==================== block 1
Fig. 1: block 1, clock network drawn from the DEF
Scale: 8 px per um.
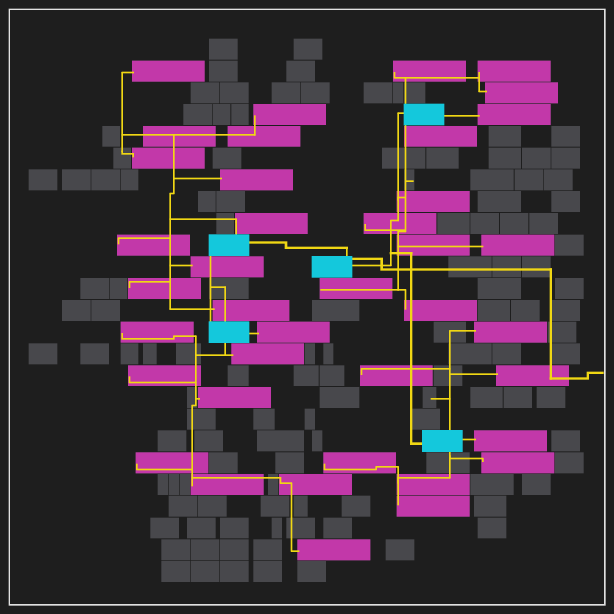
Fig. 2: block 1, cell density map
Scale: 4 px per um. 7 x 7 tiles, from black (low) to pale yellow (high), 0 to 100% covered.
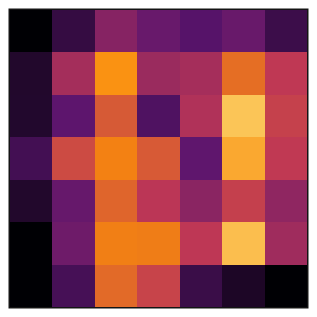
Fig. 3: block 1, a small window of the routed layout
Window x 25 to 50, y 25 to 50 um. Cells in gray, sequential cells in the stronger gray; small squares are vias.
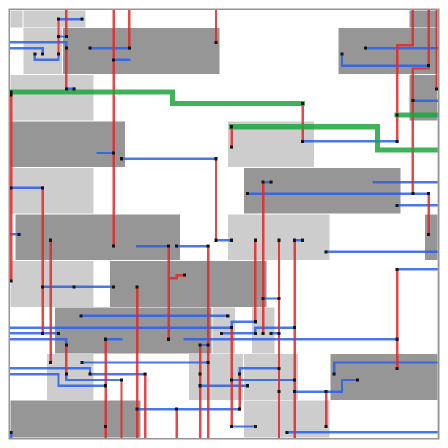
### src/rtl/patp_pkg.sv
// patp_pkg: shared widths, arbiter state encoding and port identifiers for the store arbiter.
package patp_pkg;
    localparam int ADDR_W = 5;
    localparam int DATA_W = 8;
    typedef enum logic [1:0] {IDLE, ACCESS, DONE} arb_state_t;
    typedef enum logic {PORT_F, PORT_D} port_id_t;
endpackage

### src/rtl/rr_arb2.sv
// rr_arb2: combinational two-way round-robin picker; on a tie the port not granted last wins.
module rr_arb2
    import patp_pkg::*;
(
    input  logic [1:0] req,
    input  port_id_t   last_grant,
    output logic       gnt_valid,
    output port_id_t   gnt_id
);
    always_comb begin
        gnt_valid = |req;
        gnt_id    = (req == 2'b11) ? ((last_grant == PORT_F) ? PORT_D : PORT_F)
                  : (req[1] ? PORT_D : PORT_F);
    end
endmodule

### src/rtl/store_arbiter.sv
// store_arbiter: shares the single-port 32x8 main store between the fetch port and the data port,
// one IDLE/ACCESS/DONE sequence per access with round-robin arbitration.
module store_arbiter
    import patp_pkg::*;
(
    input  logic              clk,
    input  logic              rst,
    input  logic              f_req,
    input  logic [ADDR_W-1:0] f_addr,
    output logic              f_ack,
    output logic [DATA_W-1:0] f_rdata,
    input  logic              d_req,
    input  logic              d_we,
    input  logic [ADDR_W-1:0] d_addr,
    input  logic [DATA_W-1:0] d_wdata,
    output logic              d_ack,
    output logic [DATA_W-1:0] d_rdata,
    output logic              st_read,
    output logic              st_write,
    output logic [ADDR_W-1:0] st_address,
    output logic [DATA_W-1:0] st_wdata,
    input  logic [DATA_W-1:0] st_rdata,
    output logic              busy
);
    arb_state_t        r_state, w_next;
    port_id_t          r_last, r_owner, w_last, w_owner, w_gnt_id;
    logic              w_gnt_valid, w_grant, r_we, w_we;
    logic [ADDR_W-1:0] r_addr, w_addr;
    logic [DATA_W-1:0] r_wdata, w_wdata;
    logic              w_st_read, w_st_write, w_f_ack, w_d_ack, w_busy;
    logic [ADDR_W-1:0] w_st_address;
    logic [DATA_W-1:0] w_st_wdata;

    rr_arb2 u_arb (
        .req       ({d_req, f_req}),
        .last_grant(r_last),
        .gnt_valid (w_gnt_valid),
        .gnt_id    (w_gnt_id)
    );

    always_ff @(posedge clk or posedge rst) begin
        if (rst) r_state <= IDLE;
        else     r_state <= w_next;
    end

    // Requests are only looked at in IDLE, so a req still high during DONE cannot be granted twice.
    always_comb begin
        w_grant = (r_state == IDLE) && w_gnt_valid;
        w_next  = w_grant ? ACCESS : (r_state == ACCESS) ? DONE : IDLE;
        w_owner = w_grant ? w_gnt_id : r_owner;
        w_last  = w_grant ? w_gnt_id : r_last;
        w_addr  = w_grant ? ((w_gnt_id == PORT_F) ? f_addr : d_addr) : r_addr;
        w_wdata = w_grant ? ((w_gnt_id == PORT_D) ? d_wdata : '0) : r_wdata;
        w_we    = w_grant ? ((w_gnt_id == PORT_D) && d_we) : r_we;
    end

    always_comb begin
        w_st_read    = (w_next == ACCESS) && !w_we;
        w_st_write   = (w_next == ACCESS) && w_we;
        w_st_address = (w_next == ACCESS) ? w_addr : '0;
        w_st_wdata   = (w_next == ACCESS) ? w_wdata : '0;
        w_f_ack      = (w_next == DONE) && (w_owner == PORT_F);
        w_d_ack      = (w_next == DONE) && (w_owner == PORT_D);
        w_busy       = (w_next != IDLE);
    end

    // Reset clears st_write at once, so an aborted write never reaches a store edge.
    always_ff @(posedge clk or posedge rst) begin
        if (rst) begin
            r_last     <= PORT_D;
            r_owner    <= PORT_F;
            r_addr     <= '0;
            r_wdata    <= '0;
            r_we       <= 1'b0;
            st_read    <= 1'b0;
            st_write   <= 1'b0;
            st_address <= '0;
            st_wdata   <= '0;
            f_ack      <= 1'b0;
            d_ack      <= 1'b0;
            busy       <= 1'b0;
        end else begin
            r_last     <= w_last;
            r_owner    <= w_owner;
            r_addr     <= w_addr;
            r_wdata    <= w_wdata;
            r_we       <= w_we;
            st_read    <= w_st_read;
            st_write   <= w_st_write;
            st_address <= w_st_address;
            st_wdata   <= w_st_wdata;
            f_ack      <= w_f_ack;
            d_ack      <= w_d_ack;
            busy       <= w_busy;
        end
    end

    always_ff @(posedge clk or posedge rst) begin
        if (rst) begin
            f_rdata <= '0;
            d_rdata <= '0;
        end else if (r_state == ACCESS && !r_we) begin
            if (r_owner == PORT_F) f_rdata <= st_rdata;
            else                   d_rdata <= st_rdata;
        end
    end
endmodule

### config.mk
export PLATFORM = sky130hd
export DESIGN_NAME = store_arbiter
export DESIGN_NICKNAME = d
export VERILOG_FILES = /design/src/rtl/patp_pkg.sv /design/src/rtl/rr_arb2.sv /design/src/rtl/store_arbiter.sv
export SDC_FILE = /design/constraint.sdc
export NUM_CORES = 1
export LEC_CHECK = 0
export ABC_CLOCK_PERIOD_IN_PS = 3450
export CAP_MARGIN = 0
export CORE_MARGIN = 2
export CORE_UTILIZATION = 30
export CTS_CLUSTER_SIZE = 30
export DETAILED_ROUTE_END_ITERATION = 16
export GPL_TIMING_DRIVEN = 1
export PLACE_DENSITY = 0.7
export SLEW_MARGIN = 10
export SYNTH_ARGS = -nofsm -noshare
export SYNTH_HDL_FRONTEND = slang
export SYNTH_SLANG_ARGS = --single-unit
### constraint.sdc
create_clock -name clk -period 3.45 [get_ports clk]
set_clock_uncertainty 0.15 [all_clocks]
set_input_delay 1.035 -clock clk [delete_from_list [all_inputs] [get_ports clk]]
set_output_delay 1.035 -clock clk [all_outputs]
set_load 0.02 [all_outputs]
==> run notes <==
- **shortest period the worst path allows** 2.460 ns
- **final number of hold-violating endpoints** 0
- **Power Dens Cells** 865.2 nW/um^2
- **count of antenna-violating nets left after detailed routing** 0
- **number of core rows** 25
- **maximum clock frequency** 406.5 MHz
- **Max Transition Viols Final** 0
- **top flip-flop cell by instance count after synthesis** dfrtp_1
- **floorplan die width** 74.27 um
- **effective utilization at floorplan** 31.16%
- **Global Route met1 Usage** 13.77%
- **layout cells sized above 1** 18.29%
- **headroom to the max-slew limit** 53.38%
- **xor-xnor portion of the synthesized cell area** 0%
- **synthesized-area fraction occupied by ao, oa, aoi and oai cells** 2.956%
- **type of destination of the critical path** primary output
- **Dominant cell area share** 64.19%
- **result of the run** finished, final reports clean
- **clock tree root buffer cell** clkbuf_8
- **WP depth** 1
- **Setup crit end** d_rdata[3]
- **CP required** 2.26 ns
- **post_cts resized** 0
- **CTS hold repair buffers** 0
## Picture notes: Fig. 1
[flip-flops] magenta | count: 39
[clock-net drivers] cyan | count: 5
[clock wires] yellow | length: 474 um
routed clock nets: 6

## Picture notes: Fig. 2
nearly empty tiles: 8.2%
fullest tile: 87%
mean over tiles: 40%
tiles over 75% full: 8.2%

## Picture notes: Fig. 3
| layer | color |
|---|---|
| M2 | red |
| M4 | orange |
| M3 | green |
| M1 | blue |
sequential cells in the window: 9
cells with their middle in the window: 21
netlist names of flops here include: `r_state` (2)
most frequent: dfrtp_1 (8), clkbuf_8 (4)

## cell usage in the layout, fill, tap and decap left out
master	n
nor3_4	2
inv_1	3
nand2b_2	1
dfstp_2	1
nor2b_4	1
a21oi_1	1
and3b_1	1
a22o_1	1
clkbuf_1	1
dfrtp_1	38
and2_1	9
buf_4	1
mux2_2	8
clkinv_2	1
clkdlybuf4s50_1	64
a21o_1	2
mux2_4	8
o21ai_1	1
mux2i_1	5
a21bo_2	1
nand2_1	1
clkbuf_8	6
nor2_1	7
## final cells by class
cell class	instances	share of cell area (%)
Tap cell	67	3.700
Sequential cell	39	43.13
Clock buffer	7	3.810
Timing Repair Buffer	65	28.60
Clock inverter	1	0.2209
Multi-Input combinational cell	49	20.04
Inverter	3	0.4970
## synth_stat cells, types with 2 or more instances
| cell type | count |
|---|---|
| dfrtp_1 | 38 |
| buf_2 | 3 |
| nor3_4 | 2 |
| mux2_2 | 8 |
| and2_1 | 9 |
| a21o_1 | 2 |
| mux2i_1 | 5 |
| inv_1 | 3 |
| mux2_4 | 8 |
| nor2_1 | 7 |
## power breakdown
group	switching, uW	internal (uW)	leakage, uW	total [uW]
clock	152	161	0.0000482	313
combinational	405	487	0.000477	892
sequential	112	644	0.000490	756

==================== block 2
Fig. 4: block 2, clock nets
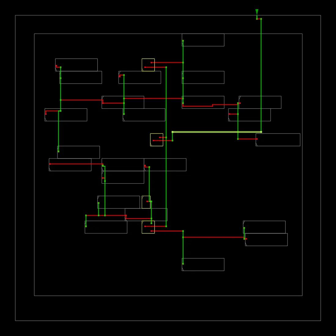
Fig. 5: block 2, clock network drawn from the DEF
Scale: 8 px per um.
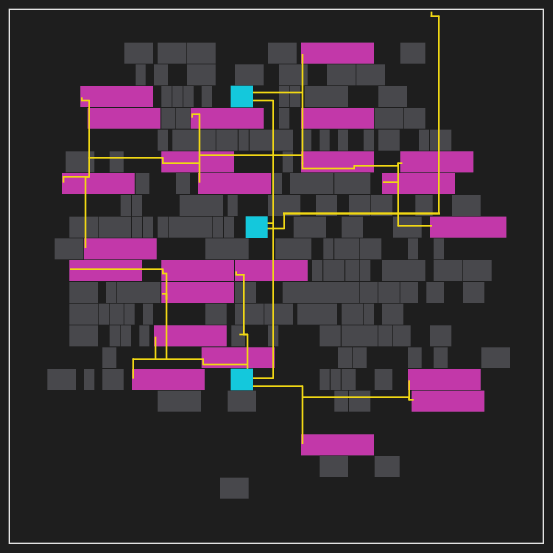
$ cat config.mk
export PLATFORM = sky130hd
export DESIGN_NAME = serial_mag_comparator
export DESIGN_NICKNAME = d
export VERILOG_FILES = /design/src/rtl/serial_mag_comparator.sv
export SDC_FILE = /design/constraint.sdc
export NUM_CORES = 1
export LEC_CHECK = 0
export CORE_MARGIN = 4
export CORE_UTILIZATION = 35
export CTS_CLUSTER_DIAMETER = 40
export DETAILED_ROUTE_END_ITERATION = 8
export PLACE_DENSITY = 0.66
export SLEW_MARGIN = 20
export SYNTH_ARGS = -nofsm -noshare
export SYNTH_HDL_FRONTEND = slang
export SYNTH_SLANG_ARGS = --single-unit
export TNS_END_PERCENT = 50
$ cat constraint.sdc
create_clock -name clk -period 2.1 [get_ports clk]
set_clock_uncertainty 0.2 [all_clocks]
set_input_delay 0.42 -clock clk [delete_from_list [all_inputs] [get_ports clk]]
set_output_delay 0.42 -clock clk [all_outputs]
set_load 0.02 [all_outputs]
$ cat src/rtl/serial_mag_comparator.sv
// serial_mag_comparator: multi-cycle MSB-first magnitude comparator.
// Compares DIGIT bits per cycle and stops at the first differing digit,
// reporting one-hot eq/lt/gt with a start/busy/done handshake.
// Optional macro SERIAL_CMP_SIGNED_EN: treat operands as two's-complement
// by flipping the sign bit at load (offset-binary), so the unsigned digit
// compare yields the signed ordering.
//
// state      | meaning
// -----------+-----------------------------------------------------------
// S_IDLE     | waiting for start; flags hold the last result
// S_COMPARE  | busy; one digit pair compared per clock, MSB digit first
// S_DONE     | one-cycle done pulse; flags valid
module serial_mag_comparator #(
  parameter int WIDTH = 8,
  parameter int DIGIT = 2
) (
  input  logic             clk,
  input  logic             rst,
  input  logic             start,
  input  logic [WIDTH-1:0] a,
  input  logic [WIDTH-1:0] b,
  output logic             busy,
  output logic             done,
  output logic             eq,
  output logic             lt,
  output logic             gt
);

  localparam int NDIG = (WIDTH + DIGIT - 1) / DIGIT;
  localparam int PW   = NDIG * DIGIT;
  localparam int PAD  = PW - WIDTH;
  localparam int CW   = (NDIG > 1) ? $clog2(NDIG) : 1;
  localparam logic [CW-1:0] LAST = CW'(NDIG - 1);

  typedef enum logic [1:0] {
    S_IDLE    = 2'd0,
    S_COMPARE = 2'd1,
    S_DONE    = 2'd2
  } state_t;

  state_t           state;
  state_t           state_nxt;
  logic [PW-1:0]    sa;
  logic [PW-1:0]    sb;
  logic [CW-1:0]    cnt;
  logic [WIDTH-1:0] a_ld;
  logic [WIDTH-1:0] b_ld;
  logic [DIGIT-1:0] a_dig;
  logic [DIGIT-1:0] b_dig;
  logic             last_dig;

`ifdef SERIAL_CMP_SIGNED_EN
  // Flipping the sign bit maps two's-complement order onto unsigned order.
  localparam logic [WIDTH-1:0] SIGN_MASK = WIDTH'(1) << (WIDTH - 1);
  assign a_ld = a ^ SIGN_MASK;
  assign b_ld = b ^ SIGN_MASK;
`else
  assign a_ld = a;
  assign b_ld = b;
`endif

  assign a_dig    = sa[PW-1 -: DIGIT];
  assign b_dig    = sb[PW-1 -: DIGIT];
  assign last_dig = (cnt == LAST);

  // State register with asynchronous abort on reset.
  always_ff @(posedge clk or posedge rst) begin
    if (rst) state <= S_IDLE;
    else     state <= state_nxt;
  end

  // Next-state: leave COMPARE on the first differing digit or after the last one.
  always_comb begin
    state_nxt = state;
    case (state)
      S_IDLE:    if (start) state_nxt = S_COMPARE;
      S_COMPARE: if ((a_dig != b_dig) || last_dig) state_nxt = S_DONE;
      S_DONE:    state_nxt = S_IDLE;
      default:   state_nxt = S_IDLE;
    endcase
  end

  // Handshake outputs decoded from the current state.
  always_comb begin
    busy = 1'b0;
    done = 1'b0;
    case (state)
      S_COMPARE: busy = 1'b1;
      S_DONE:    done = 1'b1;
      default:   ;
    endcase
  end

  // Datapath: operand shift registers, digit counter and result flags.
  // Padding zeros go at the LSB end so digit boundaries line up from the MSB.
  always_ff @(posedge clk or posedge rst) begin
    if (rst) begin
      sa  <= '0;
      sb  <= '0;
      cnt <= '0;
      eq  <= 1'b0;
      lt  <= 1'b0;
      gt  <= 1'b0;
    end else begin
      case (state)
        S_IDLE: begin
          if (start) begin
            sa  <= PW'(a_ld) << PAD;
            sb  <= PW'(b_ld) << PAD;
            cnt <= '0;
            eq  <= 1'b0;
            lt  <= 1'b0;
            gt  <= 1'b0;
          end
        end
        S_COMPARE: begin
          if (a_dig > b_dig) begin
            gt <= 1'b1;
          end else if (a_dig < b_dig) begin
            lt <= 1'b1;
          end else if (last_dig) begin
            eq <= 1'b1;
          end else begin
            sa  <= sa << DIGIT;
            sb  <= sb << DIGIT;
            cnt <= cnt + CW'(1);
          end
        end
        default: ;
      endcase
    end
  end

endmodule
==> run notes <==
- **result of the run** complete, but fails checks
- **violated checks** negative setup slack
- **slack of the critical path** -0.1076 ns
- **Core Region** 3337 um^2
- **Final HPWL DP** 1.970 mm
- **setup-violating endpoint count in the final report** 12
- **beginning of the worst register-to-register path** sa[7]
- **TritonCTS Sinks** 23
- **Max Transition Viols Final** 0
- **post-synthesis cell area** 1201 um^2
- **Remaining DRCs** 0
- **WP depth** 6
- **FILL cells** 342
- **number of ports placed on the die boundary** 24
- **largest net degree at the start of global routing** 24
- **Max stage delay cell, worst path** dfrtp_1
- **Mapped Cells** 119
- **Top area cell types** dfrtp_1 48%, nand2_1 9.4%, mux2_2 6.6%, o21ai_0 5.4%, mux2i_1 5.0%
- **R2R Path End** sb[2]
- **Critical Path Source** sa[7]
- **Top pwr grp** combinational logic
Notes on Fig. 4 above:
Clk Latency, worst-skew pair: 0.31 ns
number of flip-flops and latches: 23
power of the clock network: 207 uW

Notes on Fig. 5 above:
[clock wires] yellow | length: 296 um
[flip-flops] magenta | count: 23
[clock-net drivers] cyan | count: 3
routed clock nets: 4

cells by family after synthesis:
group	after synthesis	synth area share, %
and+or+nand+nor	46	17.50
DFF	23	47.92
AOI/OAI and AO/OA	18	10.94
muxes	16	15.31
buffers and inverters	13	5.208
adders and majority gates	3	3.125
final cells by class:
class | instances | area share (%)
Sequential cell | 23 | 34.84
Inverter | 8 | 1.814
Timing Repair Buffer | 42 | 22.83
Clock inverter | 1 | 0.3023
Multi-Input combinational cell | 83 | 35.37
Clock buffer | 3 | 1.361
Tap cell | 46 | 3.477
through the flow:
step | instance area (um^2) | instances | utilization [%]
finish | 1655 | 206 | 49.61
global route | 1655 | 206 | 49.61
CTS | 1595 | 202 | 47.81
detailed placement | 1569 | 198 | 47.02
global placement | 1569 | 198 | 47.02
floorplan | 1201 | 119 | -
cell usage after synthesis, drive strengths merged:
library cell and number:
a311oi 1, a32o 1, and3 1, buf 5, dfrtp 23, ha 3
inv 8, mux2 10, mux2i 6, nand2 30, nand2b 3, nand3 2
nand4 1, nor2 4, nor2b 2, nor3 1, o211ai 2, o21ai 13
o221ai 1, or2 2

==================== block 3
Fig. 6: block 3, a small window of the routed layout
Window x 117 to 142, y 242 to 267 um. Cells in gray, sequential cells in the stronger gray; small squares are vias.
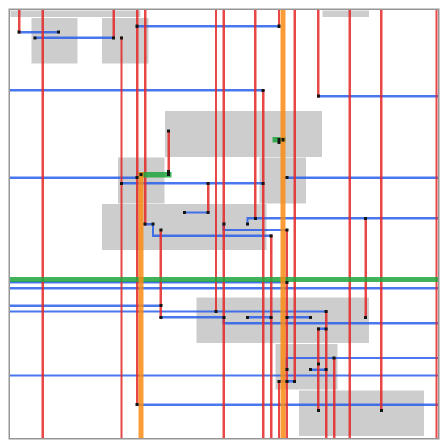
### src/rtl/aes_mode_ctrl.sv
// aes_mode_ctrl: block-mode sequencer (ECB/CBC/CTR/CFB/PCBC) wrapped around a single-block AES core
module aes_mode_ctrl #(
    parameter int BLK_S   = 128,
    parameter int IV_BITS = 128,
    parameter int BYTE_S  = 8
) (
    input  logic               clk,
    input  logic               reset_n,
    input  logic               cfg_valid,
    output logic               cfg_ready,
    input  logic [2:0]         cfg_mode,
    input  logic               cfg_encrypt,
    input  logic [IV_BITS-1:0] cfg_iv,
    input  logic               in_valid,
    output logic               in_ready,
    input  logic [BLK_S-1:0]   in_blk,
    input  logic               in_last,
    output logic               aes_start,
    output logic               aes_encrypt,
    output logic [BLK_S-1:0]   aes_blk,
    input  logic               aes_done,
    input  logic [BLK_S-1:0]   aes_result,
    output logic               out_valid,
    input  logic               out_ready,
    output logic [BLK_S-1:0]   out_blk,
    output logic               out_last,
    output logic               busy,
    output logic               err_mode
);
    typedef enum logic [2:0] {IDLE, WAIT_IN, START, CORE, OUT} state_t;
    localparam logic [2:0] M_ECB = 3'd0, M_CBC = 3'd1, M_CTR = 3'd2, M_CFB = 3'd3, M_PCBC = 3'd4;

    // Big-endian counter increment: the carry ripples upward one byte at a time.
    function automatic logic [IV_BITS-1:0] ctr_inc(input logic [IV_BITS-1:0] v);
        logic [IV_BITS-1:0] r;
        logic [BYTE_S:0]    s;
        logic               c;
        r = v;
        c = 1'b1;
        for (int i = 0; i < IV_BITS / BYTE_S; i++) begin
            s = {1'b0, v[i*BYTE_S +: BYTE_S]} + {{BYTE_S{1'b0}}, c};
            r[i*BYTE_S +: BYTE_S] = s[BYTE_S-1:0];
            c = s[BYTE_S];
        end
        return r;
    endfunction

    state_t             state_q, state_d;
    logic [2:0]         mode_q, mode_d;
    logic               enc_q, enc_d;
    logic [IV_BITS-1:0] iv_q, iv_d;
    logic [BLK_S-1:0]   p_q, p_d;
    logic               last_q, last_d;
    logic               aes_enc_q, aes_enc_d;
    logic [BLK_S-1:0]   aes_blk_q, aes_blk_d;
    logic [BLK_S-1:0]   out_blk_q, out_blk_d;
    logic               out_last_q, out_last_d;
    logic               err_q, err_d;
    logic               cfg_ready_q, in_ready_q, start_q, out_valid_q, busy_q;
    logic               chain, keystream;
    logic [BLK_S-1:0]   res_out;
    logic [IV_BITS-1:0] res_iv;

    // Next-state, datapath pre/post-processing and IV chaining.
    always_comb begin
        state_d    = state_q;
        mode_d     = mode_q;
        enc_d      = enc_q;
        iv_d       = iv_q;
        p_d        = p_q;
        last_d     = last_q;
        aes_enc_d  = aes_enc_q;
        aes_blk_d  = aes_blk_q;
        out_blk_d  = out_blk_q;
        out_last_d = out_last_q;
        err_d      = err_q;
        chain      = (mode_q == M_CBC) || (mode_q == M_PCBC);
        keystream  = (mode_q == M_CTR) || (mode_q == M_CFB);
        res_out    = keystream ? aes_result ^ p_q : (chain && !enc_q) ? aes_result ^ iv_q : aes_result;
        res_iv     = (mode_q == M_CBC)  ? (enc_q ? aes_result : p_q) :
                     (mode_q == M_CTR)  ? ctr_inc(iv_q) :
                     (mode_q == M_CFB)  ? (enc_q ? res_out : p_q) :
                     (mode_q == M_PCBC) ? p_q ^ res_out : iv_q;
        case (state_q)
            IDLE: begin
                if (cfg_valid && cfg_ready_q) begin
                    if (cfg_mode > M_PCBC) begin
                        err_d = 1'b1;
                    end else begin
                        mode_d    = cfg_mode;
                        enc_d     = cfg_encrypt;
                        iv_d      = cfg_iv;
                        aes_enc_d = cfg_encrypt || (cfg_mode == M_CTR) || (cfg_mode == M_CFB);
                        state_d   = WAIT_IN;
                    end
                end
            end
            WAIT_IN: begin
                if (in_valid && in_ready_q) begin
                    p_d       = in_blk;
                    last_d    = in_last;
                    aes_blk_d = keystream ? iv_q : (chain && enc_q) ? in_blk ^ iv_q : in_blk;
                    state_d   = START;
                end
            end
            START: state_d = CORE;
            CORE: begin
                if (aes_done) begin
                    out_blk_d  = res_out;
                    out_last_d = last_q;
                    iv_d       = res_iv;
                    state_d    = OUT;
                end
            end
            OUT: begin
                if (out_ready) state_d = out_last_q ? IDLE : WAIT_IN;
            end
            default: state_d = IDLE;
        endcase
    end

    // State, datapath and handshake flops; handshake outputs are decoded from the next state.
    always_ff @(posedge clk or negedge reset_n) begin
        if (!reset_n) begin
            state_q     <= IDLE;
            mode_q      <= '0;
            enc_q       <= 1'b0;
            iv_q        <= '0;
            p_q         <= '0;
            last_q      <= 1'b0;
            aes_enc_q   <= 1'b0;
            aes_blk_q   <= '0;
            out_blk_q   <= '0;
            out_last_q  <= 1'b0;
            err_q       <= 1'b0;
            cfg_ready_q <= 1'b0;
            in_ready_q  <= 1'b0;
            start_q     <= 1'b0;
            out_valid_q <= 1'b0;
            busy_q      <= 1'b0;
        end else begin
            state_q     <= state_d;
            mode_q      <= mode_d;
            enc_q       <= enc_d;
            iv_q        <= iv_d;
            p_q         <= p_d;
            last_q      <= last_d;
            aes_enc_q   <= aes_enc_d;
            aes_blk_q   <= aes_blk_d;
            out_blk_q   <= out_blk_d;
            out_last_q  <= out_last_d;
            err_q       <= err_d;
            cfg_ready_q <= state_d == IDLE;
            in_ready_q  <= state_d == WAIT_IN;
            start_q     <= state_d == START;
            out_valid_q <= state_d == OUT;
            busy_q      <= state_d != IDLE;
        end
    end

    assign cfg_ready   = cfg_ready_q;
    assign in_ready    = in_ready_q;
    assign aes_start   = start_q;
    assign aes_encrypt = aes_enc_q;
    assign aes_blk     = aes_blk_q;
    assign out_valid   = out_valid_q;
    assign out_blk     = out_blk_q;
    assign out_last    = out_last_q;
    assign busy        = busy_q;
    assign err_mode    = err_q;
endmodule
### config.mk
export PLATFORM = sky130hd
export DESIGN_NAME = aes_mode_ctrl
export DESIGN_NICKNAME = d
export VERILOG_FILES = /design/src/rtl/aes_mode_ctrl.sv
export SDC_FILE = /design/constraint.sdc
export NUM_CORES = 2
export LEC_CHECK = 0
export CAP_MARGIN = 20
export CORE_ASPECT_RATIO = 2
export CORE_MARGIN = 5
export CORE_UTILIZATION = 28
export CTS_CLUSTER_DIAMETER = 40
export CTS_CLUSTER_SIZE = 28
export DETAILED_ROUTE_END_ITERATION = 12
export PLACE_DENSITY = 0.5
export SYNTH_ARGS = -nofsm -noshare
export SYNTH_HDL_FRONTEND = slang
export SYNTH_SLANG_ARGS = --single-unit
### constraint.sdc
create_clock -name clk -period 27.5 [get_ports clk]
set_input_delay 8.25 -clock clk [delete_from_list [all_inputs] [get_ports clk]]
set_output_delay 8.25 -clock clk [all_outputs]
set_load 0.01 [all_outputs]
==> run notes <==
- **result of the run** finished, final reports clean
- **Top area cell types** dfrtp_1 38%, nand2_1 13%, xor2_1 7.0%, xnor2_1 6.7%, o21ai_0 6.4%
- **TritonCTS Sinks** 528
- **top flip-flop cell by instance count after synthesis** dfrtp_1
- **unrepaired setup endpoints after global routing** false
- **most common cell in the netlist** nand2_1
- **n_taps** 1,665
- **biggest fanout along the worst timing path** 7
- **number of violations reported at the end of detailed-routing iteration 0** 2,470
- **fraction of synthesized area in multiplexers** 2.006%
- **TritonCTS clock tree** done
- **largest net degree at the start of global routing** 186
- **number of clock buffers in the layout** 95
- **synthesized net count** 4,757
- **power dissipated in combinational cells** 3040 uW
- **count of antenna-violating nets left after detailed routing** 0
- **number of clock buffers inserted by TritonCTS** 86
- **Worst Hold Launch** out_blk[4]
- **power of the clock network** 1190 uW
- **combinational group share of total power** 52.2%
- **sequential power** 1590 uW
- **overall die height** 509.5 um
- **Combinational Gates** 3,436
Notes on Fig. 6 above:
| layer | color |
|---|---|
| M3 | green |
| M2 | red |
| M4 | orange |
| M1 | blue |
cells with their middle in the window: 9
sequential cells in the window: 0
most frequent: buf_4 (3)

-- metal layers --
layer  wire length, um  vias to the layer above  GRT usage (%)
met2             87410                     1324          44.87
met4              6908                       54          9.495
met3             13000                      325          6.581
met5               337                        -              0
met1             65550                    16884          28.73
li1                  -                    16004              -
-- through the flow --
| stage | instances | total power, uW | hold WS, ns | setup slack, ns |
|---|---|---|---|---|
| after CTS | 6523 | 5878 | 0.4798 | 13.39 |
| after global placement | 6362 | 4623 | 0.4601 | 13.75 |
| final | 6536 | 5816 | 0.4722 | 13.46 |
| after floorplan | 4331 | 3312 | 0.4401 | 15.54 |
| after detailed placement | 6362 | 4659 | 0.4634 | 13.50 |
| after global routing | 6526 | 6187 | 0.4970 | 12.34 |
-- flip-flops by register name (all words and copies together), names as in the netlist --
name,flops
aes_blk,128
aes_encrypt,1
aes_start,1
busy,1
cfg_ready,1
enc_q,1
err_mode,1
in_ready,1
iv_q,128
last_q,1
mode_q,3
out_blk,128
out_last,1
out_valid,1
p_q,128
state_q,3

==================== block 4
Fig. 7: block 4, cell density map
Scale: 1.5 px per um. 23 x 14 tiles, from black (low) to pale yellow (high), 0 to 100% covered.
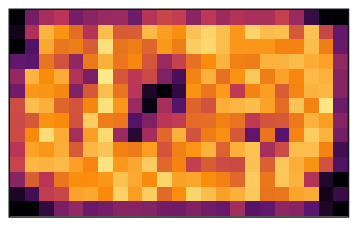
Fig. 8: block 4, clock nets
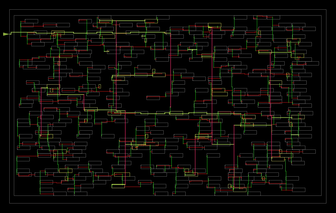
Fig. 9: block 4, placed cells, one color a class
Scale: 2 px per um. Fill, decap, tap and diode cells in gray.
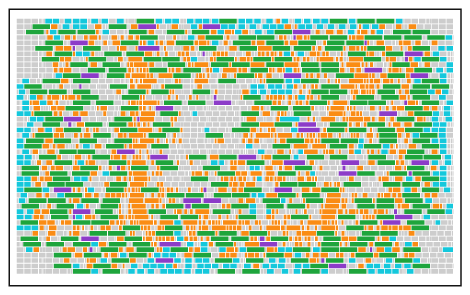
`config.mk`:
```
export PLATFORM = sky130hd
export DESIGN_NAME = seq_divider
export DESIGN_NICKNAME = d
export VERILOG_FILES = /design/src/rtl/seq_divider_pkg.sv /design/src/rtl/seq_divider_add_sub_unit.sv /design/src/rtl/seq_divider.sv
export SDC_FILE = /design/constraint.sdc
export NUM_CORES = 1
export LEC_CHECK = 0
export CAP_MARGIN = 5
export CORE_ASPECT_RATIO = 0.6
export CORE_MARGIN = 3
export CORE_UTILIZATION = 54
export CTS_BUF_LIST = sky130_fd_sc_hd__clkbuf_16
export CTS_CLUSTER_DIAMETER = 100
export DETAILED_ROUTE_END_ITERATION = 8
export PLACE_DENSITY = 0.81
export SLEW_MARGIN = 20
export SYNTH_ARGS = -nofsm -noshare
export SYNTH_HDL_FRONTEND = slang
export SYNTH_SLANG_ARGS = --single-unit
```
`constraint.sdc`:
```
create_clock -name clk -period 29.5 [get_ports clk]
set_input_delay 2.95 -clock clk [delete_from_list [all_inputs] [get_ports clk]]
set_output_delay 2.95 -clock clk [all_outputs]
set_load 0.02 [all_outputs]
```
`src/rtl/seq_divider_pkg.sv`:
```
// seq_divider_pkg: divider state encoding and add/sub mode selects
package seq_divider_pkg;
  typedef enum logic [1:0] {IDLE, RUN, DONE} state_t;
  localparam logic ADD = 1'b0;
  localparam logic SUB = 1'b1;
endpackage

```
`src/rtl/seq_divider_add_sub_unit.sv`:
```
// add_sub_unit: N-bit ripple adder/subtractor; carIn=1 subtracts (inp1 - inp2)
module add_sub_unit #(
  parameter int N = 65
) (
  input  logic [N-1:0] inp1,
  input  logic [N-1:0] inp2,
  input  logic         carIn,
  output logic [N-1:0] ans,
  output logic         carOut,
  output logic         overflow
);
  logic [N:0]   c;
  logic [N-1:0] b;
  assign c[0] = carIn;
  assign b = inp2 ^ {N{carIn}};
  for (genvar i = 0; i < N; i++) begin : g_fa
    assign ans[i]   = inp1[i] ^ b[i] ^ c[i];
    assign c[i+1]   = (inp1[i] & b[i]) | (c[i] & (inp1[i] ^ b[i]));
  end
  assign carOut   = c[N];
  assign overflow = c[N] ^ c[N-1];
endmodule

```
`src/rtl/seq_divider.sv`:
```
// seq_divider: multi-cycle unsigned restoring divider, one quotient bit per clock
module seq_divider
  import seq_divider_pkg::*;
#(
  parameter int N = 64
) (
  input  logic         clk,
  input  logic         rstN,
  input  logic         start,
  input  logic [N-1:0] dividend,
  input  logic [N-1:0] divisor,
  output logic         busy,
  output logic         done,
  output logic [N-1:0] quotient,
  output logic [N-1:0] remainder,
  output logic         divByZero
);
  localparam int CW = $clog2(N + 1);
  state_t        state;
  logic [CW-1:0] cnt;
  logic [N-1:0]  q_reg, r_reg, dsr, q_nxt, r_nxt;
  logic [N:0]    p, t;
  logic          no_borrow, ovf, unused_ok;
  assign p = {r_reg, q_reg[N-1]};
  add_sub_unit #(.N(N + 1)) u_add_sub (
    .inp1(p), .inp2({1'b0, dsr}), .carIn(SUB),
    .ans(t), .carOut(no_borrow), .overflow(ovf)
  );
  // p < 2*divisor always holds, so t never needs its top bit
  assign unused_ok = ^{ovf, t[N]};
  assign r_nxt = no_borrow ? t[N-1:0] : p[N-1:0];
  assign q_nxt = {q_reg[N-2:0], no_borrow};
  always_ff @(posedge clk or negedge rstN) begin
    if (!rstN) begin
      state     <= IDLE;
      cnt       <= '0;
      q_reg     <= '0;
      r_reg     <= '0;
      dsr       <= '0;
      busy      <= 1'b0;
      done      <= 1'b0;
      quotient  <= '0;
      remainder <= '0;
      divByZero <= 1'b0;
    end else begin
      case (state)
        RUN: begin
          q_reg <= q_nxt;
          r_reg <= r_nxt;
          cnt   <= cnt - CW'(1);
          if (cnt == CW'(1)) begin
            state     <= DONE;
            busy      <= 1'b0;
            done      <= 1'b1;
            quotient  <= q_nxt;
            remainder <= r_nxt;
          end
        end
        default: begin
          done <= 1'b0;
          if (!start) state <= IDLE;
          else if (divisor == '0) begin
            state     <= DONE;
            done      <= 1'b1;
            quotient  <= '1;
            remainder <= dividend;
            divByZero <= 1'b1;
          end else begin
            state     <= RUN;
            busy      <= 1'b1;
            dsr       <= divisor;
            q_reg     <= dividend;
            r_reg     <= '0;
            cnt       <= CW'(N);
            divByZero <= 1'b0;
          end
        end
      endcase
    end
  end
endmodule

```
==> run notes <==
- **result of the run** finished, final reports clean
- **most common cell in the netlist** dfrtp_1
- **xor-xnor portion of the synthesized cell area** 0%
- **number of clock buffers inserted by TritonCTS** 31
- **number of detailed-route iterations in the first pass** 5
- **vias per inst** 5.887
- **final number of hold-violating endpoints** 0
- **Die Area** 30,960 um^2
- **flop2flop setup slack** 2.33 ns
- **longest individual stage delay on the worst path** 0.64 ns
- **Maximum Capacitance Violations** 0
- **effective utilization at floorplan** 55.72%
- **Post-DP Area** 18,270 um^2
- **Hold Path Sink** cnt[6]
- **top flip-flop cell by instance count after synthesis** dfrtp_1
- **Total Power Consumption** 2080 uW
- **Top pwr grp** combinational logic
- **fraction of synthesized area in multiplexers** 4.462%
## Picture notes: Fig. 7
mean over tiles: 61%
tiles over 75% full: 38%
nearly empty tiles: 2.8%
fullest tile: 95%

## Picture notes: Fig. 8
Clk Latency, worst-skew pair: 0.56 ns
power of the clock network: 402 uW
number of flip-flops and latches: 331
Setup Skew: 0.01030 ns
TritonCTS Sinks: 331

## Picture notes: Fig. 9
| class | color | cells | share of their area |
|---|---|---|---|
| sequential cells | green | 331 | 44% |
| clock drivers and dummy loads | purple | 56 | 5.3% |
| remaining buffers and delay cells | cyan | 277 | 15% |
| remaining logic cells | orange | 957 | 36% |

final cells by class:
cell class              instances  area share [%]
flip-flops and latches        331           42.93
multi-input cells             819           32.52
clock inverters                25           1.148
repair buffers                277           14.29
clock buffers                  31           4.021
diodes                          1         0.01297
inverters                     138           2.685
well taps                     367           2.380
per-stage QoR:
step | setup WS, ns | std cells | hold slack, ns
final | 2.332 | 1989 | 0.4853
after detailed placement | 2.463 | 1931 | 0.4763
after floorplan | 4.283 | 1386 | 0.4370
after global routing | 1.231 | 1989 | 0.4951
after CTS | 2.438 | 1987 | 0.4872
after global placement | 2.847 | 1931 | 0.4571
worst max-delay path, delay by kind of cell, from the launching register on:
family	cells	cell delay [ns]
compound gates	2	0.37
mux	1	0.16
fa+ha+maj	64	24.71
buf+inv	4	0.69
flops	1	0.38
simple gates	2	0.75
per-layer routing:
layer / up-vias / share of wire, % / wire (um) / GRT usage, %
met2: 492 / 44 / 18330 / 39.30
met1: 5914 / 45 / 18910 / 40.94
li1: 5215 / - / - / -
met4: 0 / 3.4 / 1424 / 9.059
met5: - / 0 / 0 / 0
met3: 88 / 7.2 / 3021 / 5.260

==================== block 5
Fig. 10: block 5, clock nets
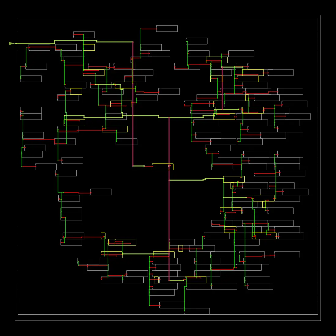
Fig. 11: block 5, cell density map
Scale: 2 px per um. 13 x 13 tiles, from black (low) to pale yellow (high), 0 to 100% covered.
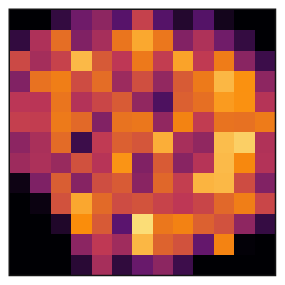
Fig. 12: block 5, clock network drawn from the DEF
Scale: 4 px per um.
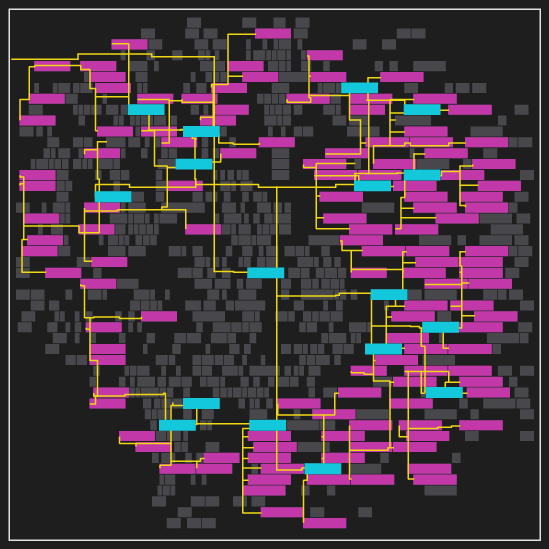
[src/rtl/stopwatch_timer.sv]
// Stopwatch / countdown timer with a tick prescaler, a start/pause FSM and a lap-capture FIFO.
// The count and all status outputs are registered. Only the FIFO head is driven combinationally.
module stopwatch_timer #(
   parameter int TICK_DIV  = 100000,
   parameter int MAX_MIN   = 60,
   parameter int LAP_DEPTH = 4,
   localparam int MIN_W    = (MAX_MIN > 1) ? $clog2(MAX_MIN) : 1
) (
   input  logic             clk,
   input  logic             reset,
   input  logic             start,
   input  logic             clear,
   input  logic             mode,
   input  logic [6:0]       load_cs,
   input  logic [5:0]       load_sec,
   input  logic [MIN_W-1:0] load_min,
   input  logic             lap,
   input  logic             lap_rd,
   output logic [6:0]       cs_out,
   output logic [5:0]       sec_out,
   output logic [MIN_W-1:0] min_out,
   output logic             running,
   output logic             expired,
   output logic [6:0]       lap_cs,
   output logic [5:0]       lap_sec,
   output logic [MIN_W-1:0] lap_min,
   output logic             lap_valid,
   output logic             lap_full,
   output logic             lap_ovf
);

   localparam int PW = (TICK_DIV > 1) ? $clog2(TICK_DIV) : 1;
   localparam int AW = (LAP_DEPTH > 1) ? $clog2(LAP_DEPTH) : 1;
   localparam int CW = $clog2(LAP_DEPTH + 1);

   typedef enum logic [1:0] {IDLE, RUN, PAUSE, DONE} state_t;

   typedef struct packed {
      logic [MIN_W-1:0] min;
      logic [5:0]       sec;
      logic [6:0]       cs;
   } lap_t;

   state_t           state, state_nx;
   logic [PW-1:0]    presc;
   logic             mode_q;
   logic             tick, at_zero, down_zero;
   logic [6:0]       cs_nx;
   logic [5:0]       sec_nx;
   logic [MIN_W-1:0] min_nx;

   assign at_zero = (cs_out == 7'd0) && (sec_out == 6'd0) && (min_out == '0);
   assign tick    = (state == RUN) && (presc == PW'(TICK_DIV - 1));

   // Count value after one tick in the direction latched while idle
   always_comb begin
      cs_nx  = cs_out;
      sec_nx = sec_out;
      min_nx = min_out;
      if (!mode_q) begin
         if (cs_out == 7'd99) begin
            cs_nx = 7'd0;
            if (sec_out == 6'd59) begin
               sec_nx = 6'd0;
               min_nx = (min_out == MIN_W'(MAX_MIN - 1)) ? '0 : min_out + 1'b1;
            end else begin
               sec_nx = sec_out + 6'd1;
            end
         end else begin
            cs_nx = cs_out + 7'd1;
         end
      end else begin
         if (cs_out == 7'd0) begin
            cs_nx = 7'd99;
            if (sec_out == 6'd0) begin
               sec_nx = 6'd59;
               min_nx = min_out - 1'b1;
            end else begin
               sec_nx = sec_out - 6'd1;
            end
         end else begin
            cs_nx = cs_out - 7'd1;
         end
      end
   end

   assign down_zero = mode_q && (cs_nx == 7'd0) && (sec_nx == 6'd0) && (min_nx == '0);

   always_comb begin
      state_nx = state;
      if (clear) begin
         state_nx = IDLE;
      end else begin
         case (state)
            IDLE:    if (start && !(mode && at_zero)) state_nx = RUN;
            RUN:     if (tick && down_zero)           state_nx = DONE;
                     else if (start)                  state_nx = PAUSE;
            PAUSE:   if (start)                       state_nx = RUN;
            default: state_nx = state;
         endcase
      end
   end

   always_ff @(posedge clk or posedge reset) begin
      if (reset) begin
         state   <= IDLE;
         running <= 1'b0;
         expired <= 1'b0;
         mode_q  <= 1'b0;
         presc   <= '0;
         cs_out  <= 7'd0;
         sec_out <= 6'd0;
         min_out <= '0;
      end else begin
         state   <= state_nx;
         running <= (state_nx == RUN);
         expired <= !clear && tick && down_zero;
         if (state == IDLE) mode_q <= mode;
         if (clear)              presc <= '0;
         else if (state == RUN)  presc <= tick ? '0 : presc + 1'b1;
         if (clear) begin
            if (mode) begin
               cs_out  <= (load_cs  > 7'd99) ? 7'd99 : load_cs;
               sec_out <= (load_sec > 6'd59) ? 6'd59 : load_sec;
               min_out <= (load_min > MIN_W'(MAX_MIN - 1)) ? MIN_W'(MAX_MIN - 1) : load_min;
            end else begin
               cs_out  <= 7'd0;
               sec_out <= 6'd0;
               min_out <= '0;
            end
         end else if (tick) begin
            cs_out  <= cs_nx;
            sec_out <= sec_nx;
            min_out <= min_nx;
         end
      end
   end

   // Lap FIFO: circular buffer, occupancy counter distinguishes full from empty
   lap_t          mem [LAP_DEPTH];
   logic [AW-1:0] wr_ptr, rd_ptr;
   logic [CW-1:0] count;
   logic          push_req, push, pop, full;

   function automatic logic [AW-1:0] ptr_inc(input logic [AW-1:0] p);
      return (p == AW'(LAP_DEPTH - 1)) ? '0 : p + 1'b1;
   endfunction

   assign full     = (count == CW'(LAP_DEPTH));
   assign push_req = lap && !clear && ((state == RUN) || (state == PAUSE));
   assign pop      = lap_rd && !clear && (count != '0);
   assign push     = push_req && (!full || pop);

   always_ff @(posedge clk or posedge reset) begin
      if (reset) begin
         wr_ptr  <= '0;
         rd_ptr  <= '0;
         count   <= '0;
         lap_ovf <= 1'b0;
      end else if (clear) begin
         wr_ptr  <= '0;
         rd_ptr  <= '0;
         count   <= '0;
         lap_ovf <= 1'b0;
      end else begin
         if (push) wr_ptr <= ptr_inc(wr_ptr);
         if (pop)  rd_ptr <= ptr_inc(rd_ptr);
         if (push && !pop)      count <= count + 1'b1;
         else if (pop && !push) count <= count - 1'b1;
         if (push_req && full && !pop) lap_ovf <= 1'b1;
      end
   end

   always_ff @(posedge clk) begin
      if (push) mem[wr_ptr] <= '{min: min_out, sec: sec_out, cs: cs_out};
   end

   lap_t head;
   assign head      = (count != '0) ? mem[rd_ptr] : '0;
   assign lap_cs    = head.cs;
   assign lap_sec   = head.sec;
   assign lap_min   = head.min;
   assign lap_valid = (count != '0);
   assign lap_full  = full;

endmodule

[config.mk]
export PLATFORM = sky130hd
export DESIGN_NAME = stopwatch_timer
export DESIGN_NICKNAME = d
export VERILOG_FILES = /design/src/rtl/stopwatch_timer.sv
export SDC_FILE = /design/constraint.sdc
export NUM_CORES = 1
export LEC_CHECK = 0
export ABC_CLOCK_PERIOD_IN_PS = 4500
export CAP_MARGIN = 20
export CORE_UTILIZATION = 40
export CTS_CLUSTER_SIZE = 25
export DETAILED_ROUTE_END_ITERATION = 10
export GPL_ROUTABILITY_DRIVEN = 1
export GPL_TIMING_DRIVEN = 1
export HOLD_SLACK_MARGIN = 0.06
export REMOVE_ABC_BUFFERS = 1
export SETUP_SLACK_MARGIN = 0.3
export SKIP_CTS_REPAIR_TIMING = 1
export SLEW_MARGIN = 20
export SYNTH_ARGS = -nofsm -noshare
export SYNTH_HDL_FRONTEND = slang
export SYNTH_SLANG_ARGS = --single-unit
[constraint.sdc]
create_clock -name clk -period 4.5 [get_ports clk]
set_input_delay 0.9 -clock clk [delete_from_list [all_inputs] [get_ports clk]]
set_output_delay 0.9 -clock clk [all_outputs]
set_load 0.05 [all_outputs]
==> run notes <==
- **xor-xnor portion of the synthesized cell area** 2.577%
- **Synth Warn #** 0
- **largest register by flop count** mem
- **Final nets** 711
- **beginning of the worst register-to-register path** cs_out[2]
- **CTS clock-pin slew for the worst setup and hold paths** 0.05 ns
- **number of logged tool warnings** 35
- **clock-cell share of area** 7.029%
- **Post-DP Area** 7645 um^2
- **DR vias** 5,094
- **n_taps** 220
- **top cells by count** 76 x edfxtp_1, 63 x nor2_1, 49 x dfrtp_1
- **type of destination of the critical path** primary output
- **headroom to the max-slew limit** 29.47%
- **largest net degree at the start of global routing** 50
- **worst min path class** reg -> reg
- **layout cells sized above 1** 11.60%
- **post-layout instance count excluding filler cells** 901
- **result of the run** finished, final reports clean
- **Total Power Consumption** 4064 uW
- **count of instantiated cells in the yosys netlist** 611
- **RD Place Congestion** 0.9060
- **post-synthesis cell area** 6798 um^2
- **fraction of synthesized area in multiplexers** 7.878%
- **htree depth** 4
- **Mapped Cells** 611
## Picture notes: Fig. 10
power of the clock network: 1310 uW
TritonCTS Sinks: 125
Clk Latency, worst-skew pair: 0.41 ns
number of flip-flops and latches: 125

## Picture notes: Fig. 11
densest ninth of the die: east
mean over tiles: 45%
nearly empty tiles: 12%
fullest tile: 93%
emptiest ninth of the die: south-west

## Picture notes: Fig. 12
[clock-net drivers] cyan | count: 17
[flip-flops] magenta | count: 125
[clock wires] yellow | length: 1,580 um
routed clock nets: 18

## kinds of logic after synthesis
kind of cell             count (synthesis)
AND/OR/NAND/NOR                        236
AND-OR/OR-AND                          127
flip-flops                             125
buffers and inverters                   59
multiplexers                            27
XOR/XNOR                                20
adder cells (fa/ha/maj)                 17
## cells in the final DEF (no fill, tap or decap), drive strengths merged, types with 3 or more instances in the layout
cell / netlist / final
and2: 26 / 26
o211ai: 10 / 10
a211oi: 3 / 3
o31ai: 6 / 6
edfxtp: 76 / 76
o2111ai: 3 / 3
nor3: 13 / 13
a21oi: 33 / 33
nand2b: 5 / 5
o21ai: 36 / 36
xor2: 14 / 14
nor4: 12 / 12
or3: 4 / 4
or3b: 3 / 3
or2: 6 / 6
nand3: 22 / 22
and3: 4 / 4
dfrtp: 49 / 49
mux2i: 4 / 4
nand3b: 5 / 5
mux4: 21 / 21
buf: 10 / 5
or4: 4 / 4
o22ai: 3 / 3
clkbuf: 25 / 26
nor2: 63 / 63
clkinv: 1 / 6
clkdlybuf4s50: 0 / 68
a31oi: 4 / 4
a21o: 3 / 3
nand2: 46 / 46
inv: 23 / 22
a211o: 3 / 3
nand4b: 3 / 3
ha: 16 / 16
xnor2: 6 / 6
nand4: 6 / 6

==================== block 6
### src/rtl/keypad_pkg.sv
// Shared types, key code constants and index/keymap helpers for the keypad decoder.
package keypad_pkg;

   typedef logic [3:0] key_code_t;

   typedef struct packed {
      logic       ok;
      logic [1:0] idx;
   } onehot_t;

   localparam key_code_t KEY_0    = 4'h0;
   localparam key_code_t KEY_1    = 4'h1;
   localparam key_code_t KEY_2    = 4'h2;
   localparam key_code_t KEY_3    = 4'h3;
   localparam key_code_t KEY_4    = 4'h4;
   localparam key_code_t KEY_5    = 4'h5;
   localparam key_code_t KEY_6    = 4'h6;
   localparam key_code_t KEY_7    = 4'h7;
   localparam key_code_t KEY_8    = 4'h8;
   localparam key_code_t KEY_9    = 4'h9;
   localparam key_code_t KEY_A    = 4'hA;
   localparam key_code_t KEY_B    = 4'hB;
   localparam key_code_t KEY_C    = 4'hC;
   localparam key_code_t KEY_D    = 4'hD;
   localparam key_code_t KEY_STAR = 4'hE;
   localparam key_code_t KEY_HASH = 4'hF;

   // Lowest set bit wins; an all-zero vector resolves to index 0.
   function automatic logic [1:0] lowest_idx(input logic [3:0] v);
      logic [1:0] idx;
      idx = 2'd0;
      for (int i = 3; i >= 0; i--) begin
         if (v[i]) begin
            idx = 2'(i);
         end
      end
      return idx;
   endfunction

   function automatic onehot_t onehot_idx(input logic [3:0] v);
      onehot_t res;
      res.idx = lowest_idx(v);
      res.ok  = $onehot(v);
      return res;
   endfunction

   function automatic key_code_t keymap(input logic [1:0] r, input logic [1:0] c);
      key_code_t code;
      case ({r, c})
         4'b00_00: code = KEY_1;
         4'b00_01: code = KEY_2;
         4'b00_10: code = KEY_3;
         4'b00_11: code = KEY_A;
         4'b01_00: code = KEY_4;
         4'b01_01: code = KEY_5;
         4'b01_10: code = KEY_6;
         4'b01_11: code = KEY_B;
         4'b10_00: code = KEY_7;
         4'b10_01: code = KEY_8;
         4'b10_10: code = KEY_9;
         4'b10_11: code = KEY_C;
         4'b11_00: code = KEY_STAR;
         4'b11_01: code = KEY_0;
         4'b11_10: code = KEY_HASH;
         4'b11_11: code = KEY_D;
         default:  code = KEY_0;
      endcase
      return code;
   endfunction

endpackage

### src/rtl/keypad_decoder_if.sv
// Valid/ready key-code handshake between the decoder (master) and its consumer (slave).
interface keypad_decoder_if;
   import keypad_pkg::*;

   key_code_t key_code;
   logic      key_valid;
   logic      key_ready;

   modport master (output key_code, output key_valid, input key_ready);
   modport slave  (input key_code, input key_valid, output key_ready);
endinterface

### src/rtl/keypad_fifo.sv
// Circular FIFO with registered head data, non-empty flag and occupancy count.
module keypad_fifo #(
   parameter int DEPTH = 4,
   parameter int WIDTH = 4
) (
   input  logic                     clk,
   input  logic                     rst_n,
   input  logic                     i_push,
   input  logic [WIDTH-1:0]         i_wdata,
   input  logic                     i_pop,
   output logic [WIDTH-1:0]         o_rdata,
   output logic                     o_empty,
   output logic                     o_full,
   output logic [$clog2(DEPTH):0]   o_count
);
   localparam int AW = $clog2(DEPTH);
   localparam int CW = AW + 1;

   logic [WIDTH-1:0] r_mem [DEPTH];
   logic [AW-1:0]    r_wr;
   logic [AW-1:0]    r_rd;
   logic [CW-1:0]    r_count;
   logic             r_valid;
   logic [WIDTH-1:0] r_rdata;

   logic             w_pop;
   logic             w_push_ok;
   logic [AW-1:0]    w_rd_nxt;
   logic [CW-1:0]    w_cnt_nxt;
   logic [WIDTH-1:0] w_head_nxt;

   assign o_full  = (r_count == CW'(DEPTH));
   assign o_empty = !r_valid;
   assign o_count = r_count;
   assign o_rdata = r_rdata;

   // A full FIFO still accepts a push when the head is popped in the same cycle.
   always_comb begin
      w_pop     = i_pop && r_valid;
      w_push_ok = i_push && (!o_full || w_pop);
      w_rd_nxt  = w_pop ? (r_rd + AW'(1)) : r_rd;
      case ({w_push_ok, w_pop})
         2'b10:   w_cnt_nxt = r_count + CW'(1);
         2'b01:   w_cnt_nxt = r_count - CW'(1);
         default: w_cnt_nxt = r_count;
      endcase
      if (w_push_ok && (r_wr == w_rd_nxt)) begin
         w_head_nxt = i_wdata;
      end else begin
         w_head_nxt = r_mem[w_rd_nxt];
      end
   end

   // Pointers, occupancy and registered head.
   always_ff @(posedge clk or negedge rst_n) begin
      if (!rst_n) begin
         r_wr    <= '0;
         r_rd    <= '0;
         r_count <= '0;
         r_valid <= 1'b0;
         r_rdata <= '0;
      end else begin
         if (w_push_ok) begin
            r_wr <= r_wr + AW'(1);
         end
         r_rd    <= w_rd_nxt;
         r_count <= w_cnt_nxt;
         r_valid <= (w_cnt_nxt != CW'(0));
         r_rdata <= w_head_nxt;
      end
   end

   // Storage array.
   always_ff @(posedge clk or negedge rst_n) begin
      if (!rst_n) begin
         for (int i = 0; i < DEPTH; i++) begin
            r_mem[i] <= '0;
         end
      end else if (w_push_ok) begin
         r_mem[r_wr] <= i_wdata;
      end
   end

endmodule

### src/rtl/keypad_decoder.sv
// Keypad capture/decode stage feeding a key-code FIFO with sticky overflow.
// Optional KEYPAD_ERR_EN: reject non-one-hot captures and pulse err instead.
module keypad_decoder
   import keypad_pkg::*;
#(
   parameter int DEPTH = 4
) (
   input  logic                   clk,
   input  logic                   rst_n,
   input  logic [3:0]             row,
   input  logic [3:0]             col,
   input  logic                   sense,
   keypad_decoder_if.master       kif,
   output logic [$clog2(DEPTH):0] count,
   output logic                   ovf,
   input  logic                   ovf_clr
`ifdef KEYPAD_ERR_EN
   ,
   output logic                   err
`endif
);
   logic       r_arm;
   logic       r_sense_d;
   logic       r_cap_stb;
   logic [3:0] r_row;
   logic [3:0] r_col;
   logic       r_ovf;

   logic       w_cap;
   logic [1:0] w_row_idx;
   logic [1:0] w_col_idx;
   key_code_t  w_code;
   logic       w_push;
   logic       w_full;
   logic       w_empty;
   key_code_t  w_head;
   logic       w_pop;
   logic       w_drop;

   // r_arm blocks a capture in the first cycle after reset release.
   assign w_cap = sense && !r_sense_d && r_arm;

   // Strobe edge detect and capture register.
   always_ff @(posedge clk or negedge rst_n) begin
      if (!rst_n) begin
         r_arm     <= 1'b0;
         r_sense_d <= 1'b0;
         r_cap_stb <= 1'b0;
         r_row     <= 4'b0000;
         r_col     <= 4'b0000;
      end else begin
         r_arm     <= 1'b1;
         r_sense_d <= sense;
         r_cap_stb <= w_cap;
         if (w_cap) begin
            r_row <= row;
            r_col <= col;
         end
      end
   end

`ifdef KEYPAD_ERR_EN
   onehot_t w_row_oh;
   onehot_t w_col_oh;
   logic    r_err;

   assign w_row_oh  = onehot_idx(r_row);
   assign w_col_oh  = onehot_idx(r_col);
   assign w_row_idx = w_row_oh.idx;
   assign w_col_idx = w_col_oh.idx;
   assign w_push    = r_cap_stb && w_row_oh.ok && w_col_oh.ok;
   assign err       = r_err;

   // One-cycle pulse for a rejected capture.
   always_ff @(posedge clk or negedge rst_n) begin
      if (!rst_n) begin
         r_err <= 1'b0;
      end else begin
         r_err <= r_cap_stb && !(w_row_oh.ok && w_col_oh.ok);
      end
   end
`else
   assign w_row_idx = lowest_idx(r_row);
   assign w_col_idx = lowest_idx(r_col);
   assign w_push    = r_cap_stb;
`endif

   assign w_code = keymap(w_row_idx, w_col_idx);
   assign w_pop  = !w_empty && kif.key_ready;
   assign w_drop = w_push && w_full && !w_pop;

   keypad_fifo #(
      .DEPTH (DEPTH),
      .WIDTH (4)
   ) u_fifo (
      .clk     (clk),
      .rst_n   (rst_n),
      .i_push  (w_push),
      .i_wdata (w_code),
      .i_pop   (kif.key_ready),
      .o_rdata (w_head),
      .o_empty (w_empty),
      .o_full  (w_full),
      .o_count (count)
   );

   assign kif.key_code  = w_head;
   assign kif.key_valid = !w_empty;
   assign ovf           = r_ovf;

   // Sticky overflow; a drop in the same cycle as a clear keeps the flag set.
   always_ff @(posedge clk or negedge rst_n) begin
      if (!rst_n) begin
         r_ovf <= 1'b0;
      end else if (w_drop) begin
         r_ovf <= 1'b1;
      end else if (ovf_clr) begin
         r_ovf <= 1'b0;
      end
   end

endmodule
### src/flat_wrapper.sv
// flat-port wrapper written by rule: the top's interface ports become plain ports
module keypad_decoder_flat import keypad_pkg::*;
#(
   parameter int DEPTH = 4
)
  (clk, rst_n, row, col, sense, count, ovf, ovf_clr, kif_key_code, kif_key_valid, kif_key_ready);
  keypad_decoder_if kif_i ();
  input  logic clk;
  input  logic rst_n;
  input  logic [3:0] row;
  input  logic [3:0] col;
  input  logic sense;
  output logic [$clog2(DEPTH):0] count;
  output logic ovf;
  input  logic ovf_clr;
  output wire logic [$bits(kif_i.key_code)-1:0] kif_key_code;
  output wire logic [$bits(kif_i.key_valid)-1:0] kif_key_valid;
  input wire logic [$bits(kif_i.key_ready)-1:0] kif_key_ready;
  assign kif_key_code = kif_i.key_code;
  assign kif_key_valid = kif_i.key_valid;
  assign kif_i.key_ready = kif_key_ready;
  keypad_decoder #(.DEPTH(DEPTH)) u_core (.clk(clk), .rst_n(rst_n), .row(row), .col(col), .sense(sense), .kif(kif_i), .count(count), .ovf(ovf), .ovf_clr(ovf_clr));
endmodule
### config.mk
export PLATFORM = sky130hd
export DESIGN_NAME = keypad_decoder_flat
export DESIGN_NICKNAME = d
export VERILOG_FILES = /design/src/rtl/keypad_pkg.sv /design/src/rtl/keypad_decoder_if.sv /design/src/rtl/keypad_fifo.sv /design/src/rtl/keypad_decoder.sv /design/src/flat_wrapper.sv
export SDC_FILE = /design/constraint.sdc
export NUM_CORES = 1
export LEC_CHECK = 0
export CORE_UTILIZATION = 45
export DETAILED_ROUTE_END_ITERATION = 8
export HOLD_SLACK_MARGIN = 0.12
export PLACE_DENSITY = 0.63
export SETUP_SLACK_MARGIN = 0.05
export SYNTH_ARGS = -nofsm -noshare
export SYNTH_HDL_FRONTEND = slang
export SYNTH_HIERARCHICAL = 1
export SYNTH_SLANG_ARGS = --single-unit
### constraint.sdc
create_clock -name clk -period 2.6 [get_ports clk]
set_input_delay 0.26 -clock clk [delete_from_list [all_inputs] [get_ports clk]]
set_output_delay 0.26 -clock clk [all_outputs]
set_load 0.01 [all_outputs]
Fig. 13: block 6, clock nets
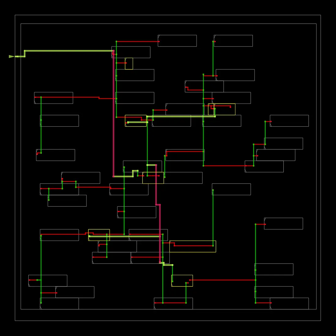
Clk Latency, worst-skew pair: 0.29 ns
Setup Skew: 0.006063 ns

==> run notes <==
- **number of detailed-route iterations in the first pass** 4
- **DRT met1 WL** 1.752 mm
- **flip-flop count of the largest register, all copies and words added** 16
- **top logic cell by instance count in the layout** dfrtp_1
- **unrepaired setup endpoints after global routing** false
- **Final nets** 234
- **Chip Area, Yosys** 2255 um^2
- **number of I/O port buffers** 21
- **slack of the critical path** 0.3063 ns
- **setup-violating endpoint count in the final report** 0
- **layout overhead on the synthesized area** 17.04%
- **result of the run** finished, final reports clean
- **synthesized net count** 206
- **worst min path class** in -> reg
- **number of core rows** 25
- **Max Transition Viols Final** 0
- **WP depth** 7
- **xor-xnor portion of the synthesized cell area** 3.441%
- **count of unique library cells instantiated by Yosys** 41
- **synthesized-area fraction occupied by ao, oa, aoi and oai cells** 5.050%
- **count of instantiated cells in the yosys netlist** 183
- **R2R Path End** u_core/u_fifo/r_valid
- **VDD IR-drop max** 0.4150 mV
Fig. 14: block 6, clock network drawn from the DEF
Scale: 8 px per um.
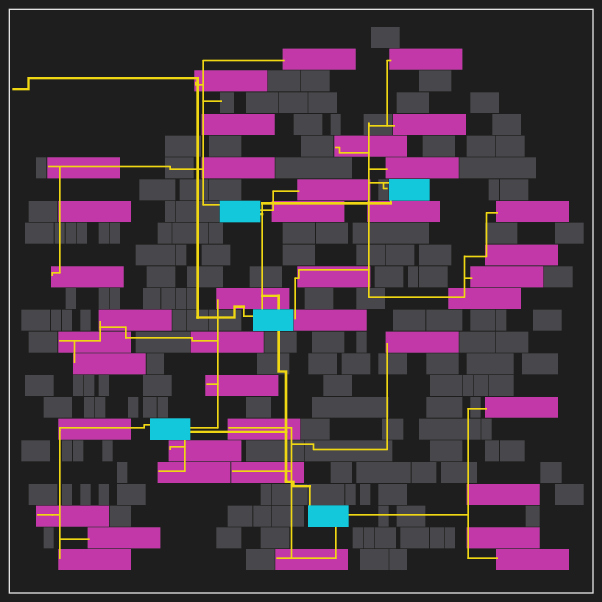
[flip-flops] magenta | count: 40
[clock-net drivers] cyan | count: 5
[clock wires] yellow | length: 536 um
routed clock nets: 6
flops lie: spread over the die

-- power breakdown --
group,internal [uW],switching (uW),leakage [uW]
registers,851,198,0.000496
clock network,285,212,0.0000552
logic,633,521,0.000736
-- cell usage after synthesis (2+ instances only) --
master	instances	area share, %
mux4_1	4	4.7
o21ai_1	2	0.44
xor2_1	2	0.78
inv_1	13	2.2
mux2_2	18	9.0
xnor2_1	5	1.9
nor2_1	4	0.67
nand2_1	26	4.3
o21ai_0	3	0.67
mux2i_1	23	10
ha_1	9	5.0
nand2_4	4	2.0
buf_6	2	1.0
inv_2	2	0.33
dfrtp_1	40	44
-- layout make-up --
type	instances	area share [%]
Multi-Input combinational cell	124	43.67
Sequential cell	40	37.93
Timing Repair Buffer	25	9.009
Tap cell	67	3.177
Clock buffer	6	2.750
Inverter	15	2.134
Clock inverter	2	1.328
-- per-stage QoR --
stage	hold WS (ns)	cell area [um^2]	power, uW
2_1_floorplan	-0.03559	2255	1942
3_3_place_gp	0.4118	2521	2150
3_5_place_dp	0.4386	2521	2224
4_1_cts	0.4432	2639	2734
5_1_grt	0.4416	2639	2890
6_report	0.4517	2639	2699

==================== block 7
Fig. 15: block 7, clock nets
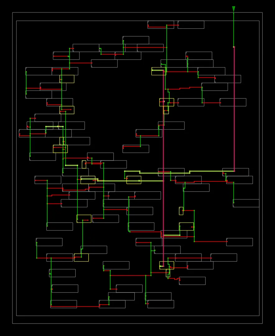
Fig. 16: block 7, a small window of the routed layout
Window x 31 to 56, y 42 to 67 um. Cells in gray, sequential cells in the stronger gray; small squares are vias.
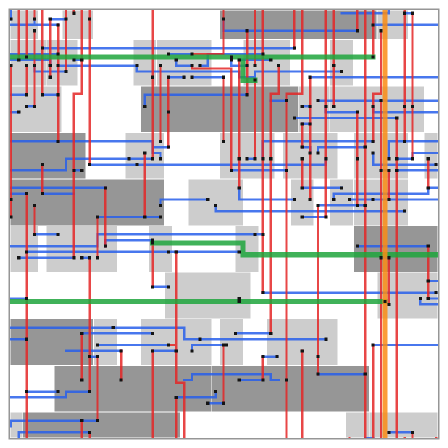
<file path="src/rtl/stats_uart_reporter_if.sv">
// Signal bundle between the pet core and the telemetry UART transmitter.
// The core drives the stat snapshot inputs and triggers; the reporter drives the serial line and status.
interface stats_uart_reporter_if;
  logic [3:0] hunger;
  logic [3:0] happiness;
  logic [3:0] health;
  logic [3:0] hygiene;
  logic [3:0] energy;
  logic [3:0] social;
  logic [6:0] status;
  // send_req is a one-cycle request. A request that arrives while a packet is
  // going out is queued one deep. Any further request during that time is dropped.
  logic       send_req;
  logic       auto_en;
  logic       uart_tx;
  logic       busy;
  logic       pkt_done;
  logic [1:0] fsm_state;

  modport master (
    output hunger, happiness, health, hygiene, energy, social, status, send_req, auto_en,
    input  uart_tx, busy, pkt_done, fsm_state
  );

  modport slave (
    input  hunger, happiness, health, hygiene, energy, social, status, send_req, auto_en,
    output uart_tx, busy, pkt_done, fsm_state
  );
endinterface

</file>
<file path="src/rtl/stats_uart_reporter.sv">
// Telemetry transmitter: snapshots the pet stats and status and sends them as a 6-byte
// 8N1 UART packet on request, or periodically while auto_en is high.
module stats_uart_reporter #(
    parameter int          CLKS_PER_BIT  = 87,
    parameter logic [23:0] REPORT_PERIOD = 24'd10_000_000
) (
    input logic                  clk,
    input logic                  rst_n,
    stats_uart_reporter_if.slave bus
);

    typedef enum logic [1:0] {
        IDLE  = 2'd0,
        START = 2'd1,
        DATA  = 2'd2,
        STOP  = 2'd3
    } state_t;

    localparam int          TW         = $clog2(CLKS_PER_BIT);
    localparam int          BW         = $clog2(8);
    localparam int          YW         = $clog2(6);
    localparam logic [TW-1:0] TMR_MAX  = TW'(CLKS_PER_BIT - 1);
    localparam logic [BW-1:0] BIT_LAST = BW'(7);
    localparam logic [YW-1:0] BYTE_LAST = YW'(5);
    localparam logic [23:0] PERIOD_MAX = REPORT_PERIOD - 24'd1;
    localparam logic [7:0]  SYNC_BYTE  = 8'hA5;

    state_t        state_q, state_d;
    logic [TW-1:0] tmr_q, tmr_d;
    logic [BW-1:0] bit_q, bit_d;
    logic [YW-1:0] byte_q, byte_d;
    logic [31:0]   snap_q;
    logic [31:0]   snap_live;
    logic          snap_en;
    logic          pending_q, pending_d;
    logic          tx_q, tx_d;
    logic          done_q, done_d;
    logic [23:0]   period_q;
    logic          tick;
    logic          trigger;
    logic          bit_end;
    logic [7:0]    cur_byte;

    // B1..B4 of the packet, packed high to low; the checksum is derived from these.
    assign snap_live = {bus.hunger, bus.happiness, bus.health, bus.hygiene,
                        bus.energy, bus.social, 1'b0, bus.status};

    assign tick    = bus.auto_en && (period_q == PERIOD_MAX);
    assign trigger = bus.send_req || tick;
    assign bit_end = (tmr_q == TMR_MAX);

    function automatic logic [7:0] byte_at(input logic [YW-1:0] idx, input logic [31:0] s);
        logic [7:0] b;
        case (idx)
            YW'(0):  b = SYNC_BYTE;
            YW'(1):  b = s[31:24];
            YW'(2):  b = s[23:16];
            YW'(3):  b = s[15:8];
            YW'(4):  b = s[7:0];
            default: b = s[31:24] ^ s[23:16] ^ s[15:8] ^ s[7:0];
        endcase
        return b;
    endfunction

    // Free-running period counter; held at zero whenever periodic reporting is off.
    always_ff @(posedge clk or negedge rst_n) begin
        if (!rst_n) begin
            period_q <= 24'd0;
        end else if (!bus.auto_en || period_q == PERIOD_MAX) begin
            period_q <= 24'd0;
        end else begin
            period_q <= period_q + 24'd1;
        end
    end

    always_ff @(posedge clk or negedge rst_n) begin
        if (!rst_n) begin
            state_q   <= IDLE;
            tmr_q     <= '0;
            bit_q     <= '0;
            byte_q    <= '0;
            snap_q    <= '0;
            pending_q <= 1'b0;
            tx_q      <= 1'b1;
            done_q    <= 1'b0;
        end else begin
            state_q   <= state_d;
            tmr_q     <= tmr_d;
            bit_q     <= bit_d;
            byte_q    <= byte_d;
            pending_q <= pending_d;
            tx_q      <= tx_d;
            done_q    <= done_d;
            if (snap_en) begin
                snap_q <= snap_live;
            end
        end
    end

    always_comb begin
        state_d   = state_q;
        tmr_d     = tmr_q;
        bit_d     = bit_q;
        byte_d    = byte_q;
        pending_d = pending_q;
        done_d    = 1'b0;
        snap_en   = 1'b0;
        tx_d      = 1'b1;
        cur_byte  = 8'h00;

        case (state_q)
            IDLE: begin
                if (trigger || pending_q) begin
                    state_d   = START;
                    tmr_d     = '0;
                    bit_d     = '0;
                    byte_d    = '0;
                    pending_d = 1'b0;
                    snap_en   = 1'b1;
                end
            end
            START: begin
                if (bit_end) begin
                    state_d = DATA;
                    tmr_d   = '0;
                    bit_d   = '0;
                end else begin
                    tmr_d = tmr_q + TW'(1);
                end
            end
            DATA: begin
                if (bit_end) begin
                    tmr_d = '0;
                    if (bit_q == BIT_LAST) begin
                        state_d = STOP;
                    end else begin
                        bit_d = bit_q + BW'(1);
                    end
                end else begin
                    tmr_d = tmr_q + TW'(1);
                end
            end
            STOP: begin
                if (bit_end) begin
                    tmr_d = '0;
                    if (byte_q == BYTE_LAST) begin
                        state_d = IDLE;
                        done_d  = 1'b1;
                    end else begin
                        state_d = START;
                        byte_d  = byte_q + YW'(1);
                    end
                end else begin
                    tmr_d = tmr_q + TW'(1);
                end
            end
            default: state_d = IDLE;
        endcase

        // Triggers arriving mid-packet (including the final stop-bit cycle) queue one packet.
        if (state_q != IDLE && trigger) begin
            pending_d = 1'b1;
        end

        // The line is registered, so it is computed from the state being entered.
        cur_byte = byte_at(byte_d, snap_q);
        case (state_d)
            START:   tx_d = 1'b0;
            DATA:    tx_d = cur_byte[bit_d];
            default: tx_d = 1'b1;
        endcase
    end

    assign bus.uart_tx   = tx_q;
    assign bus.busy      = (state_q != IDLE);
    assign bus.pkt_done  = done_q;
    assign bus.fsm_state = state_q;

endmodule
</file>
<file path="src/flat_wrapper.sv">
// flat-port wrapper written by rule: the top's interface ports become plain ports
module stats_uart_reporter_flat 
#(
    parameter int          CLKS_PER_BIT  = 87,
    parameter logic [23:0] REPORT_PERIOD = 24'd10_000_000
)
  (clk, rst_n, bus_hunger, bus_happiness, bus_health, bus_hygiene, bus_energy, bus_social, bus_status, bus_send_req, bus_auto_en, bus_uart_tx, bus_busy, bus_pkt_done, bus_fsm_state);
  stats_uart_reporter_if bus_i ();
  input logic clk;
  input logic rst_n;
  input wire logic [$bits(bus_i.hunger)-1:0] bus_hunger;
  input wire logic [$bits(bus_i.happiness)-1:0] bus_happiness;
  input wire logic [$bits(bus_i.health)-1:0] bus_health;
  input wire logic [$bits(bus_i.hygiene)-1:0] bus_hygiene;
  input wire logic [$bits(bus_i.energy)-1:0] bus_energy;
  input wire logic [$bits(bus_i.social)-1:0] bus_social;
  input wire logic [$bits(bus_i.status)-1:0] bus_status;
  input wire logic [$bits(bus_i.send_req)-1:0] bus_send_req;
  input wire logic [$bits(bus_i.auto_en)-1:0] bus_auto_en;
  output wire logic [$bits(bus_i.uart_tx)-1:0] bus_uart_tx;
  output wire logic [$bits(bus_i.busy)-1:0] bus_busy;
  output wire logic [$bits(bus_i.pkt_done)-1:0] bus_pkt_done;
  output wire logic [$bits(bus_i.fsm_state)-1:0] bus_fsm_state;
  assign bus_i.hunger = bus_hunger;
  assign bus_i.happiness = bus_happiness;
  assign bus_i.health = bus_health;
  assign bus_i.hygiene = bus_hygiene;
  assign bus_i.energy = bus_energy;
  assign bus_i.social = bus_social;
  assign bus_i.status = bus_status;
  assign bus_i.send_req = bus_send_req;
  assign bus_i.auto_en = bus_auto_en;
  assign bus_uart_tx = bus_i.uart_tx;
  assign bus_busy = bus_i.busy;
  assign bus_pkt_done = bus_i.pkt_done;
  assign bus_fsm_state = bus_i.fsm_state;
  stats_uart_reporter #(.CLKS_PER_BIT(CLKS_PER_BIT), .REPORT_PERIOD(REPORT_PERIOD)) u_core (.clk(clk), .rst_n(rst_n), .bus(bus_i));
endmodule
</file>
<file path="config.mk">
export PLATFORM = sky130hd
export DESIGN_NAME = stats_uart_reporter_flat
export DESIGN_NICKNAME = d
export VERILOG_FILES = /design/src/rtl/stats_uart_reporter_if.sv /design/src/rtl/stats_uart_reporter.sv /design/src/flat_wrapper.sv
export SDC_FILE = /design/constraint.sdc
export NUM_CORES = 1
export LEC_CHECK = 0
export CORE_ASPECT_RATIO = 1.25
export CORE_UTILIZATION = 45
export DETAILED_ROUTE_END_ITERATION = 10
export GPL_TIMING_DRIVEN = 0
export HOLD_SLACK_MARGIN = 0.15
export PLACE_DENSITY = 0.67
export SYNTH_ARGS = -nofsm -noshare
export SYNTH_HDL_FRONTEND = slang
export SYNTH_SLANG_ARGS = --single-unit
</file>
<file path="constraint.sdc">
create_clock -name clk -period 5.7 [get_ports clk]
set_clock_uncertainty 0.1 [all_clocks]
set_input_delay 0.855 -clock clk [delete_from_list [all_inputs] [get_ports clk]]
set_output_delay 0.855 -clock clk [all_outputs]
set_load 0.02 [all_outputs]
</file>
==> run notes <==
- **result of the run** finished, final reports clean
- **layout overhead on the synthesized area** 17.88%
- **CTS hold repair buffers** 0
- **top logic cell by instance count in the layout** dfrtp_1
- **Cell Count Post-Placement** 567
- **count of unique library cells instantiated by Yosys** 65
- **effective utilization at floorplan** 46.86%
- **Remaining DRCs** 0
- **post-synthesis cell area** 4121 um^2
- **Adder-Cell Fraction of Synth Area** 3.036%
- **maximum clock frequency** 274.9 MHz
- **overflow left after global routing** 0
- **VDD IR-drop max** 0.1308 mV
- **largest register by flop count** u_core.snap_q
- **number of violations reported at the end of detailed-routing iteration 0** 155
- **kind of critical path** in -> reg
- **Comb area share** 44.68%
- **fraction of registers with async set/reset** 100.0%
- **sequential power** 521 uW
- **post-synth tally of flip-flops with integrated enable** 0
- **fraction of synthesized area in multiplexers** 9.229%
- **bufs w/o clock** 53
- **Layout non-clock buf frac** 9.838%
- **setup-violating endpoint count in the final report** 0
- **layout cells sized above 1** 14.04%
- **largest family of logic cells by area** simple AND/OR/NAND/NOR gates
- **RD Place Congestion** 0.8272
- **Sum Neg Setup Slack** 0 ns
- **number of core rows** 38
- **Total Power Consumption** 925.5 uW
## Picture notes: Fig. 15
TritonCTS Sinks: 73
number of clock buffers inserted by TritonCTS: 9
number of clock buffers in the layout: 15
Clk Latency, worst-skew pair: 0.34 ns
number of flip-flops and latches: 73

## Picture notes: Fig. 16
| layer | color |
|---|---|
| M2 | red |
| M4 | orange |
| M1 | blue |
| M3 | green |
netlist names of flops here include: `u_core.snap_q` (4), `u_core.byte_q` (2), `u_core.period_q` (2)
most frequent: dfrtp_1 (8), mux2_2 (4)
cells with their middle in the window: 41
sequential cells in the window: 8

cells in the mapped netlist, types with 2 or more instances:
master	number	share of area (%)
and2_1	2	0.30
and3_1	7	1.1
inv_1	13	1.2
nand2_1	31	2.8
inv_2	3	0.27
o21ai_0	17	2.1
and4b_1	2	0.49
buf_1	3	0.27
nor2b_1	4	0.61
ha_1	10	3.0
nand2b_1	2	0.30
nand3_1	16	1.9
or2_2	2	0.30
a32oi_1	4	0.85
buf_2	2	0.24
a41o_1	2	0.49
xor2_1	20	4.3
a31oi_1	10	1.5
nor4_1	2	0.30
a22o_1	2	0.43
o21ai_1	4	0.49
a311oi_1	2	0.43
nor3_1	8	0.97
clkbuf_1	6	0.55
o31ai_1	3	0.55
xnor2_1	24	5.1
mux2i_1	2	0.49
a211oi_1	2	0.36
a41oi_1	2	0.43
o211ai_1	5	0.91
a21oi_1	11	1.3
a22oi_1	2	0.36
and4_1	2	0.43
dfrtp_1	72	44
nor2_1	43	3.9
mux2_2	32	8.7
nand4_1	5	0.76

==================== block 8
Fig. 17: block 8, cell density map
Scale: 2 px per um. 12 x 12 tiles, from black (low) to pale yellow (high), 0 to 100% covered.
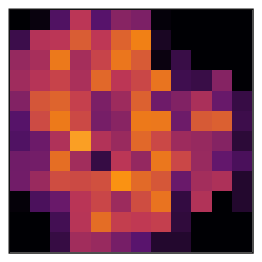
Fig. 18: block 8, clock network drawn from the DEF
Scale: 4 px per um.
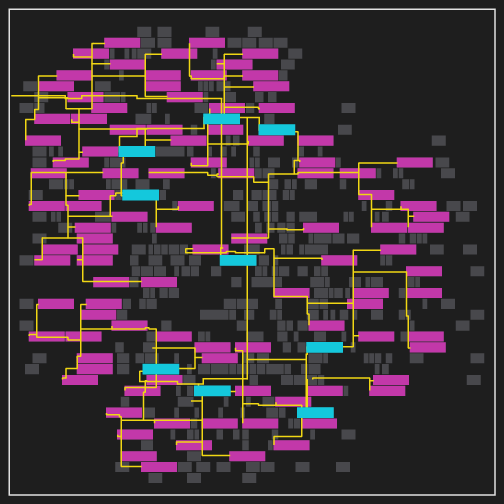
`src/rtl/cam_pixel_capture_if.sv`:
```
// Camera capture bus: OV7670-style sensor inputs plus frame-buffer write side.
// slave  = the capture block, master = whatever drives the sensor pins and
// consumes the frame-buffer writes.
interface cam_pixel_capture_if #(
  parameter int ADDR_WIDTH = 19
);
  logic                  start;
  logic                  pclk;
  logic                  vsync;
  logic                  href;
  logic [7:0]            data;
  logic                  we;
  logic [ADDR_WIDTH-1:0] address;
  logic [7:0]            pixel;
  logic                  busy;
  logic                  done;
  logic [ADDR_WIDTH-1:0] pixel_count;
  logic                  line_err;

  modport slave (
    input  start, pclk, vsync, href, data,
    output we, address, pixel, busy, done, pixel_count, line_err
  );

  modport master (
    output start, pclk, vsync, href, data,
    input  we, address, pixel, busy, done, pixel_count, line_err
  );
endinterface

```
`src/rtl/cam_pixel_capture.sv`:
```
// Camera pixel capture: samples an asynchronous OV7670-style parallel bus in
// the clk domain, packs RGB565 byte pairs into RGB332 pixels and emits
// single-cycle frame-buffer writes for one frame per start request.
// Optional build macro CAM_PIXEL_CAPTURE_TEST_PATTERN_EN: the written pixel is
// address[7:0] instead of sensor data (timing still follows pclk/href/vsync).
// ADDR_WIDTH must match the interface instance and be at least 8.
module cam_pixel_capture #(
  parameter int ADDR_WIDTH  = 19,
  parameter int MAX_PIXELS  = 19200,
  parameter int SYNC_STAGES = 2
) (
  input logic                clk,
  input logic                rst,
  cam_pixel_capture_if.slave bus
);

  localparam logic [ADDR_WIDTH-1:0] MAX_CNT = ADDR_WIDTH'(MAX_PIXELS);

  typedef enum logic [1:0] {
    IDLE    = 2'd0,
    ARM     = 2'd1,
    CAPTURE = 2'd2
  } state_t;

  state_t                  r_state;
  logic [SYNC_STAGES-1:0]  r_pclk_sync;
  logic [SYNC_STAGES-1:0]  r_vsync_sync;
  logic [SYNC_STAGES-1:0]  r_href_sync;
  logic [7:0]              r_data_pipe [SYNC_STAGES];
  logic                    r_pclk_prev;
  logic                    r_vsync_prev;
  logic                    r_href_prev;
  logic                    r_phase;
  logic [5:0]              r_hi;
  logic [ADDR_WIDTH-1:0]   r_counter;
  logic [ADDR_WIDTH-1:0]   r_address;
  logic [ADDR_WIDTH-1:0]   r_pixel_count;
  logic [7:0]              r_pixel;
  logic                    r_we;
  logic                    r_busy;
  logic                    r_done;
  logic                    r_line_err;

  logic                    w_pclk_s;
  logic                    w_vsync_s;
  logic                    w_href_s;
  logic [7:0]              w_data_s;
  logic                    w_tick;
  logic                    w_vsync_rise;
  logic                    w_vsync_fall;
  logic                    w_href_fall;
  logic                    w_not_full;
  logic                    w_write;
  logic [ADDR_WIDTH-1:0]   w_count_inc;
  logic [7:0]              w_pixel_next;

  assign w_pclk_s     = r_pclk_sync[SYNC_STAGES-1];
  assign w_vsync_s    = r_vsync_sync[SYNC_STAGES-1];
  assign w_href_s     = r_href_sync[SYNC_STAGES-1];
  assign w_data_s     = r_data_pipe[SYNC_STAGES-1];
  assign w_tick       = w_pclk_s & ~r_pclk_prev;
  assign w_vsync_rise = w_vsync_s & ~r_vsync_prev;
  assign w_vsync_fall = ~w_vsync_s & r_vsync_prev;
  assign w_href_fall  = ~w_href_s & r_href_prev;
  assign w_not_full   = (r_counter < MAX_CNT);
  assign w_count_inc  = r_counter + ADDR_WIDTH'(1);
  // A pixel write happens on the second-byte tick, unless the buffer is full.
  assign w_write      = (r_state == CAPTURE) & w_tick & w_href_s & r_phase & w_not_full;

`ifdef CAM_PIXEL_CAPTURE_TEST_PATTERN_EN
  assign w_pixel_next = r_counter[7:0];
`else
  // RGB565 -> RGB332: R[4:2] from hi[7:5], G[5:3] from hi[2:0], B[4:3] from lo[4:3].
  assign w_pixel_next = {r_hi, w_data_s[4:3]};
`endif

  // Synchronize the camera control lines and keep their previous values for edge detection.
  always_ff @(posedge clk or negedge rst) begin
    if (!rst) begin
      r_pclk_sync  <= '0;
      r_vsync_sync <= '0;
      r_href_sync  <= '0;
      r_pclk_prev  <= 1'b0;
      r_vsync_prev <= 1'b0;
      r_href_prev  <= 1'b0;
    end else begin
      r_pclk_sync  <= {r_pclk_sync[SYNC_STAGES-2:0], bus.pclk};
      r_vsync_sync <= {r_vsync_sync[SYNC_STAGES-2:0], bus.vsync};
      r_href_sync  <= {r_href_sync[SYNC_STAGES-2:0], bus.href};
      r_pclk_prev  <= w_pclk_s;
      r_vsync_prev <= w_vsync_s;
      r_href_prev  <= w_href_s;
    end
  end

  // Data delay line of the same depth, so a sample tick sees the byte that
  // was on the bus when pclk rose.
  generate
    for (genvar gi = 0; gi < SYNC_STAGES; gi++) begin : g_data_pipe
      if (gi == 0) begin : g_first
        // First data stage takes the raw camera byte.
        always_ff @(posedge clk or negedge rst) begin
          if (!rst) r_data_pipe[gi] <= 8'h00;
          else      r_data_pipe[gi] <= bus.data;
        end
      end else begin : g_next
        // Later data stages shift the byte along.
        always_ff @(posedge clk or negedge rst) begin
          if (!rst) r_data_pipe[gi] <= 8'h00;
          else      r_data_pipe[gi] <= r_data_pipe[gi-1];
        end
      end
    end
  endgenerate

  // Capture FSM: arm on start, begin at a vsync fall, pack pixels, end at a vsync rise.
  always_ff @(posedge clk or negedge rst) begin
    if (!rst) begin
      r_state       <= IDLE;
      r_phase       <= 1'b0;
      r_hi          <= 6'd0;
      r_counter     <= '0;
      r_address     <= '0;
      r_pixel_count <= '0;
      r_pixel       <= 8'h00;
      r_we          <= 1'b0;
      r_busy        <= 1'b0;
      r_done        <= 1'b0;
      r_line_err    <= 1'b0;
    end else begin
      r_we   <= 1'b0;
      r_done <= 1'b0;
      case (r_state)
        IDLE: begin
          if (bus.start) begin
            r_state       <= ARM;
            r_counter     <= '0;
            r_address     <= '0;
            r_pixel_count <= '0;
            r_line_err    <= 1'b0;
            r_phase       <= 1'b0;
            r_busy        <= 1'b1;
          end
        end
        ARM: begin
          // Only a falling vsync marks the start of a complete frame.
          if (w_vsync_fall) begin
            r_state <= CAPTURE;
            r_phase <= 1'b0;
          end
        end
        CAPTURE: begin
          if (w_tick && w_href_s) begin
            if (!r_phase) begin
              r_hi    <= {w_data_s[7:5], w_data_s[2:0]};
              r_phase <= 1'b1;
            end else begin
              r_phase <= 1'b0;
              if (w_not_full) begin
                r_we      <= 1'b1;
                r_address <= r_counter;
                r_pixel   <= w_pixel_next;
                r_counter <= w_count_inc;
              end
            end
          end else if (w_href_fall && r_phase) begin
            // A line ended halfway through a pixel: flag it and resync the byte phase.
            r_line_err <= 1'b1;
            r_phase    <= 1'b0;
          end
          if (w_vsync_rise) begin
            // Frame end; a pixel completed on this same tick is still counted.
            r_state       <= IDLE;
            r_done        <= 1'b1;
            r_busy        <= 1'b0;
            r_phase       <= 1'b0;
            r_pixel_count <= w_write ? w_count_inc : r_counter;
          end
        end
        default: r_state <= IDLE;
      endcase
    end
  end

  assign bus.we          = r_we;
  assign bus.address     = r_address;
  assign bus.pixel       = r_pixel;
  assign bus.busy        = r_busy;
  assign bus.done        = r_done;
  assign bus.pixel_count = r_pixel_count;
  assign bus.line_err    = r_line_err;

endmodule

```
`src/flat_wrapper.sv`:
```
// flat-port wrapper written by rule: the top's interface ports become plain ports
module cam_pixel_capture_flat 
#(
  parameter int ADDR_WIDTH  = 19,
  parameter int MAX_PIXELS  = 19200,
  parameter int SYNC_STAGES = 2
)
  (clk, rst, bus_start, bus_pclk, bus_vsync, bus_href, bus_data, bus_we, bus_address, bus_pixel, bus_busy, bus_done, bus_pixel_count, bus_line_err);
  cam_pixel_capture_if #(.ADDR_WIDTH(ADDR_WIDTH)) bus_i ();
  input logic clk;
  input logic rst;
  input wire logic [$bits(bus_i.start)-1:0] bus_start;
  input wire logic [$bits(bus_i.pclk)-1:0] bus_pclk;
  input wire logic [$bits(bus_i.vsync)-1:0] bus_vsync;
  input wire logic [$bits(bus_i.href)-1:0] bus_href;
  input wire logic [$bits(bus_i.data)-1:0] bus_data;
  output wire logic [$bits(bus_i.we)-1:0] bus_we;
  output wire logic [$bits(bus_i.address)-1:0] bus_address;
  output wire logic [$bits(bus_i.pixel)-1:0] bus_pixel;
  output wire logic [$bits(bus_i.busy)-1:0] bus_busy;
  output wire logic [$bits(bus_i.done)-1:0] bus_done;
  output wire logic [$bits(bus_i.pixel_count)-1:0] bus_pixel_count;
  output wire logic [$bits(bus_i.line_err)-1:0] bus_line_err;
  assign bus_i.start = bus_start;
  assign bus_i.pclk = bus_pclk;
  assign bus_i.vsync = bus_vsync;
  assign bus_i.href = bus_href;
  assign bus_i.data = bus_data;
  assign bus_we = bus_i.we;
  assign bus_address = bus_i.address;
  assign bus_pixel = bus_i.pixel;
  assign bus_busy = bus_i.busy;
  assign bus_done = bus_i.done;
  assign bus_pixel_count = bus_i.pixel_count;
  assign bus_line_err = bus_i.line_err;
  cam_pixel_capture #(.ADDR_WIDTH(ADDR_WIDTH), .MAX_PIXELS(MAX_PIXELS), .SYNC_STAGES(SYNC_STAGES)) u_core (.clk(clk), .rst(rst), .bus(bus_i));
endmodule
```
`config.mk`:
```
export PLATFORM = sky130hd
export DESIGN_NAME = cam_pixel_capture_flat
export DESIGN_NICKNAME = d
export VERILOG_FILES = /design/src/rtl/cam_pixel_capture_if.sv /design/src/rtl/cam_pixel_capture.sv /design/src/flat_wrapper.sv
export SDC_FILE = /design/constraint.sdc
export NUM_CORES = 1
export LEC_CHECK = 0
export CAP_MARGIN = 10
export CORE_MARGIN = 2
export CORE_UTILIZATION = 30
export CTS_CLUSTER_DIAMETER = 30
export DETAILED_ROUTE_END_ITERATION = 7
export PLACE_DENSITY = 0.52
export SETUP_SLACK_MARGIN = 0.05
export SLEW_MARGIN = 20
export SYNTH_ARGS = -nofsm -noshare
export SYNTH_HDL_FRONTEND = slang
export SYNTH_SLANG_ARGS = --single-unit
```
`constraint.sdc`:
```
create_clock -name clk -period 2.6 [get_ports clk]
set_input_delay 0.78 -clock clk [delete_from_list [all_inputs] [get_ports clk]]
set_output_delay 0.78 -clock clk [all_outputs]
set_load 0.005 [all_outputs]
```
==> run notes <==
- **Chip Area, Yosys** 4111 um^2
- **Top pwr grp** registers
- **count of instantiated cells in the yosys netlist** 365
- **number of clock buffers inserted by TritonCTS** 9
- **post-synth tally of flip-flops with integrated enable** 0
- **Mapped Cells** 365
- **result of the run** finished, final reports clean
- **unrepaired setup endpoints after global routing** false
- **Hold Path Sink** u_core.w_data_s[5]
- **Core Region** 13,300 um^2
- **Power Dens Cells** 647.6 nW/um^2
- **post_cts resized** 0
- **startpoint class of the critical path** flop
- **Total Power Consumption** 3404 uW
- **fraction of met2 tracks used by global routing** 20.19%
- **fraction of synthesized area in multiplexers** 2.678%
- **DR vias** 2,833
- **slew at the pin closest to its max-slew limit** 0.5872 ns
- **largest area contributor in the synthesized netlist** dfrtp_1
About Fig. 17:
fullest tile: 79%
emptiest ninth of the die: north-east
mean over tiles: 34%
nearly empty tiles: 18%

About Fig. 18:
[clock wires] yellow | length: 1,260 um
[flip-flops] magenta | count: 103
[clock-net drivers] cyan | count: 9
flops lie: spread over the die

-- synthesized netlist by cell type (2+ instances only) --
cell / count
mux2i_1: 2
and3_1: 2
buf_2: 4
xnor2_1: 13
nor4_2: 2
nand2_1: 77
a22o_1: 6
nor2_1: 11
and4_1: 2
nand2b_1: 5
o22a_1: 2
nor3b_2: 2
nand4_1: 4
nand3_1: 18
clkbuf_1: 10
dfrtp_1: 103
o21ai_0: 19
nor2b_1: 2
nor3_1: 5
a21oi_1: 7
o31ai_1: 2
buf_6: 6
o21ai_1: 11
mux2_2: 8
and2_1: 11
inv_1: 5
nor3_2: 5
a31oi_1: 3
-- final cells by class --
type / instances / share of cell area [%]
sequential: 103 / 49.04
timing repair buffer: 78 / 14.57
clock buffer: 9 / 4.285
clock inverter: 7 / 1.262
tap: 176 / 4.189
multi-input combinational: 235 / 26.21
inverter: 6 / 0.4523
-- routing by layer --
| layer | wire [um] | vias up |
|---|---|---|
| met5 | 0 | - |
| met4 | 116 | 0 |
| met3 | 452 | 8 |
| met2 | 4108 | 62 |
| met1 | 4223 | 1390 |
| li1 | - | 1373 |

==================== block 9
--- src/rtl/unified_mem_arbiter.sv ---
// Shares one memory port between an instruction-fetch and a data requester.
// Alternating priority after a data grant, a per-transaction wait timeout, and one-cycle ready pulses.
module unified_mem_arbiter #(
  parameter int unsigned TIMEOUT = 15
) (
  input  logic        clk,
  input  logic        rst,
  input  logic        if_req,
  input  logic [31:0] if_addr,
  output logic        if_ready,
  output logic [31:0] if_rdata,
  input  logic        dm_req,
  input  logic        dm_we,
  input  logic [2:0]  dm_size,
  input  logic [31:0] dm_addr,
  input  logic [31:0] dm_wdata,
  output logic        dm_ready,
  output logic [31:0] dm_rdata,
  output logic        mem_req,
  output logic        mem_we,
  output logic [2:0]  mem_size,
  output logic [31:0] mem_addr,
  output logic [31:0] mem_wdata,
  input  logic        mem_ready,
  input  logic [31:0] mem_rdata,
  output logic        stall,
  output logic        bus_err
);

  localparam int         REQ_IF    = 0;
  localparam int         REQ_DM    = 1;
  localparam logic [7:0] TIMEOUT_C = 8'(TIMEOUT);

  typedef enum logic [1:0] {
    S_IDLE    = 2'd0,
    S_BUSY_IF = 2'd1,
    S_BUSY_DM = 2'd2,
    S_RESP    = 2'd3
  } state_e;

  state_e      state_q, state_d;
  logic [7:0]  wait_q, wait_d;
  logic        last_dm_q, last_dm_d;

  logic        mem_we_q;
  logic [2:0]  mem_size_q;
  logic [31:0] mem_addr_q;
  logic [31:0] mem_wdata_q;
  logic        bus_err_q;

  logic [1:0]  ready_q, ready_d;
  logic [31:0] rdata_q [2];
  logic [31:0] rdata_d [2];

  logic [1:0]  sel_vec;
  logic [1:0]  keep_rdata;
  logic        busy;
  logic        grant_go;
  logic        grant_dm;
  logic        resp_hold;
  logic        complete;
  logic        abort;
  logic [7:0]  wait_inc;

  // A timeout returns straight to IDLE while the ready pulse is still out;
  // the requester's req is still high then, so hold off granting for that cycle.
  assign resp_hold = |ready_q;
  assign grant_dm  = dm_req & ~(last_dm_q & if_req);
  assign grant_go  = (state_q == S_IDLE) & (if_req | dm_req) & ~resp_hold;
  assign wait_inc  = wait_q + 8'd1;
  assign complete  = busy & mem_ready;
  assign abort     = busy & ~mem_ready & (wait_inc == TIMEOUT_C);

  // Stores must not disturb the last load result.
  assign keep_rdata = {mem_we_q, 1'b0};

  // State register
  always_ff @(posedge clk) begin
    if (rst) begin
      state_q   <= S_IDLE;
      wait_q    <= '0;
      last_dm_q <= 1'b0;
    end else begin
      state_q   <= state_d;
      wait_q    <= wait_d;
      last_dm_q <= last_dm_d;
    end
  end

  // Next-state logic
  always_comb begin
    state_d   = state_q;
    wait_d    = wait_q;
    last_dm_d = last_dm_q;
    case (state_q)
      S_IDLE: begin
        wait_d = '0;
        if (grant_go) begin
          state_d = grant_dm ? S_BUSY_DM : S_BUSY_IF;
        end
      end
      S_BUSY_IF, S_BUSY_DM: begin
        if (mem_ready) begin
          state_d   = S_RESP;
          last_dm_d = (state_q == S_BUSY_DM);
        end else begin
          wait_d = wait_inc;
          if (abort) begin
            state_d   = S_IDLE;
            last_dm_d = (state_q == S_BUSY_DM);
          end
        end
      end
      S_RESP: begin
        state_d = S_IDLE;
      end
      default: begin
        state_d = S_IDLE;
      end
    endcase
  end

  // Output decode from the current state
  always_comb begin
    busy    = 1'b0;
    sel_vec = '0;
    case (state_q)
      S_BUSY_IF: begin
        busy            = 1'b1;
        sel_vec[REQ_IF] = 1'b1;
      end
      S_BUSY_DM: begin
        busy            = 1'b1;
        sel_vec[REQ_DM] = 1'b1;
      end
      default: begin
        busy    = 1'b0;
        sel_vec = '0;
      end
    endcase
  end

  genvar gi;
  generate
    for (gi = 0; gi < 2; gi++) begin : g_req
      assign ready_d[gi] = sel_vec[gi] & (complete | abort);
      assign rdata_d[gi] = (sel_vec[gi] & ~keep_rdata[gi] & complete) ? mem_rdata :
                           (sel_vec[gi] & ~keep_rdata[gi] & abort)    ? 32'd0     :
                                                                        rdata_q[gi];
    end
  endgenerate

  always_ff @(posedge clk) begin
    if (rst) begin
      ready_q <= '0;
      rdata_q <= '{default: '0};
    end else begin
      ready_q <= ready_d;
      rdata_q <= rdata_d;
    end
  end

  // Request fields are captured once at grant so the requester may change them afterwards.
  always_ff @(posedge clk) begin
    if (rst) begin
      mem_we_q    <= 1'b0;
      mem_size_q  <= '0;
      mem_addr_q  <= '0;
      mem_wdata_q <= '0;
      bus_err_q   <= 1'b0;
    end else begin
      bus_err_q <= abort;
      if (grant_go) begin
        if (grant_dm) begin
          mem_we_q    <= dm_we;
          mem_size_q  <= dm_size;
          mem_addr_q  <= dm_addr;
          mem_wdata_q <= dm_wdata;
        end else begin
          mem_we_q    <= 1'b0;
          mem_size_q  <= 3'b010;
          mem_addr_q  <= if_addr;
          mem_wdata_q <= '0;
        end
      end
    end
  end

  assign mem_req   = busy;
  assign mem_we    = mem_we_q;
  assign mem_size  = mem_size_q;
  assign mem_addr  = mem_addr_q;
  assign mem_wdata = mem_wdata_q;
  assign bus_err   = bus_err_q;
  assign if_ready  = ready_q[REQ_IF];
  assign dm_ready  = ready_q[REQ_DM];
  assign if_rdata  = rdata_q[REQ_IF];
  assign dm_rdata  = rdata_q[REQ_DM];
  assign stall     = (if_req & ~if_ready) | (dm_req & ~dm_ready);

endmodule

--- config.mk ---
export PLATFORM = sky130hd
export DESIGN_NAME = unified_mem_arbiter
export DESIGN_NICKNAME = d
export VERILOG_FILES = /design/src/rtl/unified_mem_arbiter.sv
export SDC_FILE = /design/constraint.sdc
export NUM_CORES = 1
export LEC_CHECK = 0
export CAP_MARGIN = 5
export CORE_AREA = 2 2 128 130
export DETAILED_ROUTE_END_ITERATION = 10
export DIE_AREA = 0 0 130 132
export PLACE_DENSITY_LB_ADDON = 0.05
export SETUP_SLACK_MARGIN = 0.1
export SYNTH_ARGS = -nofsm -noshare
export SYNTH_HDL_FRONTEND = slang
export SYNTH_SLANG_ARGS = --single-unit
export TNS_END_PERCENT = 5
--- constraint.sdc ---
create_clock -name clk -period 4.9 [get_ports clk]
set_input_delay 0.98 -clock clk [delete_from_list [all_inputs] [get_ports clk]]
set_output_delay 0.98 -clock clk [all_outputs]
set_load 0.01 [all_outputs]
Fig. 19: block 9, clock network drawn from the DEF
Scale: 4 px per um.
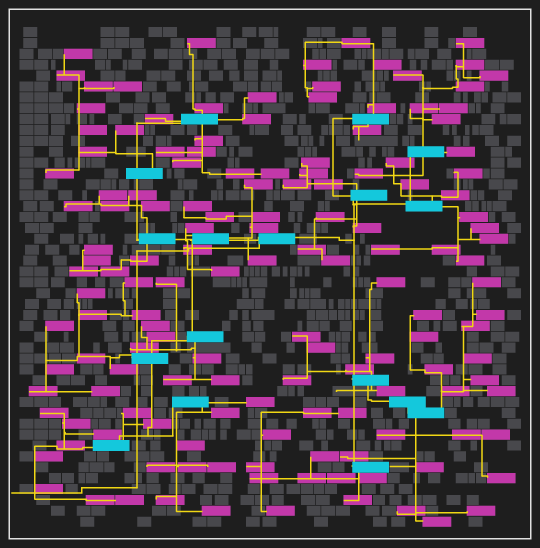
[flip-flops] magenta | count: 146
[clock wires] yellow | length: 1,840 um
[clock-net drivers] cyan | count: 17
flops lie: spread over the die

==> run notes <==
- **Post-DP Area** 8974 um^2
- **post-synthesis cell area** 6156 um^2
- **layout cells sized above 1** 10.46%
- **Synth Seq Share** 47.48%
- **fraction of synthesized area in multiplexers** 5.711%
- **Max stage delay cell, worst path** clkdlybuf4s50_1
- **dpl ws** 1.621 ns
- **initial antenna violation count** 0
- **Data arrival, critical path** 2.31 ns
- **CP required** 3.92 ns
- **fraction of met2 tracks used by global routing** 37.52%
- **number of detailed-route iterations in the first pass** 4
- **Clk Latency, worst-skew pair** 0.41 ns
- **Layout non-clock buf frac** 29.26%
- **result of the run** finished, final reports clean
- **effective utilization at floorplan** 39.18%
- **TritonCTS clock tree** done
- **total global-route track usage** 21.78%
- **CTS hold repair buffers** 0
==> Yosys cell counts, types with 2 or more instances <==
cell | number | area (um^2)
o21ai_2 | 20 | 175.2
a211oi_1 | 34 | 255.2
a21oi_1 | 77 | 385.4
inv_1 | 7 | 26.28
nand2_1 | 43 | 161.4
nand2b_1 | 6 | 37.54
nor4_1 | 2 | 12.51
o21ai_0 | 16 | 80.08
nor2_1 | 52 | 195.2
nand4_1 | 2 | 12.51
ha_1 | 5 | 62.56
dfxtp_1 | 146 | 2923
xor2_1 | 4 | 35.03
clkbuf_1 | 47 | 176.4
mux2i_1 | 34 | 340.3
nor3b_1 | 32 | 240.2
a22o_1 | 32 | 280.3
buf_6 | 3 | 33.78
or3b_2 | 32 | 280.3
nand3_1 | 39 | 195.2
nor2b_1 | 2 | 12.51
and3b_1 | 3 | 26.28
buf_2 | 9 | 45.04
==> state kept, by name (all words and copies together) (netlist names), 2 cells and up <==
name,cells
dm_rdata,32
if_rdata,32
mem_addr,32
mem_wdata,32
wait_q,8
mem_size,3
ready_q,2
state_q,2
==> power breakdown <==
group          internal [uW]  total (uW)  leakage [uW]  switching [uW]
Clock                    838        1300      0.000288             463
Combinational            712        1490       0.00203             776
Sequential              1410        1530       0.00119             126

==================== block 10
Fig. 20: block 10, a small window of the routed layout
Window x 37 to 62, y 37 to 62 um. Cells in gray, sequential cells in the stronger gray; small squares are vias.
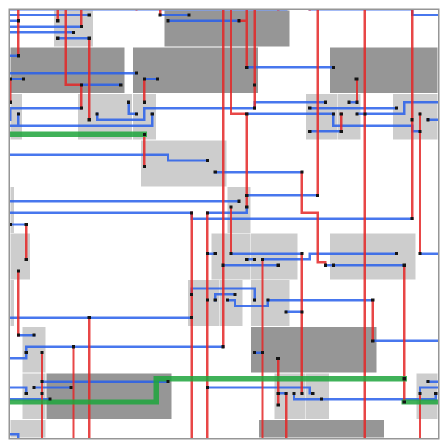
Fig. 21: block 10, cell density map
Scale: 3 px per um. 10 x 10 tiles, from black (low) to pale yellow (high), 0 to 100% covered.
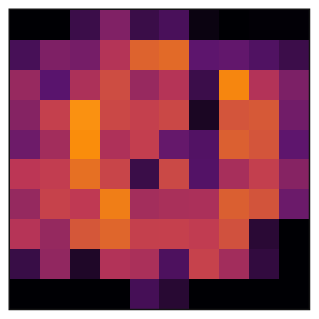
`src/rtl/registro_alarma_if.sv`:
```
// Bus between the setup-time watcher / report logic and the alarm logger.
// Carries the sampled alarm, the control strobes and the registered log outputs.
interface registro_alarma_if #(
   parameter int unsigned CNT_W = 8,
   parameter int unsigned TS_W  = 16
);
   logic             Alarm;
   logic             Ack;
   logic             Clr;
   logic [CNT_W-1:0] Violations;
   logic [TS_W-1:0]  FirstTS;
   logic [TS_W-1:0]  LastTS;
   logic             Valid;
   logic             Fault;
   logic [1:0]       State;

   modport master (
      output Alarm, Ack, Clr,
      input  Violations, FirstTS, LastTS, Valid, Fault, State
   );

   modport slave (
      input  Alarm, Ack, Clr,
      output Violations, FirstTS, LastTS, Valid, Fault, State
   );
endinterface

```
`src/rtl/registro_alarma.sv`:
```
// Logs setup-violation alarms (saturating count, first/last cycle stamps) and
// raises a sticky fault after BURST consecutive violating samples.
module registro_alarma #(
   parameter int unsigned CNT_W = 8,
   parameter int unsigned TS_W  = 16,
   parameter int unsigned BURST = 4
) (
   input  logic                CLK,
   input  logic                RST,
   registro_alarma_if.slave    bus
);

   typedef enum logic [1:0] {
      REPOSO = 2'd0,
      ALERTA = 2'd1,
      FALLA  = 2'd2
   } estado_e;

   localparam logic [7:0] BURST_C = 8'(BURST);

   logic [TS_W-1:0]  tiempo_q, tiempo_d;
   logic [TS_W-1:0]  first_q, first_d;
   logic [TS_W-1:0]  last_q, last_d;
   logic [CNT_W-1:0] viol_q, viol_d;
   logic             valid_q, valid_d;

   estado_e          estado_q;
   logic [7:0]       racha_q;
   logic             fault_q;

   // Clear is applied first so a same-cycle alarm becomes the first new entry.
   always_comb begin
      tiempo_d = tiempo_q + 1'b1;
      viol_d   = viol_q;
      first_d  = first_q;
      last_d   = last_q;
      valid_d  = valid_q;
      if (bus.Clr) begin
         viol_d  = '0;
         first_d = '0;
         last_d  = '0;
         valid_d = 1'b0;
      end
      if (bus.Alarm) begin
         if (viol_d != '1) viol_d = viol_d + 1'b1;
         last_d = tiempo_q;
         if (!valid_d) begin
            first_d = tiempo_q;
            valid_d = 1'b1;
         end
      end
   end

   always_ff @(posedge CLK) begin
      if (RST) begin
         tiempo_q <= '0;
         viol_q   <= '0;
         first_q  <= '0;
         last_q   <= '0;
         valid_q  <= 1'b0;
      end else begin
         tiempo_q <= tiempo_d;
         viol_q   <= viol_d;
         first_q  <= first_d;
         last_q   <= last_d;
         valid_q  <= valid_d;
      end
   end

   always_ff @(posedge CLK) begin
      if (RST) begin
         estado_q <= REPOSO;
         racha_q  <= '0;
         fault_q  <= 1'b0;
      end else begin
         case (estado_q)
            REPOSO: begin
               fault_q <= 1'b0;
               if (bus.Alarm) begin
                  estado_q <= ALERTA;
                  racha_q  <= 8'd1;
               end else begin
                  racha_q  <= '0;
               end
            end
            ALERTA: begin
               if (bus.Alarm) begin
                  racha_q <= racha_q + 8'd1;
                  if (racha_q + 8'd1 == BURST_C) begin
                     estado_q <= FALLA;
                     fault_q  <= 1'b1;
                  end
               end else begin
                  estado_q <= REPOSO;
                  racha_q  <= '0;
               end
            end
            FALLA: begin
               if (bus.Ack) begin
                  estado_q <= REPOSO;
                  racha_q  <= '0;
                  fault_q  <= 1'b0;
               end
            end
            default: begin
               estado_q <= REPOSO;
               racha_q  <= '0;
               fault_q  <= 1'b0;
            end
         endcase
      end
   end

   assign bus.Violations = viol_q;
   assign bus.FirstTS    = first_q;
   assign bus.LastTS     = last_q;
   assign bus.Valid      = valid_q;
   assign bus.Fault      = fault_q;
   assign bus.State      = estado_q;

endmodule

```
`src/flat_wrapper.sv`:
```
// flat-port wrapper written by rule: the top's interface ports become plain ports
module registro_alarma_flat 
#(
   parameter int unsigned CNT_W = 8,
   parameter int unsigned TS_W  = 16,
   parameter int unsigned BURST = 4
)
  (CLK, RST, bus_Alarm, bus_Ack, bus_Clr, bus_Violations, bus_FirstTS, bus_LastTS, bus_Valid, bus_Fault, bus_State);
  registro_alarma_if #(.CNT_W(CNT_W), .TS_W(TS_W)) bus_i ();
  input  logic CLK;
  input  logic RST;
  input wire logic [$bits(bus_i.Alarm)-1:0] bus_Alarm;
  input wire logic [$bits(bus_i.Ack)-1:0] bus_Ack;
  input wire logic [$bits(bus_i.Clr)-1:0] bus_Clr;
  output wire logic [$bits(bus_i.Violations)-1:0] bus_Violations;
  output wire logic [$bits(bus_i.FirstTS)-1:0] bus_FirstTS;
  output wire logic [$bits(bus_i.LastTS)-1:0] bus_LastTS;
  output wire logic [$bits(bus_i.Valid)-1:0] bus_Valid;
  output wire logic [$bits(bus_i.Fault)-1:0] bus_Fault;
  output wire logic [$bits(bus_i.State)-1:0] bus_State;
  assign bus_i.Alarm = bus_Alarm;
  assign bus_i.Ack = bus_Ack;
  assign bus_i.Clr = bus_Clr;
  assign bus_Violations = bus_i.Violations;
  assign bus_FirstTS = bus_i.FirstTS;
  assign bus_LastTS = bus_i.LastTS;
  assign bus_Valid = bus_i.Valid;
  assign bus_Fault = bus_i.Fault;
  assign bus_State = bus_i.State;
  registro_alarma #(.CNT_W(CNT_W), .TS_W(TS_W), .BURST(BURST)) u_core (.CLK(CLK), .RST(RST), .bus(bus_i));
endmodule
```
`config.mk`:
```
export PLATFORM = sky130hd
export DESIGN_NAME = registro_alarma_flat
export DESIGN_NICKNAME = d
export VERILOG_FILES = /design/src/rtl/registro_alarma_if.sv /design/src/rtl/registro_alarma.sv /design/src/flat_wrapper.sv
export SDC_FILE = /design/constraint.sdc
export NUM_CORES = 1
export LEC_CHECK = 0
export CAP_MARGIN = 10
export CORE_MARGIN = 2
export CORE_UTILIZATION = 32
export CTS_BUF_LIST = sky130_fd_sc_hd__clkbuf_2 sky130_fd_sc_hd__clkbuf_4 sky130_fd_sc_hd__clkbuf_8
export CTS_CLUSTER_DIAMETER = 60
export DETAILED_ROUTE_END_ITERATION = 8
export PLACE_DENSITY = 0.55
export SLEW_MARGIN = 20
export SYNTH_ARGS = -nofsm -noshare
export SYNTH_HDL_FRONTEND = slang
export SYNTH_SLANG_ARGS = --single-unit
```
`constraint.sdc`:
```
create_clock -name CLK -period 3.4 [get_ports CLK]
set_clock_uncertainty 0.05 [all_clocks]
set_input_delay 0.68 -clock CLK [delete_from_list [all_inputs] [get_ports CLK]]
set_output_delay 0.68 -clock CLK [all_outputs]
set_load 0.1 [all_outputs]
```
==> run notes <==
- **result of the run** finished, final reports clean
- **htree depth** 3
- **post-synth tally of flip-flops with integrated enable** 0
- **beginning of the worst register-to-register path** u_core.racha_q[0]
- **number of I/O port buffers** 48
- **Post-DP Area** 3362 um^2
- **worst min path class** reg -> reg
- **Critical Path Source** bus_Clr
- **headroom to the max-slew limit** 50.57%
- **CTS hold repair buffers** 0
- **worst r2r path cells** 5
- **fraction of met2 tracks used by global routing** 22.45%
- **post_cts resized** 0
- **Core Region** 8806 um^2
- **VDD IR-drop max** 0.2080 mV
- **overall die height** 99.59 um
- **sequential share of power** 47.5%
- **met3 Resource Use GR** 4.919%
- **number of violations reported at the end of detailed-routing iteration 0** 64
Notes on Fig. 20 above:
| layer | color |
|---|---|
| M2 | red |
| M1 | blue |
| M3 | green |
netlist names of flops here include: `u_core.tiempo_q` (4)
most frequent: dfxtp_1 (6), nor2_1 (5), a21oi_1 (4)
sequential cells in the window: 6
cells with their middle in the window: 27

Notes on Fig. 21 above:
nearly empty tiles: 15%
emptiest ninth of the die: south-east
tiles over 75% full: 2.0%
densest ninth of the die: west

==> routing by layer <==
metal / vias up / wire, um
li1: 1262 / -
met1: 1160 / 3369
met2: 45 / 3126
met3: 7 / 314
met4: 0 / 39
met5: - / 0
==> worst max-delay path: stages <==
cell,delay (ns)
clkdlybuf4s50_1,0.44
nor2b_1,0.20
ha_1,0.23
nand2_1,0.13
nor4_1,0.44
or3b_2,0.20
a21oi_1,0.06
==> sequential cells by signal (all words and copies together), names as in the netlist <==
register / cells
u_core.bus.Fault: 1
u_core.bus.FirstTS: 16
u_core.bus.LastTS: 16
u_core.bus.State: 2
u_core.bus.Valid: 1
u_core.bus.Violations: 8
u_core.racha_q: 8
u_core.tiempo_q: 16
==> area by class of cell <==
class | instances | share of cell area (%)
timing repair buffer | 54 | 11.39
clock inverter | 3 | 1.876
multi-input combinational | 239 | 39.77
clock buffer | 13 | 4.793
sequential | 68 | 37.79
tap | 108 | 3.751
inverter | 6 | 0.6252
==> cells by family after synthesis <==
group,Yosys count,synth area share (%)
flops,68,46.56
simple gates,153,29.57
compound gates,70,14.21
fa+ha+maj,3,1.284
buf+inv,30,4.450
mux,1,0.3423
xor+xnor,12,3.594

==================== block 11
**src/rtl/wr_burst_ctrl.sv**
```systemverilog
// wr_burst_ctrl
//   Buffers user write words in a circular FIFO and issues fixed-length burst
//   requests to a downstream write master. The master pops words
//   (first-word-fall-through) and signals completion with wr_done. Burst
//   start addresses advance by one burst per completed burst and wrap back
//   to BASE_ADDR when the next burst would run past END_ADDR.
//
// Ports
//   clk, rst_n       : clock, synchronous active-low reset
//   init_end         : memory ready; gates new bursts only
//   usr_wr_en/_data  : user push interface
//   usr_full         : FIFO holds FIFO_DEPTH words
//   usr_level        : words currently held
//   wr_trig          : one-cycle burst request
//   wr_len           : burst length (constant WBURST_LEN)
//   wr_addr          : burst start address
//   wr_data          : FIFO head word
//   wr_data_en       : master consumed wr_data (pop)
//   wr_ready         : master idle
//   wr_done          : burst-complete pulse
//   busy             : burst outstanding
//   ovf_err, udf_err : sticky overflow / underflow flags
//
// state  | meaning
// -------+-----------------------------------------------
// S_IDLE | no burst outstanding; waiting for enough data
// S_REQ  | wr_trig high for one cycle
// S_WAIT | burst in flight; waiting for wr_done

module wr_burst_ctrl #(
   parameter int                    ADDR_WIDTH = 26,
   parameter int                    DATA_WIDTH = 32,
   parameter int                    FIFO_DEPTH = 64,
   parameter logic [7:0]            WBURST_LEN = 8'd8,
   parameter int                    ADDR_STEP  = 4,
   parameter logic [ADDR_WIDTH-1:0] BASE_ADDR  = '0,
   parameter logic [ADDR_WIDTH-1:0] END_ADDR   = '1
) (
   input  logic                          clk,
   input  logic                          rst_n,
   input  logic                          init_end,
   input  logic                          usr_wr_en,
   input  logic [DATA_WIDTH-1:0]         usr_wr_data,
   output logic                          usr_full,
   output logic [$clog2(FIFO_DEPTH):0]   usr_level,
   output logic                          wr_trig,
   output logic [7:0]                    wr_len,
   output logic [ADDR_WIDTH-1:0]         wr_addr,
   output logic [DATA_WIDTH-1:0]         wr_data,
   input  logic                          wr_data_en,
   input  logic                          wr_ready,
   input  logic                          wr_done,
   output logic                          busy,
   output logic                          ovf_err,
   output logic                          udf_err
);

   localparam int PW  = $clog2(FIFO_DEPTH);
   localparam int LW  = PW + 1;
   localparam int AXW = ADDR_WIDTH + 2;

   localparam logic [LW-1:0]  DEPTH_LVL   = LW'(FIFO_DEPTH);
   localparam logic [LW-1:0]  BURST_LVL   = LW'(WBURST_LEN);
   localparam logic [AXW-1:0] BURST_BYTES = AXW'(int'(WBURST_LEN) * ADDR_STEP);

   typedef enum logic [1:0] {
      S_IDLE = 2'd0,
      S_REQ  = 2'd1,
      S_WAIT = 2'd2
   } state_t;

   state_t                  state_q;
   logic [DATA_WIDTH-1:0]   mem_q [FIFO_DEPTH];
   logic [PW-1:0]           wr_ptr_q, wr_ptr_d;
   logic [PW-1:0]           rd_ptr_q, rd_ptr_d;
   logic [LW-1:0]           level_q, level_d;
   logic                    ovf_q, ovf_d;
   logic                    udf_q, udf_d;
   logic                    wr_trig_q;
   logic                    busy_q;
   logic [ADDR_WIDTH-1:0]   addr_q, addr_d;
   logic                    fifo_empty, fifo_full;
   logic                    do_push, do_pop;
   logic [AXW-1:0]          nxt_x, last_x;

   // A pop at full frees a slot in the same cycle, so the push is accepted
   // and no overflow is flagged. A pop at empty is never performed.
   always_comb begin
      fifo_empty = (level_q == '0);
      fifo_full  = (level_q == DEPTH_LVL);
      do_pop     = wr_data_en && !fifo_empty;
      do_push    = usr_wr_en && (!fifo_full || do_pop);

      wr_ptr_d = do_push ? wr_ptr_q + PW'(1) : wr_ptr_q;
      rd_ptr_d = do_pop  ? rd_ptr_q + PW'(1) : rd_ptr_q;

      level_d = level_q;
      if (do_push && !do_pop) begin
         level_d = level_q + LW'(1);
      end else if (!do_push && do_pop) begin
         level_d = level_q - LW'(1);
      end

      ovf_d = ovf_q | (usr_wr_en & ~do_push);
      udf_d = udf_q | (wr_data_en & fifo_empty);
   end

   // Extra headroom bits keep the end-of-burst check free of wrap-around
   // even when the address sits at the top of the ADDR_WIDTH range.
   always_comb begin
      nxt_x  = {2'b00, addr_q} + BURST_BYTES;
      last_x = nxt_x + BURST_BYTES - AXW'(1);
      addr_d = (last_x > {2'b00, END_ADDR}) ? BASE_ADDR : nxt_x[ADDR_WIDTH-1:0];
   end

   // Storage carries no reset; stale words are unreachable once pointers clear.
   always_ff @(posedge clk) begin
      if (do_push) begin
         mem_q[wr_ptr_q] <= usr_wr_data;
      end
   end

   always_ff @(posedge clk) begin
      if (!rst_n) begin
         wr_ptr_q <= '0;
         rd_ptr_q <= '0;
         level_q  <= '0;
         ovf_q    <= 1'b0;
         udf_q    <= 1'b0;
      end else begin
         wr_ptr_q <= wr_ptr_d;
         rd_ptr_q <= rd_ptr_d;
         level_q  <= level_d;
         ovf_q    <= ovf_d;
         udf_q    <= udf_d;
      end
   end

   // init_end only gates leaving S_IDLE; a burst already requested runs to
   // wr_done regardless. wr_done outside S_WAIT has no effect.
   always_ff @(posedge clk) begin
      if (!rst_n) begin
         state_q   <= S_IDLE;
         wr_trig_q <= 1'b0;
         busy_q    <= 1'b0;
         addr_q    <= BASE_ADDR;
      end else begin
         case (state_q)
            S_IDLE: begin
               if (init_end && wr_ready && (level_q >= BURST_LVL)) begin
                  state_q   <= S_REQ;
                  wr_trig_q <= 1'b1;
                  busy_q    <= 1'b1;
               end
            end
            S_REQ: begin
               state_q   <= S_WAIT;
               wr_trig_q <= 1'b0;
            end
            S_WAIT: begin
               if (wr_done) begin
                  state_q <= S_IDLE;
                  busy_q  <= 1'b0;
                  addr_q  <= addr_d;
               end
            end
            default: begin
               state_q   <= S_IDLE;
               wr_trig_q <= 1'b0;
               busy_q    <= 1'b0;
            end
         endcase
      end
   end

   assign usr_full  = fifo_full;
   assign usr_level = level_q;
   assign wr_trig   = wr_trig_q;
   assign wr_len    = WBURST_LEN;
   assign wr_addr   = addr_q;
   assign wr_data   = mem_q[rd_ptr_q];
   assign busy      = busy_q;
   assign ovf_err   = ovf_q;
   assign udf_err   = udf_q;

endmodule
```
**config.mk**
```make
export PLATFORM = sky130hd
export DESIGN_NAME = wr_burst_ctrl
export DESIGN_NICKNAME = d
export VERILOG_FILES = /design/src/rtl/wr_burst_ctrl.sv
export SDC_FILE = /design/constraint.sdc
export NUM_CORES = 2
export LEC_CHECK = 0
export CORE_UTILIZATION = 55
export CTS_BUF_LIST = sky130_fd_sc_hd__clkbuf_4 sky130_fd_sc_hd__clkbuf_8
export DETAILED_ROUTE_END_ITERATION = 10
export PLACE_DENSITY = 0.71
export SKIP_CTS_REPAIR_TIMING = 1
export SLEW_MARGIN = 20
export SYNTH_ARGS = -nofsm -noshare
export SYNTH_HDL_FRONTEND = slang
export SYNTH_SLANG_ARGS = --single-unit
```
**constraint.sdc**
```tcl
create_clock -name clk -period 8.2 [get_ports clk]
set_input_delay 2.46 -clock clk [delete_from_list [all_inputs] [get_ports clk]]
set_output_delay 2.46 -clock clk [all_outputs]
set_load 0.005 [all_outputs]
```
Fig. 22: block 11, placed cells, one color a class
Scale: 1 px per um. Fill, decap, tap and diode cells in gray.
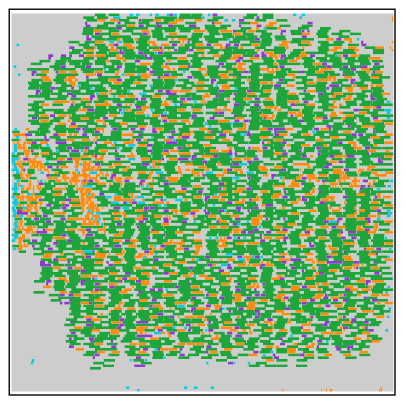
| class | color | cells | share of their area |
|---|---|---|---|
| remaining buffers and delay cells | cyan | 221 | 2.4% |
| clock drivers and dummy loads | purple | 561 | 7.2% |
| remaining logic cells | orange | 1,289 | 20% |
| sequential cells | green | 2,100 | 71% |

Fig. 23: block 11, cell density map
38 x 38 tiles, from black (low) to pale yellow (high), 0 to 100% covered.
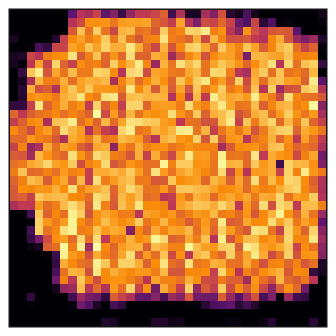
nearly empty tiles: 13%
emptiest ninth of the die: south-west
fullest tile: 100%
mean over tiles: 60%

==> run notes <==
- **result of the run** finished, final reports clean
- **total global-route track usage** 26.61%
- **DRT met1 WL** 74.36 mm
- **setup-violating endpoint count in the final report** 0
- **largest area contributor in the synthesized netlist** edfxtp_1
- **Data arrival, critical path** 4.85 ns
- **Dominant cell area share** 76.50%
- **unrepaired setup endpoints after global routing** false
- **flop2flop setup slack** 4.17 ns
- **maximum clock frequency** 136.9 MHz
- **number of ports placed on the die boundary** 117
- **logic area** 17,210 um^2
- **number of global-route vias before repair** 40,043
- **count of instantiated cells in the yosys netlist** 3,582
- **shortest period the worst path allows** 7.306 ns
- **most frequent logic cells in the routed design** 2,048 x edfxtp_1, 509 x mux4_2, 349 x clkbuf_8
- **Setup Skew** 0.05324 ns
- **kind of critical path** reg -> out
- **longest individual stage delay on the worst path** 0.78 ns
- **RD Place Congestion** 0.7954
- **headroom to the max-slew limit** 20.67%
- **Final HPWL DP** 109.1 mm
- **largest family of logic cells by area** multiplexers
- **xor-xnor portion of the synthesized cell area** 0.3486%
- **maximum clock path buffer count** 4
- **Synth Seq Share** 77.79%
-- how the worst min path moves through the flow --
stage | from | endpoint | slack [ns] | cells past startpoint
final | usr_level[6] | usr_level[6] | 0.48 | 2
after global routing | usr_level[6] | usr_level[6] | 0.52 | 2
after CTS | usr_level[6] | usr_level[6] | 0.48 | 2
after detailed placement | usr_level[6] | usr_level[6] | 0.47 | 2
after global placement | rd_ptr_q[1] | flop | 0.47 | 2
after floorplan | ovf_err | ovf_err | 0.46 | 2
-- where the power goes --
group          switching, uW  internal [uW]
registers                107          11900
clock network           3890           4720
logic                   1860           2030
total                   5860          18600
-- sequential cells by signal, summed over array words and instances, names as in the netlist, named ones only --
register and flops:
ovf_err 1, wr_trig 1, udf_err 1, wr_ptr_q 6, rd_ptr_q 6, usr_level 7
mem_q 2048, wr_addr 21, state_q 2, busy 1
-- layout make-up --
cell class                 count  area share [%]
antenna                        2        0.005523
clock buffer                 444           6.088
clock inverter               117          0.8823
inverter                      14         0.05799
multi-input combinational   1275           18.99
sequential                  2100           69.03
tap                         1903           2.628
timing repair buffer         221           2.317


==> gallery <==
Clock network drawn from the DEF.
(a)
Scale: 3 px per um.
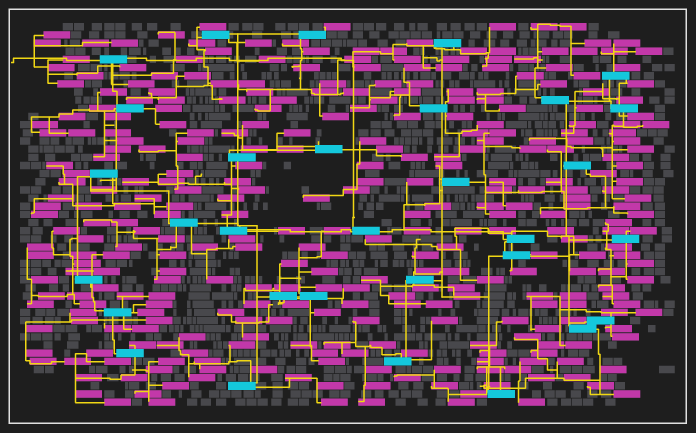
(b)
Scale: 1.5 px per um.
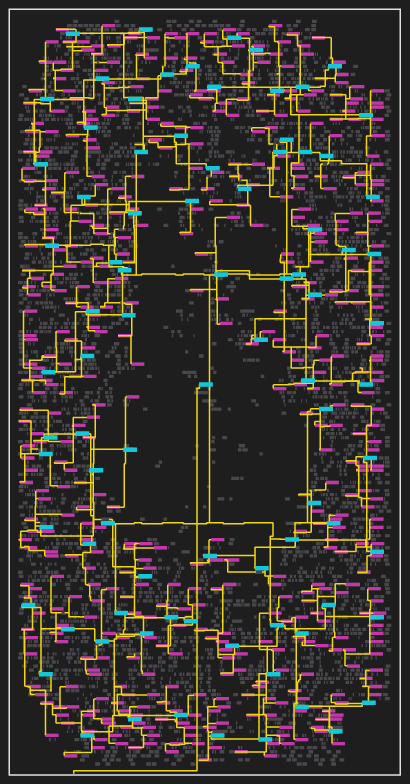
(c)
Scale: 4 px per um.
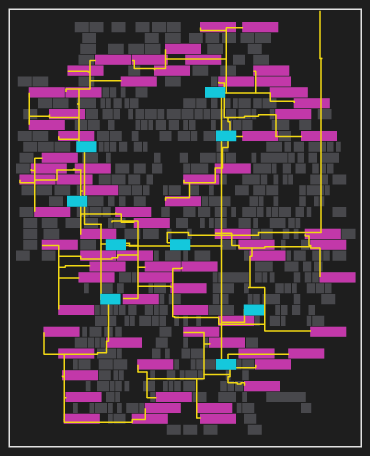
(d)
Scale: 1.5 px per um.
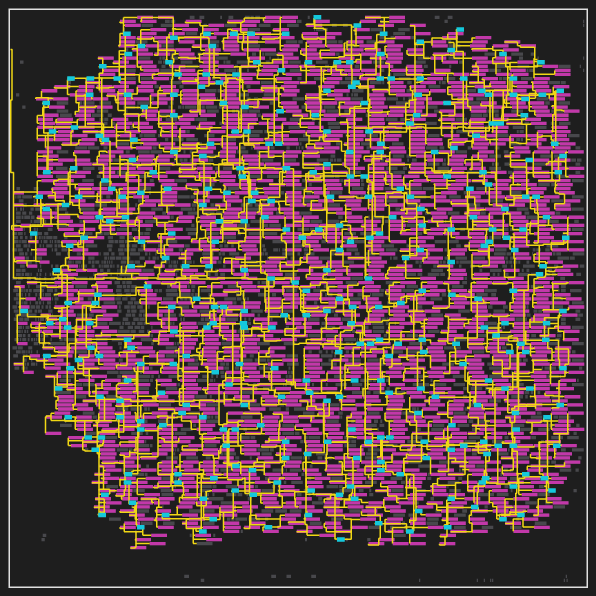
(e)
Scale: 6 px per um.
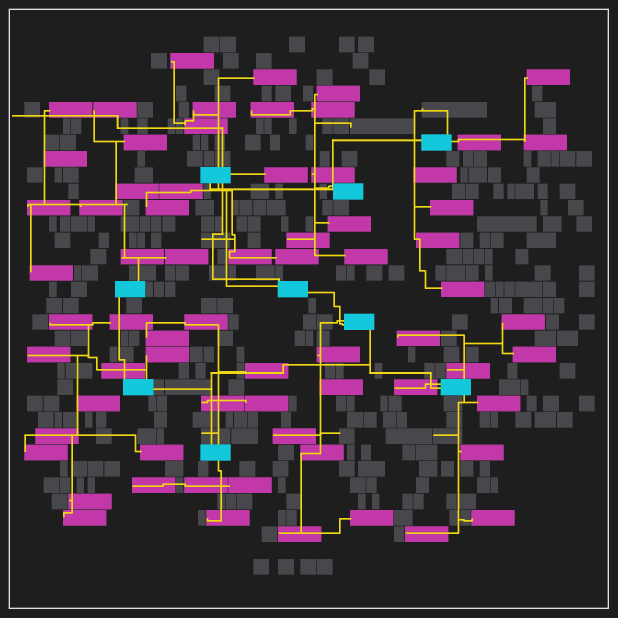
Of these, most sequential cells: (d)
block 4: (a)
block 10: (e)
block 3: (b)
block 7: (c)
block 11: (d)


==> screenshots <==
Placed cells, one color a class.
image #1
Scale: 4 px per um. Fill, decap, tap and diode cells in gray.
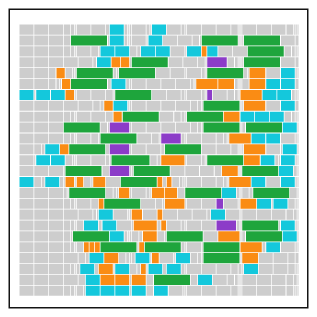
image #2
Scale: 3 px per um. Fill, decap, tap and diode cells in gray.
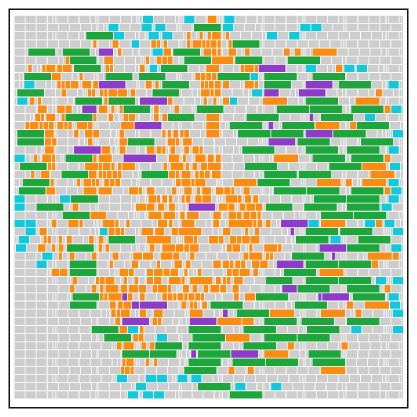
image #3
Scale: 4 px per um. Fill, decap, tap and diode cells in gray.
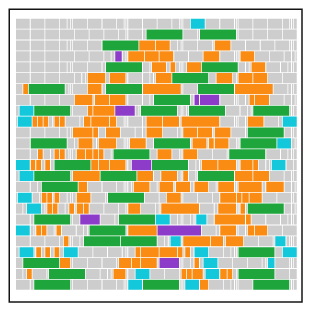
image #4
Scale: 3 px per um. Fill, decap, tap and diode cells in gray.
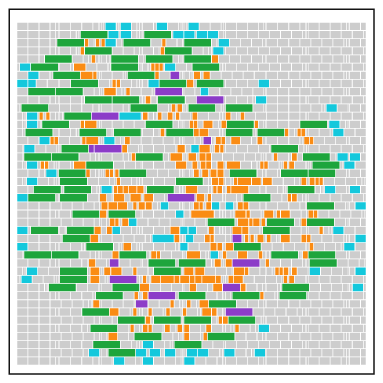
image #5
Scale: 3 px per um. Fill, decap, tap and diode cells in gray.
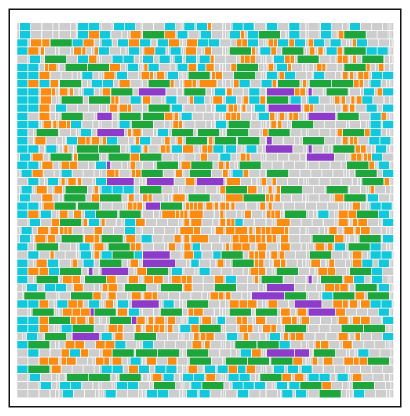
image #6
Scale: 4 px per um. Fill, decap, tap and diode cells in gray.
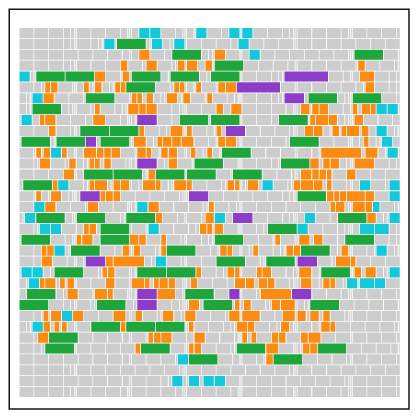
Image #3 comes from block 6.
Image #4 comes from block 8.
Image #6 comes from block 10.
Image #1 comes from block 1.
Image #5 comes from block 9.
Image #2 comes from block 5.
Of these, most sequential cells: image #5
Of these, fewest cells: image #1

Power and IR drop assume default switching activity.
